==================== design 1
design_1/flops_by_reg.png
Scale: 4 px per um.
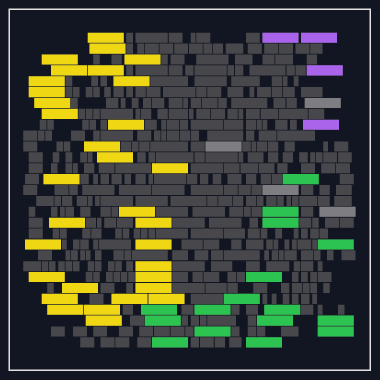

**src/rtl/hazard_scoreboard.sv**
```systemverilog
// Register scoreboard for long-latency writes: stalls decode on RAW/WAW/capacity hazards
// and flags stalls that run too long. Optional same-cycle writeback bypass: HZ_WB_BYPASS_EN.
module hazard_scoreboard #(
    parameter int NUM_REGS    = 32,
    parameter int IDX_W       = $clog2(NUM_REGS),
    parameter int MAX_PENDING = 4,
    parameter int TIMEOUT     = 255
) (
    input  logic                clk,
    input  logic                rst_n,
    input  logic                id_valid,
    input  logic [IDX_W-1:0]    id_rs1_idx,
    input  logic                id_rs1_used,
    input  logic [IDX_W-1:0]    id_rs2_idx,
    input  logic                id_rs2_used,
    input  logic [IDX_W-1:0]    id_rd_idx,
    input  logic                id_rd_we,
    input  logic                id_long,
    input  logic                flush,
    input  logic                wb_valid,
    input  logic [IDX_W-1:0]    wb_rd_idx,
    output logic                stall,
    output logic [NUM_REGS-1:0] pending_mask,
    output logic [3:0]          outstanding,
    output logic                full,
    output logic                deadlock,
    output logic                err_wb,
    output logic                stall_state
);

    typedef enum logic {
        S_IDLE     = 1'b0,
        S_STALLING = 1'b1
    } stall_state_t;

    localparam logic [15:0] TIMEOUT_C = 16'(TIMEOUT);
    localparam logic [3:0]  MAX_C     = 4'(MAX_PENDING);

    stall_state_t        state_q, state_d;
    logic [15:0]         stall_cnt_q, stall_cnt_d;
    logic [NUM_REGS-1:0] mask_q, mask_d, pend_view, wb_onehot;
    logic [3:0]          cnt_q, cnt_d;
    logic                full_q, cap_block;
    logic                raw1, raw2, waw, cap;
    logic                issue, wb_hit, wb_err, dl_set;

    assign wb_onehot = wb_valid ? (NUM_REGS'(1) << wb_rd_idx) : '0;

`ifdef HZ_WB_BYPASS_EN
    // A writeback landing this cycle already resolves the hazard (register file writes through).
    assign pend_view = mask_q & ~wb_onehot;
    assign cap_block = (cnt_q - {3'b000, (wb_valid && cnt_q != 4'd0)}) >= MAX_C;
`else
    assign pend_view = mask_q;
    assign cap_block = full_q;
`endif

    assign raw1  = id_rs1_used && (id_rs1_idx != '0) && pend_view[id_rs1_idx];
    assign raw2  = id_rs2_used && (id_rs2_idx != '0) && pend_view[id_rs2_idx];
    assign waw   = id_rd_we && (id_rd_idx != '0) && pend_view[id_rd_idx];
    assign cap   = id_long && id_rd_we && cap_block;
    assign stall = id_valid && !flush && (raw1 || raw2 || waw || cap);

    assign issue  = id_valid && !flush && !stall && id_long && id_rd_we && (id_rd_idx != '0);
    assign wb_hit = wb_valid && (wb_rd_idx != '0) && mask_q[wb_rd_idx] && (cnt_q != 4'd0);
    assign wb_err = wb_valid && !wb_hit;

    always_comb begin
        mask_d = mask_q;
        cnt_d  = cnt_q;
        if (wb_hit) mask_d = mask_d & ~wb_onehot;
        // Set after clear so a same-index issue keeps the bit.
        if (issue) mask_d = mask_d | (NUM_REGS'(1) << id_rd_idx);
        case ({issue, wb_hit})
            2'b10:   cnt_d = cnt_q + 4'd1;
            2'b01:   cnt_d = cnt_q - 4'd1;
            default: cnt_d = cnt_q;
        endcase
    end

    always_comb begin
        state_d     = state_q;
        stall_cnt_d = stall_cnt_q;
        case (state_q)
            S_IDLE: begin
                if (stall) begin
                    state_d     = S_STALLING;
                    stall_cnt_d = 16'd1;
                end
            end
            S_STALLING: begin
                if (stall) begin
                    stall_cnt_d = (stall_cnt_q >= TIMEOUT_C) ? TIMEOUT_C : stall_cnt_q + 16'd1;
                end else begin
                    state_d     = S_IDLE;
                    stall_cnt_d = 16'd0;
                end
            end
            default: begin
                state_d     = S_IDLE;
                stall_cnt_d = 16'd0;
            end
        endcase
        dl_set = stall && (stall_cnt_d == TIMEOUT_C);
    end

    always_ff @(posedge clk or negedge rst_n) begin
        if (!rst_n) begin
            mask_q      <= '0;
            cnt_q       <= 4'd0;
            full_q      <= 1'b0;
            err_wb      <= 1'b0;
            deadlock    <= 1'b0;
            state_q     <= S_IDLE;
            stall_cnt_q <= 16'd0;
        end else begin
            mask_q      <= mask_d;
            cnt_q       <= cnt_d;
            full_q      <= (cnt_d == MAX_C);
            err_wb      <= err_wb | wb_err;
            deadlock    <= deadlock | dl_set;
            state_q     <= state_d;
            stall_cnt_q <= stall_cnt_d;
        end
    end

    assign pending_mask = mask_q;
    assign outstanding  = cnt_q;
    assign full         = full_q;
    assign stall_state  = state_q;

endmodule

```
**config.mk**
```make
export PLATFORM = sky130hd
export DESIGN_NAME = hazard_scoreboard
export DESIGN_NICKNAME = d
export VERILOG_FILES = /design/src/rtl/hazard_scoreboard.sv
export SDC_FILE = /design/constraint.sdc
export NUM_CORES = 1
export LEC_CHECK = 0
export CORE_MARGIN = 3
export CORE_UTILIZATION = 53
export CTS_BUF_LIST = sky130_fd_sc_hd__clkbuf_16
export DETAILED_ROUTE_END_ITERATION = 10
export PLACE_DENSITY = 0.81
export SLEW_MARGIN = 15
export SYNTH_ARGS = -nofsm -noshare
export SYNTH_HDL_FRONTEND = slang
export SYNTH_SLANG_ARGS = --single-unit
```
**constraint.sdc**
```tcl
create_clock -name clk -period 3.68 [get_ports clk]
set_clock_uncertainty 0.05 [all_clocks]
set_input_delay 0.736 -clock clk [delete_from_list [all_inputs] [get_ports clk]]
set_output_delay 0.736 -clock clk [all_outputs]
set_load 0.03 [all_outputs]
```
==================== design 2
$ cat src/rtl/regfile_pkg.sv
// Shared definitions for the register-file write path.
// Contents:
//   REG_ADDR_W / REG_DATA_W / NUM_REGS : register-file geometry
//   ZERO_REG                           : index of the hardwired-zero register
//   wb_entry_t                         : one queued write {regIdx, data}
package regfile_pkg;

  localparam int REG_ADDR_W = 4;
  localparam int REG_DATA_W = 16;
  localparam int NUM_REGS   = 16;

  localparam logic [REG_ADDR_W-1:0] ZERO_REG = '0;

  typedef struct packed {
    logic [REG_ADDR_W-1:0] regIdx;
    logic [REG_DATA_W-1:0] data;
  } wb_entry_t;

endpackage

$ cat src/rtl/regfile_writeback_queue_fifo.sv
// Generic in-order circular FIFO (DEPTH entries of WIDTH bits), shared by the
// writeback queue and the load-return path.
// Ports:
//   clk, rst        : clock, synchronous active-low reset
//   push, pushData  : enqueue pushData at the tail (caller guarantees room)
//   pop             : drop the head entry (caller guarantees non-empty)
//   headData        : current head entry
//   count/full/empty: occupancy
//   slotValid       : per-slot occupancy flag, indexed by physical slot
//   slotData        : all slots flattened, slot i at [i*WIDTH +: WIDTH]
module wb_fifo #(
  parameter int DEPTH = 4,
  parameter int WIDTH = 20
) (
  input  logic                       clk,
  input  logic                       rst,
  input  logic                       push,
  input  logic [WIDTH-1:0]           pushData,
  input  logic                       pop,
  output logic [WIDTH-1:0]           headData,
  output logic [$clog2(DEPTH+1)-1:0] count,
  output logic                       full,
  output logic                       empty,
  output logic [DEPTH-1:0]           slotValid,
  output logic [DEPTH*WIDTH-1:0]     slotData
);

  localparam int PTR_W = $clog2(DEPTH);
  localparam int CNT_W = $clog2(DEPTH+1);

  logic [WIDTH-1:0] mem [DEPTH];
  logic [PTR_W-1:0] rdPtr;
  logic [PTR_W-1:0] wrPtr;
  logic [PTR_W-1:0] offset;

  // DEPTH is a power of two, so pointer overflow is the modulo wrap.
  always_ff @(posedge clk) begin
    if (!rst) begin
      rdPtr <= '0;
      wrPtr <= '0;
      count <= '0;
    end else begin
      if (push) wrPtr <= wrPtr + 1'b1;
      if (pop)  rdPtr <= rdPtr + 1'b1;
      case ({push, pop})
        2'b10:   count <= count + 1'b1;
        2'b01:   count <= count - 1'b1;
        default: count <= count;
      endcase
    end
  end

  // Storage is not reset; validity comes solely from count.
  always_ff @(posedge clk) begin
    if (push) mem[wrPtr] <= pushData;
  end

  assign headData = mem[rdPtr];
  assign full     = (count == CNT_W'(DEPTH));
  assign empty    = (count == '0);

  // A slot is occupied when its distance from the head is below count.
  always_comb begin
    offset    = '0;
    slotValid = '0;
    for (int i = 0; i < DEPTH; i++) begin
      offset       = PTR_W'(i) - rdPtr;
      slotValid[i] = (CNT_W'(offset) < count);
    end
  end

  for (genvar g = 0; g < DEPTH; g++) begin : gSlot
    assign slotData[g*WIDTH +: WIDTH] = mem[g];
  end

endmodule

$ cat src/rtl/regfile_writeback_queue.sv
// Writer-side front end of the 16x16 register file. Buffers pipeline write
// requests in order and retires at most one per cycle onto the register-file
// write port, publishing which registers still have writes queued.
// Ports:
//   clk, rst                    : clock, synchronous active-low reset
//   wr_valid/wr_ready           : request handshake
//   wr_reg, wr_data             : request payload
//   hold                        : suppress retirement this cycle
//   WriteReg, DstReg, DstData   : register-file write port
//   pend_mask                   : bit r set while a queued entry targets r
//   count, empty                : queue occupancy
import regfile_pkg::*;

module regfile_writeback_queue #(
  parameter int DEPTH  = 4,
  parameter int ADDR_W = 4,
  parameter int DATA_W = 16
) (
  input  logic                       clk,
  input  logic                       rst,
  input  logic                       wr_valid,
  output logic                       wr_ready,
  input  logic [ADDR_W-1:0]          wr_reg,
  input  logic [DATA_W-1:0]          wr_data,
  input  logic                       hold,
  output logic                       WriteReg,
  output logic [ADDR_W-1:0]          DstReg,
  output logic [DATA_W-1:0]          DstData,
  output logic [NUM_REGS-1:0]        pend_mask,
  output logic [$clog2(DEPTH+1)-1:0] count,
  output logic                       empty
);

  localparam int ENTRY_W = ADDR_W + DATA_W;

  logic                     push;
  logic                     pop;
  logic                     full;
  logic                     fifoEmpty;
  logic [ENTRY_W-1:0]       headEntry;
  logic [DEPTH-1:0]         slotValid;
  logic [DEPTH*ENTRY_W-1:0] slotData;

  // Handshake: a request transfers at a rising edge where wr_valid and
  // wr_ready are both 1. wr_ready is a function of queue state and hold only
  // (never of wr_valid); the requester holds wr_reg/wr_data stable while
  // wr_valid=1 and wr_ready=0. A full queue still accepts when the head
  // retires in the same cycle. Writes to the zero register complete the
  // handshake but are discarded.
  assign pop      = ~fifoEmpty & ~hold;
  assign wr_ready = ~full | pop;
  assign push     = wr_valid & wr_ready & (wr_reg != ADDR_W'(ZERO_REG));

  wb_fifo #(
    .DEPTH (DEPTH),
    .WIDTH (ENTRY_W)
  ) uFifo (
    .clk       (clk),
    .rst       (rst),
    .push      (push),
    .pushData  ({wr_reg, wr_data}),
    .pop       (pop),
    .headData  (headEntry),
    .count     (count),
    .full      (full),
    .empty     (fifoEmpty),
    .slotValid (slotValid),
    .slotData  (slotData)
  );

  // The register file always accepts, so retiring is the same as popping.
  assign WriteReg = pop;
  assign DstReg   = fifoEmpty ? '0 : headEntry[ENTRY_W-1 -: ADDR_W];
  assign DstData  = fifoEmpty ? '0 : headEntry[DATA_W-1:0];
  assign empty    = fifoEmpty;

  // Includes the retiring head: the register-file bypass covers that entry,
  // but decode still sees it as pending until it has left the queue.
  always_comb begin
    pend_mask = '0;
    for (int i = 0; i < DEPTH; i++) begin
      if (slotValid[i]) pend_mask[slotData[i*ENTRY_W + DATA_W +: ADDR_W]] = 1'b1;
    end
    pend_mask[0] = 1'b0;
  end

endmodule

$ cat config.mk
export PLATFORM = sky130hd
export DESIGN_NAME = regfile_writeback_queue
export DESIGN_NICKNAME = d
export VERILOG_FILES = /design/src/rtl/regfile_pkg.sv /design/src/rtl/regfile_writeback_queue_fifo.sv /design/src/rtl/regfile_writeback_queue.sv
export SDC_FILE = /design/constraint.sdc
export NUM_CORES = 1
export LEC_CHECK = 0
export CAP_MARGIN = 20
export CORE_MARGIN = 2
export CORE_UTILIZATION = 30
export CTS_CLUSTER_SIZE = 24
export DETAILED_ROUTE_END_ITERATION = 16
export PLACE_DENSITY = 0.49
export SYNTH_ARGS = -nofsm -noshare
export SYNTH_HDL_FRONTEND = slang
export SYNTH_HIERARCHICAL = 1
export SYNTH_SLANG_ARGS = --single-unit
$ cat constraint.sdc
create_clock -name clk -period 2.6 [get_ports clk]
set_clock_uncertainty 0.1 [all_clocks]
set_input_delay 0.52 -clock clk [delete_from_list [all_inputs] [get_ports clk]]
set_output_delay 0.52 -clock clk [all_outputs]
set_load 0.01 [all_outputs]

==> notes/layouts.md <==
Pictures saved along the way, in no particular order.

Supply network.
Plate I
Scale: 4 px per um. Pins as bars on the die edge.
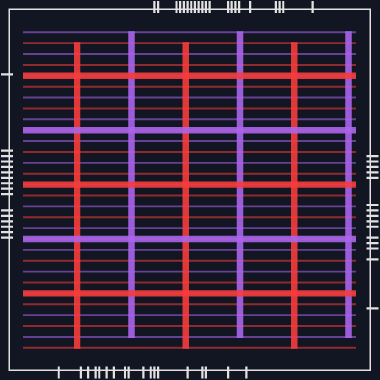
Plate II
Scale: 3 px per um. Pins as bars on the die edge.
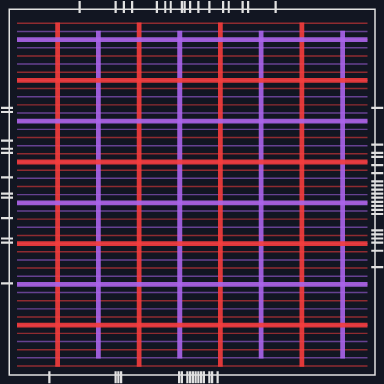
Plate II -> design 2
Plate I -> design 1

Key to Plate I:
| color | net |
|---|---|
| purple | VDD |
| red | VSS |
met4 straps: 6
signal pins: 70
met1 rails: 30
met5 straps: 5
rows: 29

design_2/clocks.png
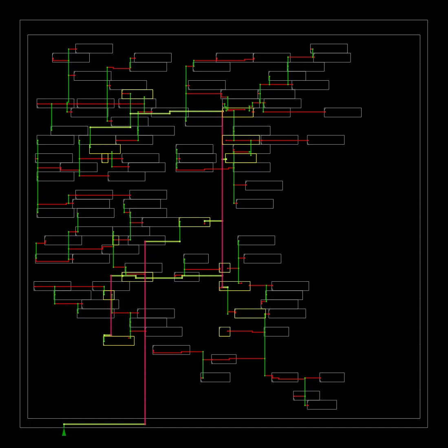
registers: 89
cts bufs inserted: 9
Clock Latency Late Sink: 0.33 ns
clkbuf count: 9
Power Clock: 1.27 mW

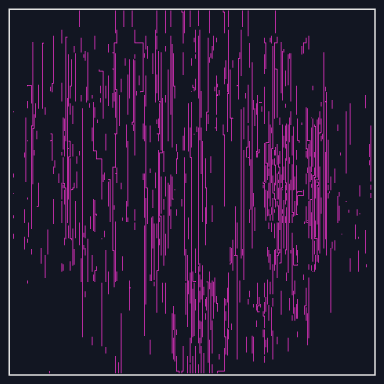
design_2/layer_met2.png
Scale: 3 px per um.
main direction: vertical
longest straight run: 76.2 um
share of all routed wire: 53%

==> qor.txt, design 2 <==
WL/cell = 18.1 um
Post-Synth AOI/OAI Area = 6.48%
via/cell ratio = 4.87
Synth Warn # = 6
top_reg_cell synth = edfxtp_1
Hold Crit Class = primary input to flip-flop
failing checks = setup timing
Finished Core Util = 43.4%
Slew Viols, Final = 0
n_taps = 176
flop share of the area = 44.7%
initial antenna violation count = 0
final tally of setup violations = 15
Layout area overhead = 40.2%
hold path depth = 1
Cell area leaders = edfxtp_1, mux4_2, dfxtp_1
most common cell in the synthesized netlist = edfxtp_1
Initial Util = 31.0%
Final WS setup = -0.502 ns
# H-tree levels = 3
total power = 6.02 mW
CTS root buf = clkbuf_16
first-pass GRT wire length = 15,400 um
status = finished, violations left
storage element area = 0.00259 mm^2
top cell type's share of synthesized area = 58.1%
Die Y = 121 um
Cell Area, Synth = 0.00413 mm^2
Hold Vio Cnt, Final = 0
-- design 2: per-layer routing --
metal	vias up	track usage, %	wire (um)
met5	-	0	0
met4	0	6.25	225
met3	17	2.68	327
met2	62	25.6	5350
met1	1361	16.7	4210
li1	1279	-	-
-- design 2: where the power goes --
group          total [mW]  leakage [nW]  internal [mW]  switching (mW)
Clock                1.27         0.146          0.744           0.523
Combinational        2.90          1.12           1.60            1.30
Sequential           1.85         0.809           1.74           0.113
-- design 2: cell usage in the layout (no fill, tap or decap), types with 3 or more instances in the layout --
master           instances
nor2_1                   4
ha_4                     3
clkdlybuf4s50_1         25
nand3b_1                 4
nor3_1                   4
nand2_1                  9
xor2_1                   3
nor2b_1                 27
dlygate4sd2_1           20
o22ai_2                  4
buf_4                   29
buf_6                    5
a21oi_1                  3
and3_4                   3
a221o_1                  7
dfxtp_1                  5
clkbuf_16                9
edfxtp_1                80
mux4_2                  20
nor3b_1                  4
buf_12                   7
buf_2                   14
ha_1                     5
nand2b_1                 3
inv_1                    7
or3b_4                   3
and2_1                  12
a22oi_2                  4
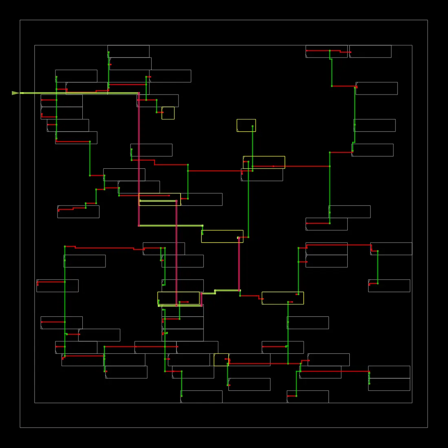
design_1/clocks.png
clkbuf count: 5
Clock Latency Late Sink: 0.30 ns
registers: 56
Power Clock: 502 uW

## Picture notes: design_1/flops_by_reg.png
| color | netlist name | sequential cells |
|---|---|---|
| yellow | `pending_mask` | 32 |
| purple | `outstanding` | 4 |
| green | `stall_cnt_q` | 16 |
not colored: 4

==> qor.txt, design 1 <==
status = finished clean
clock buffer depth = 2
register area share after synthesis = 37.6%
Die Y = 89.9 um
cts bufs inserted = 5
total track usage = 28.4%
Crit path max-delay family = AND-OR/OR-AND gates
Crit path buffers/inverters = 2
clock sinks = 56
CP Depth = 16
CP endpoint kind = flip-flop
Net Sw Frac = 36.2%
Worst R2R End = full
vias in the first global route = 3,620
drt drc = 0
# H-tree levels = 2
Log Warnings = 28
post-route minimum period = 3.63 ns
hold wc startpoint = deadlock
crit start category = primary input
Final #Nets = 485
max reg flops = 32
fraction of registers with async set/reset = 100%
first-pass GRT wire length = 18,600 um
setup bufs post-CTS = 2
die area = 0.00808 mm^2
top_reg_cell synth = dfrtp_1
R2R setup slack = 0.20 ns
most frequent logic cell in the layout = o21ai_0
maximum vdd drop = 0.197 mV
MaxCap Viol Count = 0
largest net degree at the start of global routing = 33
initial antenna violation count = 0
Yosys top cell by area = dfrtp_1
PwrDens = 404 mW/mm^2
P_seq = 823 uW
Peak Freq = 275 MHz
## design 1: final cells by class
type	count	share of cell area [%]
inverter	7	0.519
multi-input combinational	262	44.6
timing repair buffer	119	21.9
sequential	56	27.7
clock buffer	5	2.47
tap	93	2.30
clock inverter	3	0.544
## design 1: metrics by stage
step | cell area [um^2] | hold WS [ns] | setup WS (ns) | utilization (%) | std cells
finish | 5060 | 0.426 | 0.0475 | 77.1 | 545
global route | 5060 | 0.446 | -0.181 | 77.1 | 545
CTS | 4950 | 0.428 | 0.0187 | 75.4 | 540
detailed placement | 4780 | 0.411 | -0.720 | 72.9 | 530
global placement | 4780 | 0.404 | -0.551 | 72.9 | 530
floorplan | 3800 | 0.390 | 0.0322 | - | 348
## design 1: cells by family (layout without fill, tap and decap cells)
family	after synthesis	count (layout)	synth area share, %
mux	46	46	23.2
simple gates	102	102	14.9
buf+inv	30	134	4.36
compound gates	102	102	16.2
fa+ha+maj	5	5	1.88
xor+xnor	7	7	1.85
flops	56	56	37.6
## design 1: routing by layer
metal	GRT usage (%)	up-vias
met5	0	-
met4	11.5	0
met3	5.76	64
met2	47.9	279
met1	35.9	1812
li1	-	1530

==================== design 3
design_3/cell_density.png
Scale: 4 px per um. The die is cut into 7 by 7 equal tiles; black is low, pale yellow is high, 0 to 100% covered.
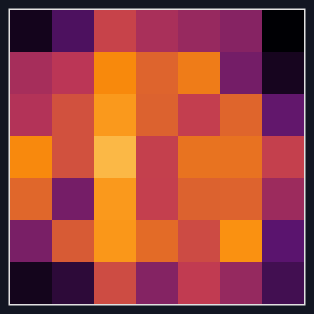

### config.mk
export PLATFORM = sky130hd
export DESIGN_NAME = module_teclado_1
export DESIGN_NICKNAME = d
export VERILOG_FILES = /design/src/rtl/module_teclado_1.sv
export SDC_FILE = /design/constraint.sdc
export NUM_CORES = 1
export LEC_CHECK = 0
export CORE_UTILIZATION = 45
export DETAILED_ROUTE_END_ITERATION = 10
export PLACE_DENSITY = 0.66
export SYNTH_ARGS = -nofsm -noshare
export SYNTH_HDL_FRONTEND = slang
export SYNTH_SLANG_ARGS = --single-unit
export TNS_END_PERCENT = 100
### constraint.sdc
create_clock -name clk -period 5 [get_ports clk]
set_input_delay 1 -clock clk [delete_from_list [all_inputs] [get_ports clk]]
set_output_delay 1 -clock clk [all_outputs]
set_load 0.05 [all_outputs]
### src/rtl/module_teclado_1.sv
// rtl/module_teclado_1.sv - 4x4 keypad operand capture: sync, debounce, decode, two-operand entry FSM
// Produces two binary operands (0..99) with sticky confirmation flags.
module module_teclado_1 #(
  parameter int DEBOUNCE_CYCLES = 16
) (
  input  logic       clk,
  input  logic       rst,
  input  logic [3:0] row,
  input  logic [3:0] column,
  input  logic       key_out,
  output logic [7:0] first_num,
  output logic [7:0] second_num,
  output logic       listo_1,
  output logic       listo_2,
  output logic       listo
);

  localparam int CW = $clog2(DEBOUNCE_CYCLES + 1);
  localparam logic [CW-1:0] CNT_LAST = CW'(DEBOUNCE_CYCLES - 1);

  typedef enum logic [1:0] {ENTER1, ENTER2, DONE} state_t;

  state_t        state;
  logic          key_s1, key_s2;
  logic          pressed;
  logic [CW-1:0] deb_cnt;
  logic          key_evt;
  logic [3:0]    row_q, col_q;
  logic [1:0]    digit_cnt;

  // {valid, index} for a code with exactly one bit low
  function automatic logic [2:0] decode_low(input logic [3:0] code);
    case (code)
      4'b1110: decode_low = 3'b100;
      4'b1101: decode_low = 3'b101;
      4'b1011: decode_low = 3'b110;
      4'b0111: decode_low = 3'b111;
      default: decode_low = 3'b000;
    endcase
  endfunction

  // The tracker counts the level opposite to its current state; a full run flips it.
  always_ff @(posedge clk) begin
    if (rst) begin
      key_s1  <= 1'b1;
      key_s2  <= 1'b1;
      pressed <= 1'b0;
      deb_cnt <= '0;
      key_evt <= 1'b0;
      row_q   <= 4'hf;
      col_q   <= 4'hf;
    end else begin
      key_s1  <= key_out;
      key_s2  <= key_s1;
      key_evt <= 1'b0;
      if (key_s2 == pressed) begin
        if (deb_cnt == CNT_LAST) begin
          deb_cnt <= '0;
          pressed <= ~pressed;
          if (!pressed) begin
            key_evt <= 1'b1;
            row_q   <= row;
            col_q   <= column;
          end
        end else begin
          deb_cnt <= deb_cnt + 1'b1;
        end
      end else begin
        deb_cnt <= '0;
      end
    end
  end

  logic [2:0] rd, cd;
  logic       key_valid, is_letter, is_star, is_hash;
  logic [3:0] digit;
  logic [7:0] cur_num, next_num;

  always_comb begin
    rd        = decode_low(row_q);
    cd        = decode_low(col_q);
    key_valid = key_evt & rd[2] & cd[2];
    is_letter = (cd[1:0] == 2'd3);
    is_star   = (rd[1:0] == 2'd3) && (cd[1:0] == 2'd0);
    is_hash   = (rd[1:0] == 2'd3) && (cd[1:0] == 2'd2);
    digit     = (rd[1:0] == 2'd3) ? 4'd0
              : ({2'b00, rd[1:0]} * 4'd3 + {2'b00, cd[1:0]} + 4'd1);
    cur_num   = (state == ENTER1) ? first_num : second_num;
    next_num  = cur_num * 8'd10 + {4'b0000, digit};
  end

  always_ff @(posedge clk) begin
    if (rst) begin
      state      <= ENTER1;
      first_num  <= 8'd0;
      second_num <= 8'd0;
      listo_1    <= 1'b0;
      listo_2    <= 1'b0;
      listo      <= 1'b0;
      digit_cnt  <= 2'd0;
    end else if (key_valid && state != DONE) begin
      if (is_letter) begin
        digit_cnt <= 2'd0;
        if (state == ENTER1) begin
          listo_1 <= 1'b1;
          state   <= ENTER2;
        end else begin
          listo_2 <= 1'b1;
          listo   <= 1'b1;
          state   <= DONE;
        end
      end else if (is_star) begin
        digit_cnt <= 2'd0;
        if (state == ENTER1) first_num <= 8'd0;
        else                 second_num <= 8'd0;
      end else if (!is_hash && digit_cnt < 2'd2) begin
        digit_cnt <= digit_cnt + 2'd1;
        if (state == ENTER1) first_num <= next_num;
        else                 second_num <= next_num;
      end
    end
  end

endmodule

==================== design 4
===== src/rtl/vga_pkg.sv =====
// Shared 640x480@60 raster timing, colour codes and their DAC colours.
// Used by the scan driver, the colour LUT and any later overlay renderer.
package vga_pkg;

  localparam int H_ACTIVE = 640;
  localparam int H_FP     = 16;
  localparam int H_SYNC   = 96;
  localparam int H_BP     = 48;
  localparam int V_ACTIVE = 480;
  localparam int V_FP     = 10;
  localparam int V_SYNC   = 2;
  localparam int V_BP     = 33;

  localparam int H_TOTAL      = H_ACTIVE + H_FP + H_SYNC + H_BP;
  localparam int V_TOTAL      = V_ACTIVE + V_FP + V_SYNC + V_BP;
  localparam int H_SYNC_START = H_ACTIVE + H_FP;
  localparam int H_SYNC_END   = H_SYNC_START + H_SYNC - 1;
  localparam int V_SYNC_START = V_ACTIVE + V_FP;
  localparam int V_SYNC_END   = V_SYNC_START + V_SYNC - 1;

  localparam int DEF_CLK_DIV = 2;
  localparam int DEF_PIPE    = 2;

  localparam logic [2:0] CC_START = 3'b000;
  localparam logic [2:0] CC_OBJ   = 3'b001;
  localparam logic [2:0] CC_BLOCK = 3'b010;
  localparam logic [2:0] CC_BG    = 3'b011;
  localparam logic [2:0] CC_WIN   = 3'b100;
  localparam logic [2:0] CC_LOSS  = 3'b101;

  localparam logic [23:0] RGB_START = 24'h0000FF;
  localparam logic [23:0] RGB_OBJ   = 24'h000000;
  localparam logic [23:0] RGB_BLOCK = 24'hFF0000;
  localparam logic [23:0] RGB_BG    = 24'hFFFFFF;
  localparam logic [23:0] RGB_WIN   = 24'h00FF00;
  localparam logic [23:0] RGB_LOSS  = 24'hFF8000;
  localparam logic [23:0] RGB_IDLE  = 24'h000000;

  // Sync/blank bundle carried through the alignment pipe (sync active-low).
  typedef struct packed {
    logic hs;
    logic vs;
    logic act;
  } timing_t;

  localparam timing_t TIMING_IDLE = '{hs: 1'b1, vs: 1'b1, act: 1'b0};

endpackage


===== src/rtl/vga_color_lut.sv =====
// Combinational map from the game's 3-bit colour code to 24-bit RGB.
// Unused codes (reset/idle) fall through to black.
module vga_color_lut
  import vga_pkg::*;
(
  input  logic [2:0]  code,
  output logic [23:0] rgb
);

  always_comb begin
    rgb = RGB_IDLE;
    case (code)
      CC_START: rgb = RGB_START;
      CC_OBJ:   rgb = RGB_OBJ;
      CC_BLOCK: rgb = RGB_BLOCK;
      CC_BG:    rgb = RGB_BG;
      CC_WIN:   rgb = RGB_WIN;
      CC_LOSS:  rgb = RGB_LOSS;
      default:  rgb = RGB_IDLE;
    endcase
  end

endmodule


===== src/rtl/vga_scan_driver.sv =====
// 640x480 raster scan generator and DAC driver; sync/blank are delayed by
// PIPE pixel ticks so they line up with the externally registered colour.
module vga_scan_driver
  import vga_pkg::timing_t, vga_pkg::TIMING_IDLE;
#(
  parameter int H_ACTIVE = vga_pkg::H_ACTIVE,
  parameter int H_FP     = vga_pkg::H_FP,
  parameter int H_SYNC   = vga_pkg::H_SYNC,
  parameter int H_BP     = vga_pkg::H_BP,
  parameter int V_ACTIVE = vga_pkg::V_ACTIVE,
  parameter int V_FP     = vga_pkg::V_FP,
  parameter int V_SYNC   = vga_pkg::V_SYNC,
  parameter int V_BP     = vga_pkg::V_BP,
  parameter int CLK_DIV  = vga_pkg::DEF_CLK_DIV,
  parameter int PIPE     = vga_pkg::DEF_PIPE
) (
  input  logic       clk,
  input  logic       rst,
  input  logic [2:0] color,
  output logic [9:0] x,
  output logic [9:0] y,
  output logic       pix_en,
  output logic       frame_start,
  output logic       vga_clk,
  output logic       hsync,
  output logic       vsync,
  output logic       blank_n,
  output logic       sync_n,
  output logic [7:0] r,
  output logic [7:0] g,
  output logic [7:0] b
);

  localparam int DIV_W = (CLK_DIV > 1) ? $clog2(CLK_DIV) : 1;
  localparam logic [DIV_W-1:0] DIV_LAST = DIV_W'(CLK_DIV - 1);
  localparam logic [DIV_W-1:0] DIV_HALF = DIV_W'(CLK_DIV / 2);

  localparam logic [9:0] X_LAST   = 10'(H_ACTIVE + H_FP + H_SYNC + H_BP - 1);
  localparam logic [9:0] Y_LAST   = 10'(V_ACTIVE + V_FP + V_SYNC + V_BP - 1);
  localparam logic [9:0] HS_FIRST = 10'(H_ACTIVE + H_FP);
  localparam logic [9:0] HS_LAST  = 10'(H_ACTIVE + H_FP + H_SYNC - 1);
  localparam logic [9:0] VS_FIRST = 10'(V_ACTIVE + V_FP);
  localparam logic [9:0] VS_LAST  = 10'(V_ACTIVE + V_FP + V_SYNC - 1);
  localparam logic [9:0] X_ACT    = 10'(H_ACTIVE);
  localparam logic [9:0] Y_ACT    = 10'(V_ACTIVE);

  logic [DIV_W-1:0] div_reg, div_next;
  logic [9:0]       x_reg, x_next, y_reg, y_next;
  logic             tick;
  timing_t          raw;
  timing_t          aligned;
  logic [23:0]      lut_rgb;
  logic             hsync_reg, vsync_reg, blank_n_reg;
  logic [23:0]      rgb_reg;

  // Gated by rst so a divide-by-one build still shows no tick during reset.
  assign tick = rst & (div_reg == DIV_LAST);

  always_comb begin
    div_next = tick ? '0 : div_reg + 1'b1;
    x_next   = x_reg;
    y_next   = y_reg;
    if (tick) begin
      if (x_reg == X_LAST) begin
        x_next = '0;
        y_next = (y_reg == Y_LAST) ? '0 : y_reg + 10'd1;
      end else begin
        x_next = x_reg + 10'd1;
      end
    end
  end

  always_ff @(posedge clk or negedge rst) begin
    if (!rst) begin
      div_reg <= '0;
      x_reg   <= '0;
      y_reg   <= '0;
    end else begin
      div_reg <= div_next;
      x_reg   <= x_next;
      y_reg   <= y_next;
    end
  end

  always_comb begin
    raw     = TIMING_IDLE;
    raw.hs  = !((x_reg >= HS_FIRST) && (x_reg <= HS_LAST));
    raw.vs  = !((y_reg >= VS_FIRST) && (y_reg <= VS_LAST));
    raw.act = (x_reg < X_ACT) && (y_reg < Y_ACT);
  end

  generate
    if (PIPE == 0) begin : g_nopipe
      assign aligned = raw;
    end else begin : g_pipe
      timing_t stage_reg [PIPE];

      always_ff @(posedge clk or negedge rst) begin
        if (!rst) begin
          for (int i = 0; i < PIPE; i++) stage_reg[i] <= TIMING_IDLE;
        end else if (tick) begin
          stage_reg[0] <= raw;
          for (int i = 1; i < PIPE; i++) stage_reg[i] <= stage_reg[i-1];
        end
      end

      assign aligned = stage_reg[PIPE-1];
    end
  endgenerate

  vga_color_lut u_lut (
    .code (color),
    .rgb  (lut_rgb)
  );

  // All five DAC-side outputs update on the same tick so they stay coherent.
  always_ff @(posedge clk or negedge rst) begin
    if (!rst) begin
      hsync_reg   <= 1'b1;
      vsync_reg   <= 1'b1;
      blank_n_reg <= 1'b0;
      rgb_reg     <= '0;
    end else if (tick) begin
      hsync_reg   <= aligned.hs;
      vsync_reg   <= aligned.vs;
      blank_n_reg <= aligned.act;
      rgb_reg     <= aligned.act ? lut_rgb : 24'h000000;
    end
  end

  assign x           = x_reg;
  assign y           = y_reg;
  assign pix_en      = tick;
  assign frame_start = tick && (x_reg == 10'd0) && (y_reg == 10'd0);
  assign vga_clk     = rst & (div_reg >= DIV_HALF);
  assign hsync       = hsync_reg;
  assign vsync       = vsync_reg;
  assign blank_n     = blank_n_reg;
  assign sync_n      = 1'b0;
  assign r           = rgb_reg[23:16];
  assign g           = rgb_reg[15:8];
  assign b           = rgb_reg[7:0];

endmodule


===== config.mk =====
export PLATFORM = sky130hd
export DESIGN_NAME = vga_scan_driver
export DESIGN_NICKNAME = d
export VERILOG_FILES = /design/src/rtl/vga_pkg.sv /design/src/rtl/vga_color_lut.sv /design/src/rtl/vga_scan_driver.sv
export SDC_FILE = /design/constraint.sdc
export NUM_CORES = 1
export LEC_CHECK = 0
export ABC_AREA = 1
export CAP_MARGIN = 10
export CORE_MARGIN = 4
export CORE_UTILIZATION = 25
export CTS_BUF_LIST = sky130_fd_sc_hd__clkbuf_16
export DETAILED_ROUTE_END_ITERATION = 8
export PLACE_DENSITY = 0.44
export SLEW_MARGIN = 10
export SYNTH_ARGS = -nofsm -noshare
export SYNTH_HDL_FRONTEND = slang
export SYNTH_SLANG_ARGS = --single-unit
export TNS_END_PERCENT = 100

===== constraint.sdc =====
create_clock -name clk -period 1.67 [get_ports clk]
set_input_delay 0.334 -clock clk [delete_from_list [all_inputs] [get_ports clk]]
set_output_delay 0.334 -clock clk [all_outputs]
set_load 0.1 [all_outputs]

==================== design 5
$ cat src/rtl/core_pkg.sv
// rtl/core_pkg.sv - shared opcodes, bubble bundle, FSM type and memory-op helpers
package core_pkg;

    localparam logic [5:0]  OP_LD    = 6'b010000;
    localparam logic [5:0]  OP_ST    = 6'b010001;
    localparam logic [63:0] NOP_INST = 64'h0;

    typedef enum logic [0:0] {
        IDLE   = 1'b0,
        SECOND = 1'b1
    } fsm_t;

    function automatic logic is_mem(input logic [5:0] op);
        return (op == OP_LD) || (op == OP_ST);
    endfunction

    // Byte enables for one 32-bit lane of a 64-bit row.
    function automatic logic [7:0] lane_web(input logic lane);
        return lane ? 8'hF0 : 8'h0F;
    endfunction

endpackage

$ cat src/rtl/lane_steer.sv
// rtl/lane_steer.sv - selects each slot's load word from BRAM data or the hold register
module lane_steer (
    input  logic [63:0] rdata,
    input  logic        u_lane,
    input  logic        l_lane,
    input  logic        u_from_hold,
    input  logic        l_from_hold,
    input  logic [31:0] hold,
    output logic [63:0] dout
);

    logic [31:0] u_word;
    logic [31:0] l_word;

    always_comb begin
        u_word = u_lane ? rdata[63:32] : rdata[31:0];
        l_word = l_lane ? rdata[63:32] : rdata[31:0];
        dout   = {(u_from_hold ? hold : u_word), (l_from_hold ? hold : l_word)};
    end

endmodule

$ cat src/rtl/mem_access.sv
// rtl/mem_access.sv - dual-slot memory-access stage driving BRAM port B, splits cross-row pairs
module mem_access #(
    parameter int          ADDR_W   = 16,
    parameter logic [63:0] NOP_INST = 64'h0
) (
    input  logic              clk,
    input  logic              rst,
    input  logic              interlock,
    input  logic [63:0]       inst_from_exec,
    input  logic [31:0]       u_tdata_from_exec,
    input  logic [31:0]       l_tdata_from_exec,
    input  logic [31:0]       u_sdata_from_exec,
    input  logic [31:0]       l_sdata_from_exec,
    input  logic [4:0]        u_rt_from_exec,
    input  logic [4:0]        l_rt_from_exec,
    input  logic              u_rt_flag_from_exec,
    input  logic              l_rt_flag_from_exec,
    output logic [63:0]       inst_to_wb,
    output logic [4:0]        u_rt_to_wb,
    output logic [4:0]        l_rt_to_wb,
    output logic              u_rt_flag_to_wb,
    output logic              l_rt_flag_to_wb,
    output logic [31:0]       l_tdata_to_wb,
    output logic [63:0]       mem_doutb,
    output logic [ADDR_W-1:0] bram_addrb,
    output logic              bram_enb,
    output logic [7:0]        bram_web,
    output logic [63:0]       bram_dinb,
    input  logic [63:0]       bram_doutb,
    output logic              mem_stall
);
    import core_pkg::*;

    fsm_t        state;
    logic [31:0] hold;
    logic        u_lane_r;
    logic        l_lane_r;
    logic        u_from_hold_r;
    logic        l_from_hold_r;

    logic [5:0]        u_op;
    logic [5:0]        l_op;
    logic              u_ld;
    logic              u_st;
    logic              l_ld;
    logic              l_st;
    logic              u_mem;
    logic              l_mem;
    logic              u_lane;
    logic              l_lane;
    logic [ADDR_W-1:0] u_row;
    logic [ADDR_W-1:0] l_row;
    logic              split;
    logic              fwd;
    logic              unused_addr_bits;

    assign u_op   = inst_from_exec[63:58];
    assign l_op   = inst_from_exec[31:26];
    assign u_ld   = (u_op == OP_LD);
    assign u_st   = (u_op == OP_ST);
    assign l_ld   = (l_op == OP_LD);
    assign l_st   = (l_op == OP_ST);
    assign u_mem  = is_mem(u_op);
    assign l_mem  = is_mem(l_op);
    assign u_lane = u_tdata_from_exec[0];
    assign l_lane = l_tdata_from_exec[0];
    assign u_row  = u_tdata_from_exec[ADDR_W:1];
    assign l_row  = l_tdata_from_exec[ADDR_W:1];
    assign split  = u_mem && l_mem && (u_row != l_row);
    // Read-first BRAM returns the pre-store word, so an upper store feeding a lower load is bypassed.
    assign fwd    = u_st && l_ld && (u_row == l_row) && (u_lane == l_lane);

    assign unused_addr_bits = ^u_tdata_from_exec[31:ADDR_W+1];

    always_comb begin
        bram_enb   = 1'b0;
        bram_addrb = u_row;
        bram_web   = 8'h00;
        bram_dinb  = {u_sdata_from_exec, u_sdata_from_exec};
        mem_stall  = 1'b0;
        if (!rst && !interlock) begin
            if (state == SECOND) begin
                bram_enb   = 1'b1;
                bram_addrb = l_row;
                bram_web   = l_st ? lane_web(l_lane) : 8'h00;
                bram_dinb  = {l_sdata_from_exec, l_sdata_from_exec};
            end else if (split) begin
                mem_stall = 1'b1;
                bram_enb  = 1'b1;
                bram_web  = u_st ? lane_web(u_lane) : 8'h00;
            end else begin
                bram_enb   = u_mem || l_mem;
                bram_addrb = u_mem ? u_row : l_row;
                bram_web   = (u_st ? lane_web(u_lane) : 8'h00) |
                             (l_st ? lane_web(l_lane) : 8'h00);
                // Lower store owns its lane so it wins a same-word collision.
                bram_dinb[63:32] = (l_st && l_lane)  ? l_sdata_from_exec : u_sdata_from_exec;
                bram_dinb[31:0]  = (l_st && !l_lane) ? l_sdata_from_exec : u_sdata_from_exec;
            end
        end
    end

    always_ff @(posedge clk) begin
        if (rst) begin
            state           <= IDLE;
            inst_to_wb      <= NOP_INST;
            u_rt_to_wb      <= 5'd0;
            l_rt_to_wb      <= 5'd0;
            u_rt_flag_to_wb <= 1'b0;
            l_rt_flag_to_wb <= 1'b0;
            l_tdata_to_wb   <= 32'd0;
            hold            <= 32'd0;
            u_lane_r        <= 1'b0;
            l_lane_r        <= 1'b0;
            u_from_hold_r   <= 1'b0;
            l_from_hold_r   <= 1'b0;
        end else if (!interlock) begin
            if (state == IDLE && split) begin
                state           <= SECOND;
                inst_to_wb      <= NOP_INST;
                u_rt_to_wb      <= 5'd0;
                l_rt_to_wb      <= 5'd0;
                u_rt_flag_to_wb <= 1'b0;
                l_rt_flag_to_wb <= 1'b0;
                l_tdata_to_wb   <= 32'd0;
            end else begin
                state           <= IDLE;
                inst_to_wb      <= inst_from_exec;
                u_rt_to_wb      <= u_rt_from_exec;
                l_rt_to_wb      <= l_rt_from_exec;
                u_rt_flag_to_wb <= u_rt_flag_from_exec;
                l_rt_flag_to_wb <= l_rt_flag_from_exec;
                l_tdata_to_wb   <= l_tdata_from_exec;
                u_lane_r        <= u_lane;
                l_lane_r        <= l_lane;
                if (state == SECOND) begin
                    hold          <= u_lane ? bram_doutb[63:32] : bram_doutb[31:0];
                    u_from_hold_r <= 1'b1;
                    l_from_hold_r <= 1'b0;
                end else begin
                    if (fwd) begin
                        hold <= u_sdata_from_exec;
                    end
                    u_from_hold_r <= 1'b0;
                    l_from_hold_r <= fwd;
                end
            end
        end
    end

    lane_steer u_lane_steer (
        .rdata       (bram_doutb),
        .u_lane      (u_lane_r),
        .l_lane      (l_lane_r),
        .u_from_hold (u_from_hold_r),
        .l_from_hold (l_from_hold_r),
        .hold        (hold),
        .dout        (mem_doutb)
    );

endmodule

$ cat config.mk
export PLATFORM = sky130hd
export DESIGN_NAME = mem_access
export DESIGN_NICKNAME = d
export VERILOG_FILES = /design/src/rtl/core_pkg.sv /design/src/rtl/lane_steer.sv /design/src/rtl/mem_access.sv
export SDC_FILE = /design/constraint.sdc
export NUM_CORES = 1
export LEC_CHECK = 0
export ABC_AREA = 1
export CORE_AREA = 3 3 206 208
export CTS_CLUSTER_SIZE = 8
export DETAILED_ROUTE_END_ITERATION = 16
export DIE_AREA = 0 0 209 211
export SYNTH_ARGS = -nofsm -noshare
export SYNTH_HDL_FRONTEND = slang
export SYNTH_SLANG_ARGS = --single-unit
$ cat constraint.sdc
create_clock -name clk -period 2.35 [get_ports clk]
set_clock_uncertainty 0.2 [all_clocks]
set_input_delay 0.235 -clock clk [delete_from_list [all_inputs] [get_ports clk]]
set_output_delay 0.235 -clock clk [all_outputs]
set_load 0.01 [all_outputs]
==================== design 6
### src/rtl/stc_a_compressor.sv
// stc_a_compressor
//   Upstream loader for the sparse-A operand buffer. Accepts one dense A row
//   per valid/ready handshake, scans it LANES elements per cycle, packs the
//   nonzeros left-aligned together with their column indices, then writes the
//   packed data and packed column indices into the A buffer on two
//   consecutive cycles. Also reports the row's nnz and a running row-start
//   pointer (prefix sum of nnz within the current tile).
//
//   Ports
//     clk, reset      clock; synchronous active-high reset
//     in_valid/ready  dense-row handshake (ready only while idle)
//     in_row, in_idx  dense row (element j at [j*DW_DATA +: DW_DATA]), target row index
//     write_data_en   data write strobe      (A_data_input valid)
//     write_cidx_en   col-index write strobe (A_colidx_input valid)
//     A_data_input    packed nonzeros, slot s at [s*DW_DATA +: DW_DATA]
//     A_colidx_input  packed columns,  slot s at [s*DW_COL +: DW_COL]
//     idx             row index of the current write
//     nnz_valid       1-cycle pulse with nnz / row_start
//     nnz, row_start  nonzero count of the row, prefix sum of earlier rows
module stc_a_compressor #(
  parameter int K       = 16,
  parameter int DW_DATA = 16,
  parameter int DW_COL  = 4,
  parameter int DW_MEM  = 256,
  parameter int DW_PTR  = 8,
  parameter int DW_IDX  = 4,
  parameter int LANES   = 4
) (
  input  logic                  clk,
  input  logic                  reset,
  input  logic                  in_valid,
  output logic                  in_ready,
  input  logic [DW_MEM-1:0]     in_row,
  input  logic [DW_IDX-1:0]     in_idx,
  output logic                  write_data_en,
  output logic                  write_cidx_en,
  output logic [DW_MEM-1:0]     A_data_input,
  output logic [DW_MEM-1:0]     A_colidx_input,
  output logic [DW_IDX-1:0]     idx,
  output logic                  nnz_valid,
  output logic [$clog2(K):0]    nnz,
  output logic [DW_PTR-1:0]     row_start
);

  localparam int NBEAT  = K / LANES;
  localparam int BW     = (NBEAT > 1) ? $clog2(NBEAT) : 1;
  localparam int DW_NNZ = $clog2(K) + 1;
  localparam int BEAT_W = LANES * DW_DATA;

  typedef enum logic [1:0] {S_IDLE, S_SCAN, S_WDATA, S_WCIDX} state_t;

  state_t                r_state;
  logic                  r_in_ready;
  logic [DW_MEM-1:0]     r_row;
  logic [DW_IDX-1:0]     r_idx_lat;
  logic [BW-1:0]         r_beat;
  logic [DW_NNZ-1:0]     r_cnt;
  logic [K*DW_DATA-1:0]  r_pack_data;
  logic [K*DW_COL-1:0]   r_pack_col;
  logic                  r_wde;
  logic                  r_wce;
  logic [DW_MEM-1:0]     r_a_data;
  logic [DW_MEM-1:0]     r_a_col;
  logic [DW_IDX-1:0]     r_idx;
  logic                  r_nnz_valid;
  logic [DW_NNZ-1:0]     r_nnz;
  logic [DW_PTR-1:0]     r_row_start;
  logic [DW_PTR-1:0]     r_sum;

  logic [BEAT_W-1:0]     w_beat_row;
  logic [K*DW_DATA-1:0]  w_pack_data;
  logic [K*DW_COL-1:0]   w_pack_col;
  logic [DW_NNZ-1:0]     w_cnt;
  logic [DW_PTR-1:0]     w_start;

  // One scan beat: append this beat's nonzeros after the slots already used.
  // The running count is threaded through the lane loop so order is preserved.
  always_comb begin
    w_beat_row  = BEAT_W'(r_row >> (32'(r_beat) * LANES * DW_DATA));
    w_pack_data = r_pack_data;
    w_pack_col  = r_pack_col;
    w_cnt       = r_cnt;
    for (int unsigned l = 0; l < LANES; l++) begin
      if (w_beat_row[l*DW_DATA +: DW_DATA] != '0) begin
        w_pack_data[32'(w_cnt)*DW_DATA +: DW_DATA] = w_beat_row[l*DW_DATA +: DW_DATA];
        w_pack_col[32'(w_cnt)*DW_COL +: DW_COL]    = DW_COL'(32'(r_beat) * LANES + l);
        w_cnt = w_cnt + DW_NNZ'(1);
      end
    end
  end

  // Row index 0 starts a new tile, restarting the prefix sum.
  always_comb begin
    w_start = (r_idx_lat == '0) ? '0 : r_sum;
  end

  always_ff @(posedge clk) begin
    if (reset) begin
      r_state     <= S_IDLE;
      r_in_ready  <= 1'b0;
      r_row       <= '0;
      r_idx_lat   <= '0;
      r_beat      <= '0;
      r_cnt       <= '0;
      r_pack_data <= '0;
      r_pack_col  <= '0;
      r_wde       <= 1'b0;
      r_wce       <= 1'b0;
      r_a_data    <= '0;
      r_a_col     <= '0;
      r_idx       <= '0;
      r_nnz_valid <= 1'b0;
      r_nnz       <= '0;
      r_row_start <= '0;
      r_sum       <= '0;
    end else begin
      case (r_state)
        S_IDLE: begin
          r_in_ready <= 1'b1;
          if (in_valid && r_in_ready) begin
            r_row       <= in_row;
            r_idx_lat   <= in_idx;
            r_beat      <= '0;
            r_cnt       <= '0;
            r_pack_data <= '0;
            r_pack_col  <= '0;
            r_in_ready  <= 1'b0;
            r_state     <= S_SCAN;
          end
        end
        S_SCAN: begin
          r_pack_data <= w_pack_data;
          r_pack_col  <= w_pack_col;
          r_cnt       <= w_cnt;
          r_beat      <= r_beat + BW'(1);
          if (r_beat == BW'(NBEAT - 1)) begin
            // Last beat feeds the data output directly so WDATA needs no extra cycle.
            r_a_data <= DW_MEM'(w_pack_data);
            r_idx    <= r_idx_lat;
            r_wde    <= 1'b1;
            r_state  <= S_WDATA;
          end
        end
        S_WDATA: begin
          r_wde       <= 1'b0;
          r_wce       <= 1'b1;
          r_a_col     <= DW_MEM'(r_pack_col);
          r_nnz_valid <= 1'b1;
          r_nnz       <= r_cnt;
          r_row_start <= w_start;
          r_sum       <= w_start + DW_PTR'(r_cnt);
          r_state     <= S_WCIDX;
        end
        S_WCIDX: begin
          r_wce       <= 1'b0;
          r_nnz_valid <= 1'b0;
          r_in_ready  <= 1'b1;
          r_state     <= S_IDLE;
        end
        default: begin
          r_state    <= S_IDLE;
          r_in_ready <= 1'b0;
        end
      endcase
    end
  end

  assign in_ready       = r_in_ready;
  assign write_data_en  = r_wde;
  assign write_cidx_en  = r_wce;
  assign A_data_input   = r_a_data;
  assign A_colidx_input = r_a_col;
  assign idx            = r_idx;
  assign nnz_valid      = r_nnz_valid;
  assign nnz            = r_nnz;
  assign row_start      = r_row_start;

endmodule

### config.mk
export PLATFORM = sky130hd
export DESIGN_NAME = stc_a_compressor
export DESIGN_NICKNAME = d
export VERILOG_FILES = /design/src/rtl/stc_a_compressor.sv
export SDC_FILE = /design/constraint.sdc
export NUM_CORES = 2
export LEC_CHECK = 0
export CAP_MARGIN = 20
export CORE_ASPECT_RATIO = 1.1
export CORE_MARGIN = 5
export CORE_UTILIZATION = 40
export DETAILED_ROUTE_END_ITERATION = 16
export PLACE_DENSITY = 0.66
export SLEW_MARGIN = 20
export SYNTH_ARGS = -nofsm -noshare
export SYNTH_HDL_FRONTEND = slang
export SYNTH_SLANG_ARGS = --single-unit
export TNS_END_PERCENT = 20
### constraint.sdc
create_clock -name clk -period 6.7 [get_ports clk]
set_input_delay 1.005 -clock clk [delete_from_list [all_inputs] [get_ports clk]]
set_output_delay 1.005 -clock clk [all_outputs]
set_load 0.005 [all_outputs]

==> gallery <==
Clock nets.
image #1
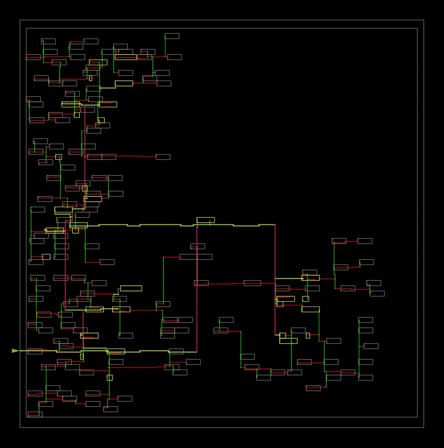
image #2
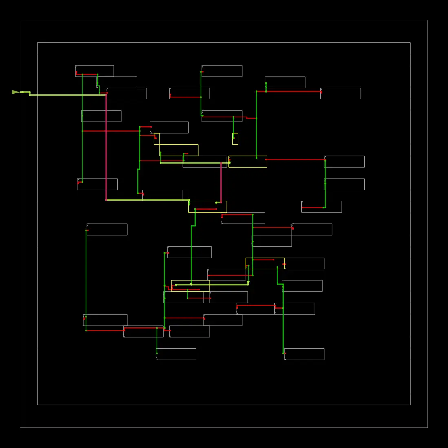
image #3
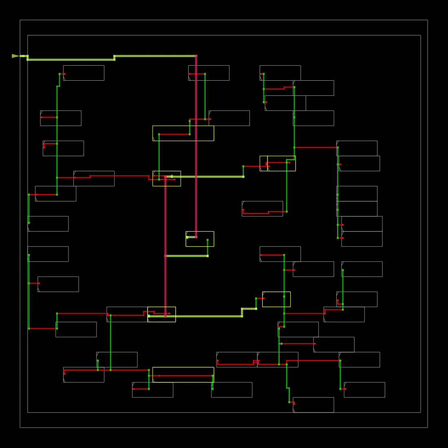
image #4
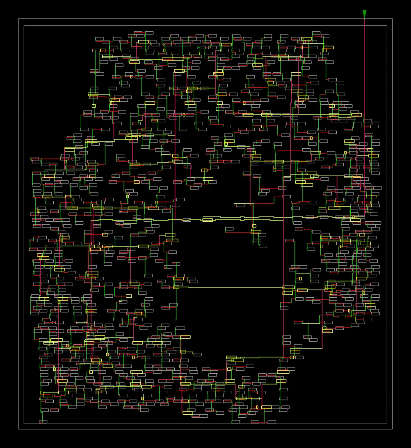
- image #2 = design 4
- image #1 = design 5
- image #4 = design 6
- image #3 = design 3

design_5/cell_density.png
Scale: 2 px per um. The die is cut into 21 by 21 equal tiles; black is low, pale yellow is high, 0 to 100% covered.
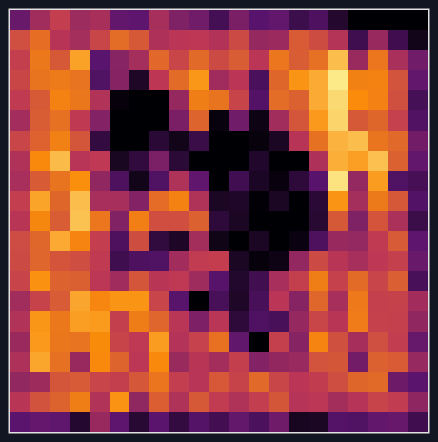
emptiest ninth of the die: center
fullest tile: 96%
tiles over 75% full: 7.9%
mean over tiles: 44%

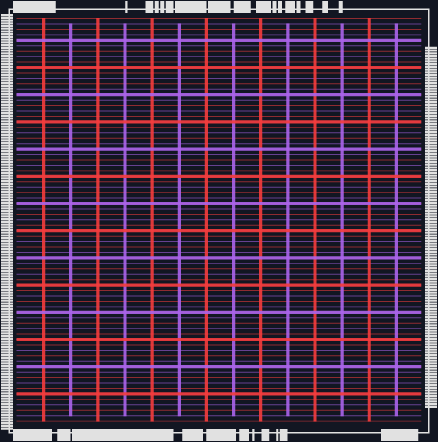
design_5/power_grid.png
Scale: 2 px per um. Pins as bars on the die edge.
| color | net |
|---|---|
| purple | VDD |
| red | VSS |
met5 straps: 14
met4 straps: 14
met1 rails: 75

==> qor.txt, design 5 <==
status = finished, violations left
failing checks = setup timing
post-cts hold buffer count = 19
Initial Util = 27.6%
Log Warnings = 47
design area = 0.0200 mm^2
top cell type's share of synthesized area = 31.7%
Yosys top cell by area = nand2_1
clock sinks = 145
top_reg_cell synth = dfxtp_1
Hold Vio Cnt, Final = 0
PwrDens = 413 mW/mm^2
hold path depth = 4
DP HPWL = 40,200 um
Slew HR = 19.2%
R2R setup slack = 0.40 ns
drt pass-1 iters = 5
first-pass GRT wire length = 86,300 um
MUX area fraction = 0%
crit-path cells = buf_6 -> or2_4 -> nor3_4 -> nand2_2 -> clkinv_4 -> buf_12 -> nand2_8 -> buf_4 -> bufbuf_16 -> nand2_2 -> nand2_2 -> nand2_1 -> nand2_1 -> nand2_1 -> nand2_2 -> buf_6
Post-Synthesis Net Count = 2,286
Final WS setup = -0.0925 ns
Routed WL = 59,200 um
Placed Area = 0.0175 mm^2
number of nets still failing antenna checks after routing = 0
clock buffer depth = 2
DR WL met2 = 29,400 um
gpl congestion = 0.914
most numerous logic cells after layout = nand2_1, clkdlybuf4s50_1, o21ai_0, nand2_2, dfxtp_1
xor/xnor share = 0%
routed wire length on met3 = 5160 um
Post-CTS Resized = 686
fin crit share = 104%
flip-flops with a built-in enable = 0
CP peak stage delay = 0.27 ns
M1 WL = 22,400 um
cts bufs inserted = 17
CP Max Fanout = 5
Crit path max-delay family = simple AND/OR/NAND/NOR gates
final tally of setup violations = 35
design 5: report_power, final:
| group | internal, mW | switching (mW) |
|---|---|---|
| Clock | 1.58 | 1.19 |
| Sequential | 2.59 | 0.0673 |
| Combinational | 1.34 | 1.49 |
design 5: stage by stage:
stage,cells,setup slack [ns],utilization (%)
3_3_place_gp,3037,-0.794,43.0
4_1_cts,3147,-0.152,47.0
5_1_grt,3172,-0.194,49.1
2_1_floorplan,2015,0.0753,-
6_report,3172,-0.0925,49.1
3_5_place_dp,3037,-0.830,43.0
design 5: routing by layer:
layer	vias to the layer above	global-route usage, %
met1	7073	28.6
met3	117	6.59
met5	-	0
met4	4	8.41
met2	704	45.1
li1	7486	-
design 5: registers in the layout, summed over array words and instances (netlist names), 5 cells and up:
register	cells
l_tdata_to_wb	32
inst_to_wb	64
hold	32
u_rt_to_wb	5
l_rt_to_wb	5
design 5: cell type report:
cell class | count | share of cell area [%]
Multi-Input combinational cell | 1585 | 39.2
Timing Repair Buffer | 732 | 37.2
Sequential cell | 145 | 14.6
Tap cell | 532 | 3.33
Inverter | 146 | 2.81
Clock buffer | 19 | 2.16
Clock inverter | 13 | 0.757
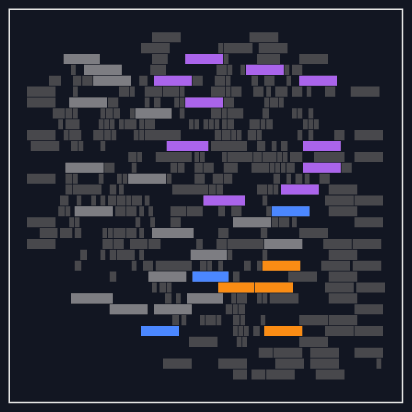
design_4/flops_by_reg.png
Scale: 4 px per um.
| color | netlist name | sequential cells |
|---|---|---|
| blue | `aligned` | 3 |
| orange | `rgb_reg` | 4 |
| purple | `x` | 10 |
not colored: 17

==> qor.txt, design 4 <==
clkbuf count = 5
adder share = 3.09%
Final #Nets = 343
via/cell ratio = 4.31
Clk pin slew, worst setup/hold paths = 0.05 ns
Post-synth regs = 34
Final WS setup = -0.232 ns
top cell type's share of synthesized area = 34.7%
invs w/o clock = 27
Syn Area/Cell = 7.75 um^2
# diodes = 0
Layout area overhead = 75.1%
failing checks = setup timing
number of core rows = 32
Syn Inst Count = 261
flop share of the area = 25.3%
Log Warnings = 32
post-route minimum period = 1.90 ns
dpl ws = -0.231 ns
clock sinks = 34
Clock Latency Late Sink = 0.27 ns
vias in the first global route = 1,960
crit-path cells = nor4_4 -> buf_4 -> nand4_1 -> nor2_4 -> buf_12
Die Span X = 97.9 um
final tally of setup violations = 1
number of cells in Yosys stat = 261
status = finished, violations left
==> design 4: final timing paths <==
kind	slack (ns)	cells after the start	end
worst min register to register	0.44	1	div_reg
worst max register to register	0.09	9	y[0]
worst max-delay path	-0.23	5	frame_start
max in group asynchronous	1.04	2	x[0]
worst min-delay path	0.26	2	div_reg
min in group clk	0.44	1	div_reg
==> design 4: power breakdown <==
group | internal [mW] | total (mW) | leakage, nW | switching, mW
clock network | 0.532 | 0.853 | 0.0723 | 0.320
logic | 0.866 | 2.51 | 1.17 | 1.64
registers | 0.968 | 1.11 | 0.371 | 0.139
==> design 4: through the flow <==
stage | instance area (um^2) | cells | util, % | power [mW]
final | 3540 | 435 | 45.4 | 4.47
after global routing | 3540 | 435 | 45.4 | 4.64
after CTS | 3520 | 436 | 45.0 | 4.50
after detailed placement | 3340 | 426 | 42.7 | 3.60
after global placement | 3340 | 426 | 42.7 | 3.59
after floorplan | 2090 | 261 | - | 2.64
==> design 4: per-layer routing <==
layer,vias to the layer above,part of all wire [%],track usage [%]
met3,9,5.2,3.07
met4,0,1.4,3.73
li1,965,-,-
met5,-,0,0
met2,53,47,19.0
met1,850,46,15.1
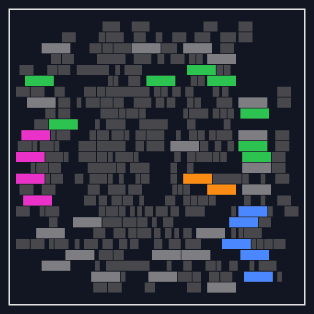
design_3/flops_by_reg.png
Scale: 4 px per um.
| color | netlist name | sequential cells |
|---|---|---|
| orange | `state` | 2 |
| blue | `deb_cnt` | 5 |
| magenta | `row_q` | 4 |
| green | `first_num` | 8 |
not colored: 20

## Picture notes: design_3/cell_density.png
nearly empty tiles: 2.0%
mean over tiles: 49%
fullest tile: 85%

==> qor.txt, design 3 <==
number of distinct library cells after synthesis = 47
Layout area overhead = 18.2%
RSZ-0062 raised after global routing = false
Worst Reg2Reg Path Length in Cells = 12
met2 Track Usage GR = 29.1%
Hold Vio Cnt, Final = 0
drt drc = 0
Finished Core Util = 56.4%
total power = 636 uW
first-pass GRT wire length = 7550 um
number of core rows = 25
Final #Nets = 302
post-route minimum period = 3.77 ns
gpl congestion = 0.843
Log Warnings = 27
status = finished clean
CP peak stage delay = 0.53 ns
DP HPWL = 3290 um
design 3: layer usage:
metal  wire length, um  share of wire (%)
met1              2350                 52
met2              1940                 43
met3               154                3.4
met5                 0                  0
met4                57                1.3
design 3: final cells by class:
type	count	area, um^2
clock buffers	6	72.6
clock inverters	2	60.1
fillers	466	2100
inverters	9	33.8
multi-input cells	186	1390
flip-flops and latches	39	781
well taps	67	83.8
repair buffers	30	298
design 3: power by group through the flow:
stage          registers (mW)  clock network, mW  logic (mW)
6_report                0.312              0.309      0.0148
5_1_grt                 0.312              0.329      0.0163
4_1_cts                 0.312              0.314      0.0150
3_5_place_dp            0.319                  0      0.0150
3_3_place_gp            0.319                  0      0.0149
2_1_floorplan           0.319                  0     0.00562
design 3: cell families after synthesis:
logic type	synth area share, %
fa+ha+maj	12.2
buf+inv	5.61
flops	34.0
xor+xnor	7.46
mux	6.86
compound gates	16.4
simple gates	17.5
design 3: state kept, by name, indices dropped and copies added, names as in the netlist, 2 cells and up:
| register | cells |
|---|---|
| digit_cnt | 2 |
| first_num | 8 |
| col_q | 4 |
| deb_cnt | 5 |
| row_q | 4 |
| second_num | 8 |
| state | 2 |
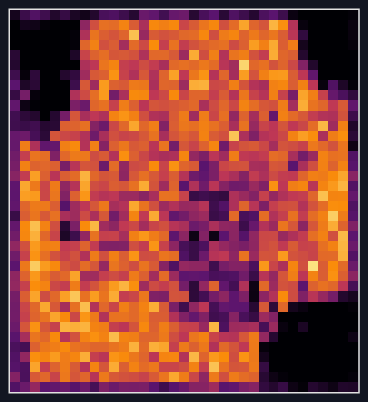
design_6/cell_density.png
Scale: 1 px per um. The die is cut into 35 by 38 equal tiles; black is low, pale yellow is high, 0 to 100% covered.
nearly empty tiles: 11%
emptiest ninth of the die: lower right
mean over tiles: 46%
fullest tile: 94%
tiles over 75% full: 7.7%

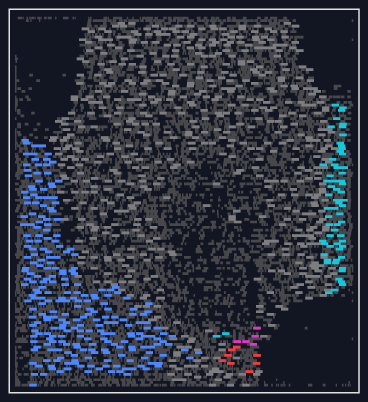
design_6/flops_by_reg.png
Scale: 1 px per um.
| color | netlist name | sequential cells |
|---|---|---|
| red | `r_sum` | 8 |
| cyan | `A_colidx_input` | 64 |
| blue | `r_row` | 256 |
| magenta | `r_cnt` | 5 |

==> qor.txt, design 6 <==
status = finished clean
CP peak stage delay = 0.62 ns
CTS tree = done
Crit path max-delay family = simple AND/OR/NAND/NOR gates
RSZ-0062 raised after global routing = false
Setup CP Type = flip-flop to flip-flop
Post-CTS Resized = 0
Vias = 53,565
met2 Track Usage GR = 54.0%
clock buffer depth = 3
M1 WL = 98,700 um
crit start category = flip-flop
Port Buf Inserts = 603
Yosys top cell by area = dfxtp_1
MaxCap Viol Count = 0
Lkg Pwr = 23.4 nW
Final #Nets = 7,067
Hold Vio Cnt, Final = 0
slew at the pin closest to its max-slew limit = 1.28 ns
layer with the highest usage = met2
most numerous logic cells after layout = nand2_1, dfxtp_1, clkdlybuf4s50_1, a21oi_1, buf_4
first-pass GRT wire length = 363,000 um
Clk pin slew, worst setup/hold paths = 0.06 ns
number of distinct library cells after synthesis = 99
drt drc = 0
final hold slack = 0.452 ns
Finished Core Util = 50.5%
CTS root buf = clkbuf_16
drt pass-1 iters = 6
Initial DRC Count = 7,813
Synth Warn # = 0
gpl congestion = 1.08
CP arrival = 7.12 ns
dpl ws = 0.0487 ns
vias in the first global route = 49,226
==> design 6: final cells by class <==
type	instances	area (um^2)
Timing Repair Buffer	1044	9980
Multi-Input combinational cell	4652	28600
Clock buffer	140	2930
Clock inverter	47	613
Sequential cell	937	18800
Antenna cell	36	90.1
Fill cell	11875	61900
Tap cell	1656	2070
Inverter	36	140
==> design 6: flip-flops by register name, summed over array words and instances (netlist names) <==
register and flops:
A_data_input 256, r_pack_data 256, r_row 256, A_colidx_input 64, r_pack_col 64, r_sum 8
row_start 8, nnz 5, r_cnt 5, idx 4, r_idx_lat 4, r_beat 2
r_state 2, in_ready 1, nnz_valid 1, write_data_en 1
==> design 6: power breakdown <==
| group | leakage (nW) | switching, mW | internal, mW |
|---|---|---|---|
| Combinational | 14.1 | 14.0 | 6.43 |
| Sequential | 7.57 | 0.188 | 5.84 |
| Clock | 1.75 | 2.59 | 3.40 |
==> design 6: final timing paths <==
check / start / cells past startpoint / endpoint / slack [ns]
max reg2reg: r_beat[0] / 27 / r_pack_col[63] / 0.27
max: r_beat[0] / 27 / r_pack_col[63] / 0.27
min reg2reg: r_row[217] / 2 / r_row[217] / 0.45
min: r_row[217] / 2 / r_row[217] / 0.45


## Gallery

Supply network.
picture 1
Scale: 4 px per um. Pins as bars on the die edge.
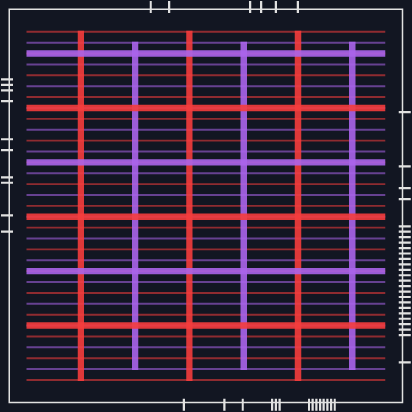
picture 2
Scale: 4 px per um. Pins as bars on the die edge.
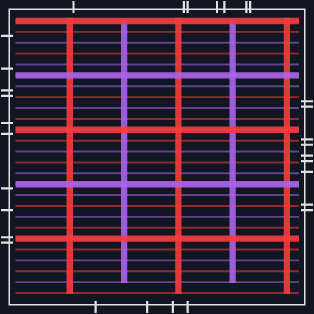
picture 3
Scale: 1 px per um. Pins as bars on the die edge.
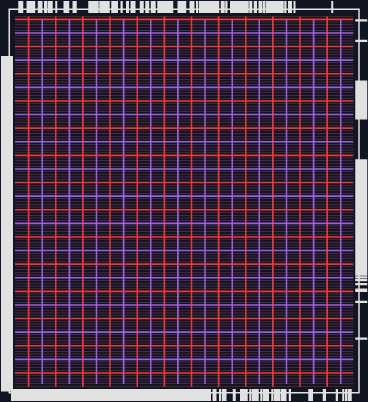
Of these, fewest pins: picture 2
design 4 -> picture 1
design 3 -> picture 2
design 6 -> picture 3

Key to picture 2:
| color | net |
|---|---|
| purple | VDD |
| red | VSS |
met4 straps: 5
signal pins: 30


==> layout pictures side by side <==
M2 wires.
(a)
Scale: 4 px per um.
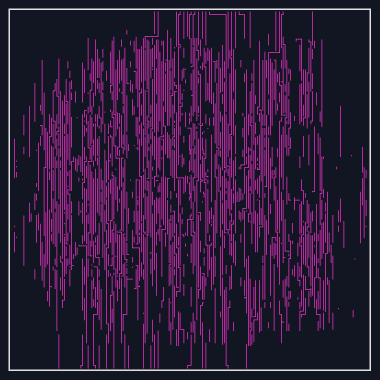
(b)
Scale: 4 px per um.
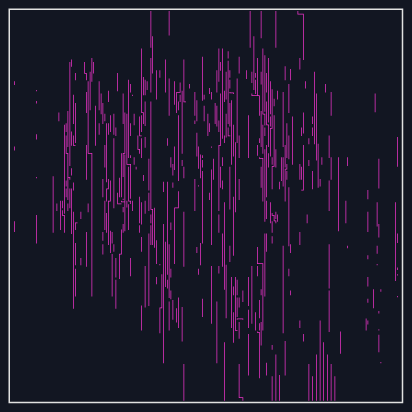
(c)
Scale: 1 px per um.
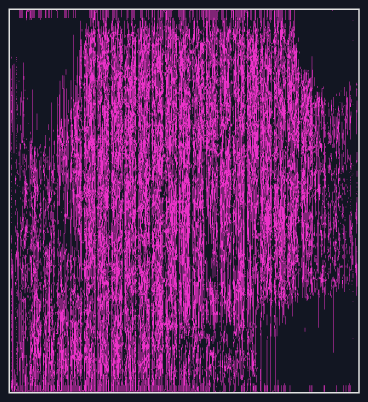
(d)
Scale: 4 px per um.
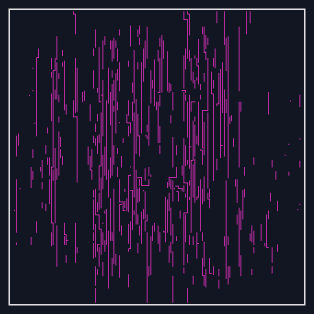
(e)
Scale: 2 px per um.
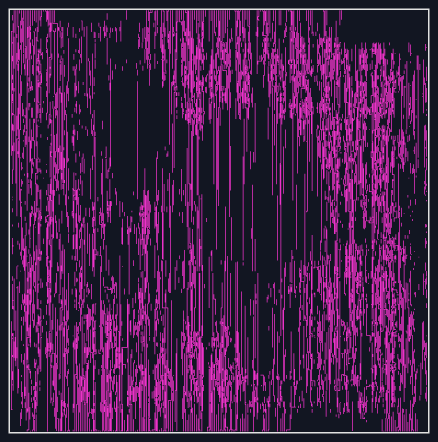
The one with the smallest die is (d).
| from | picture |
|---|---|
| design 4 | (b) |
| design 5 | (e) |
| design 6 | (c) |
| design 1 | (a) |
| design 3 | (d) |

Power figures rest on the tool's default switching activity, not on a simulated workload.
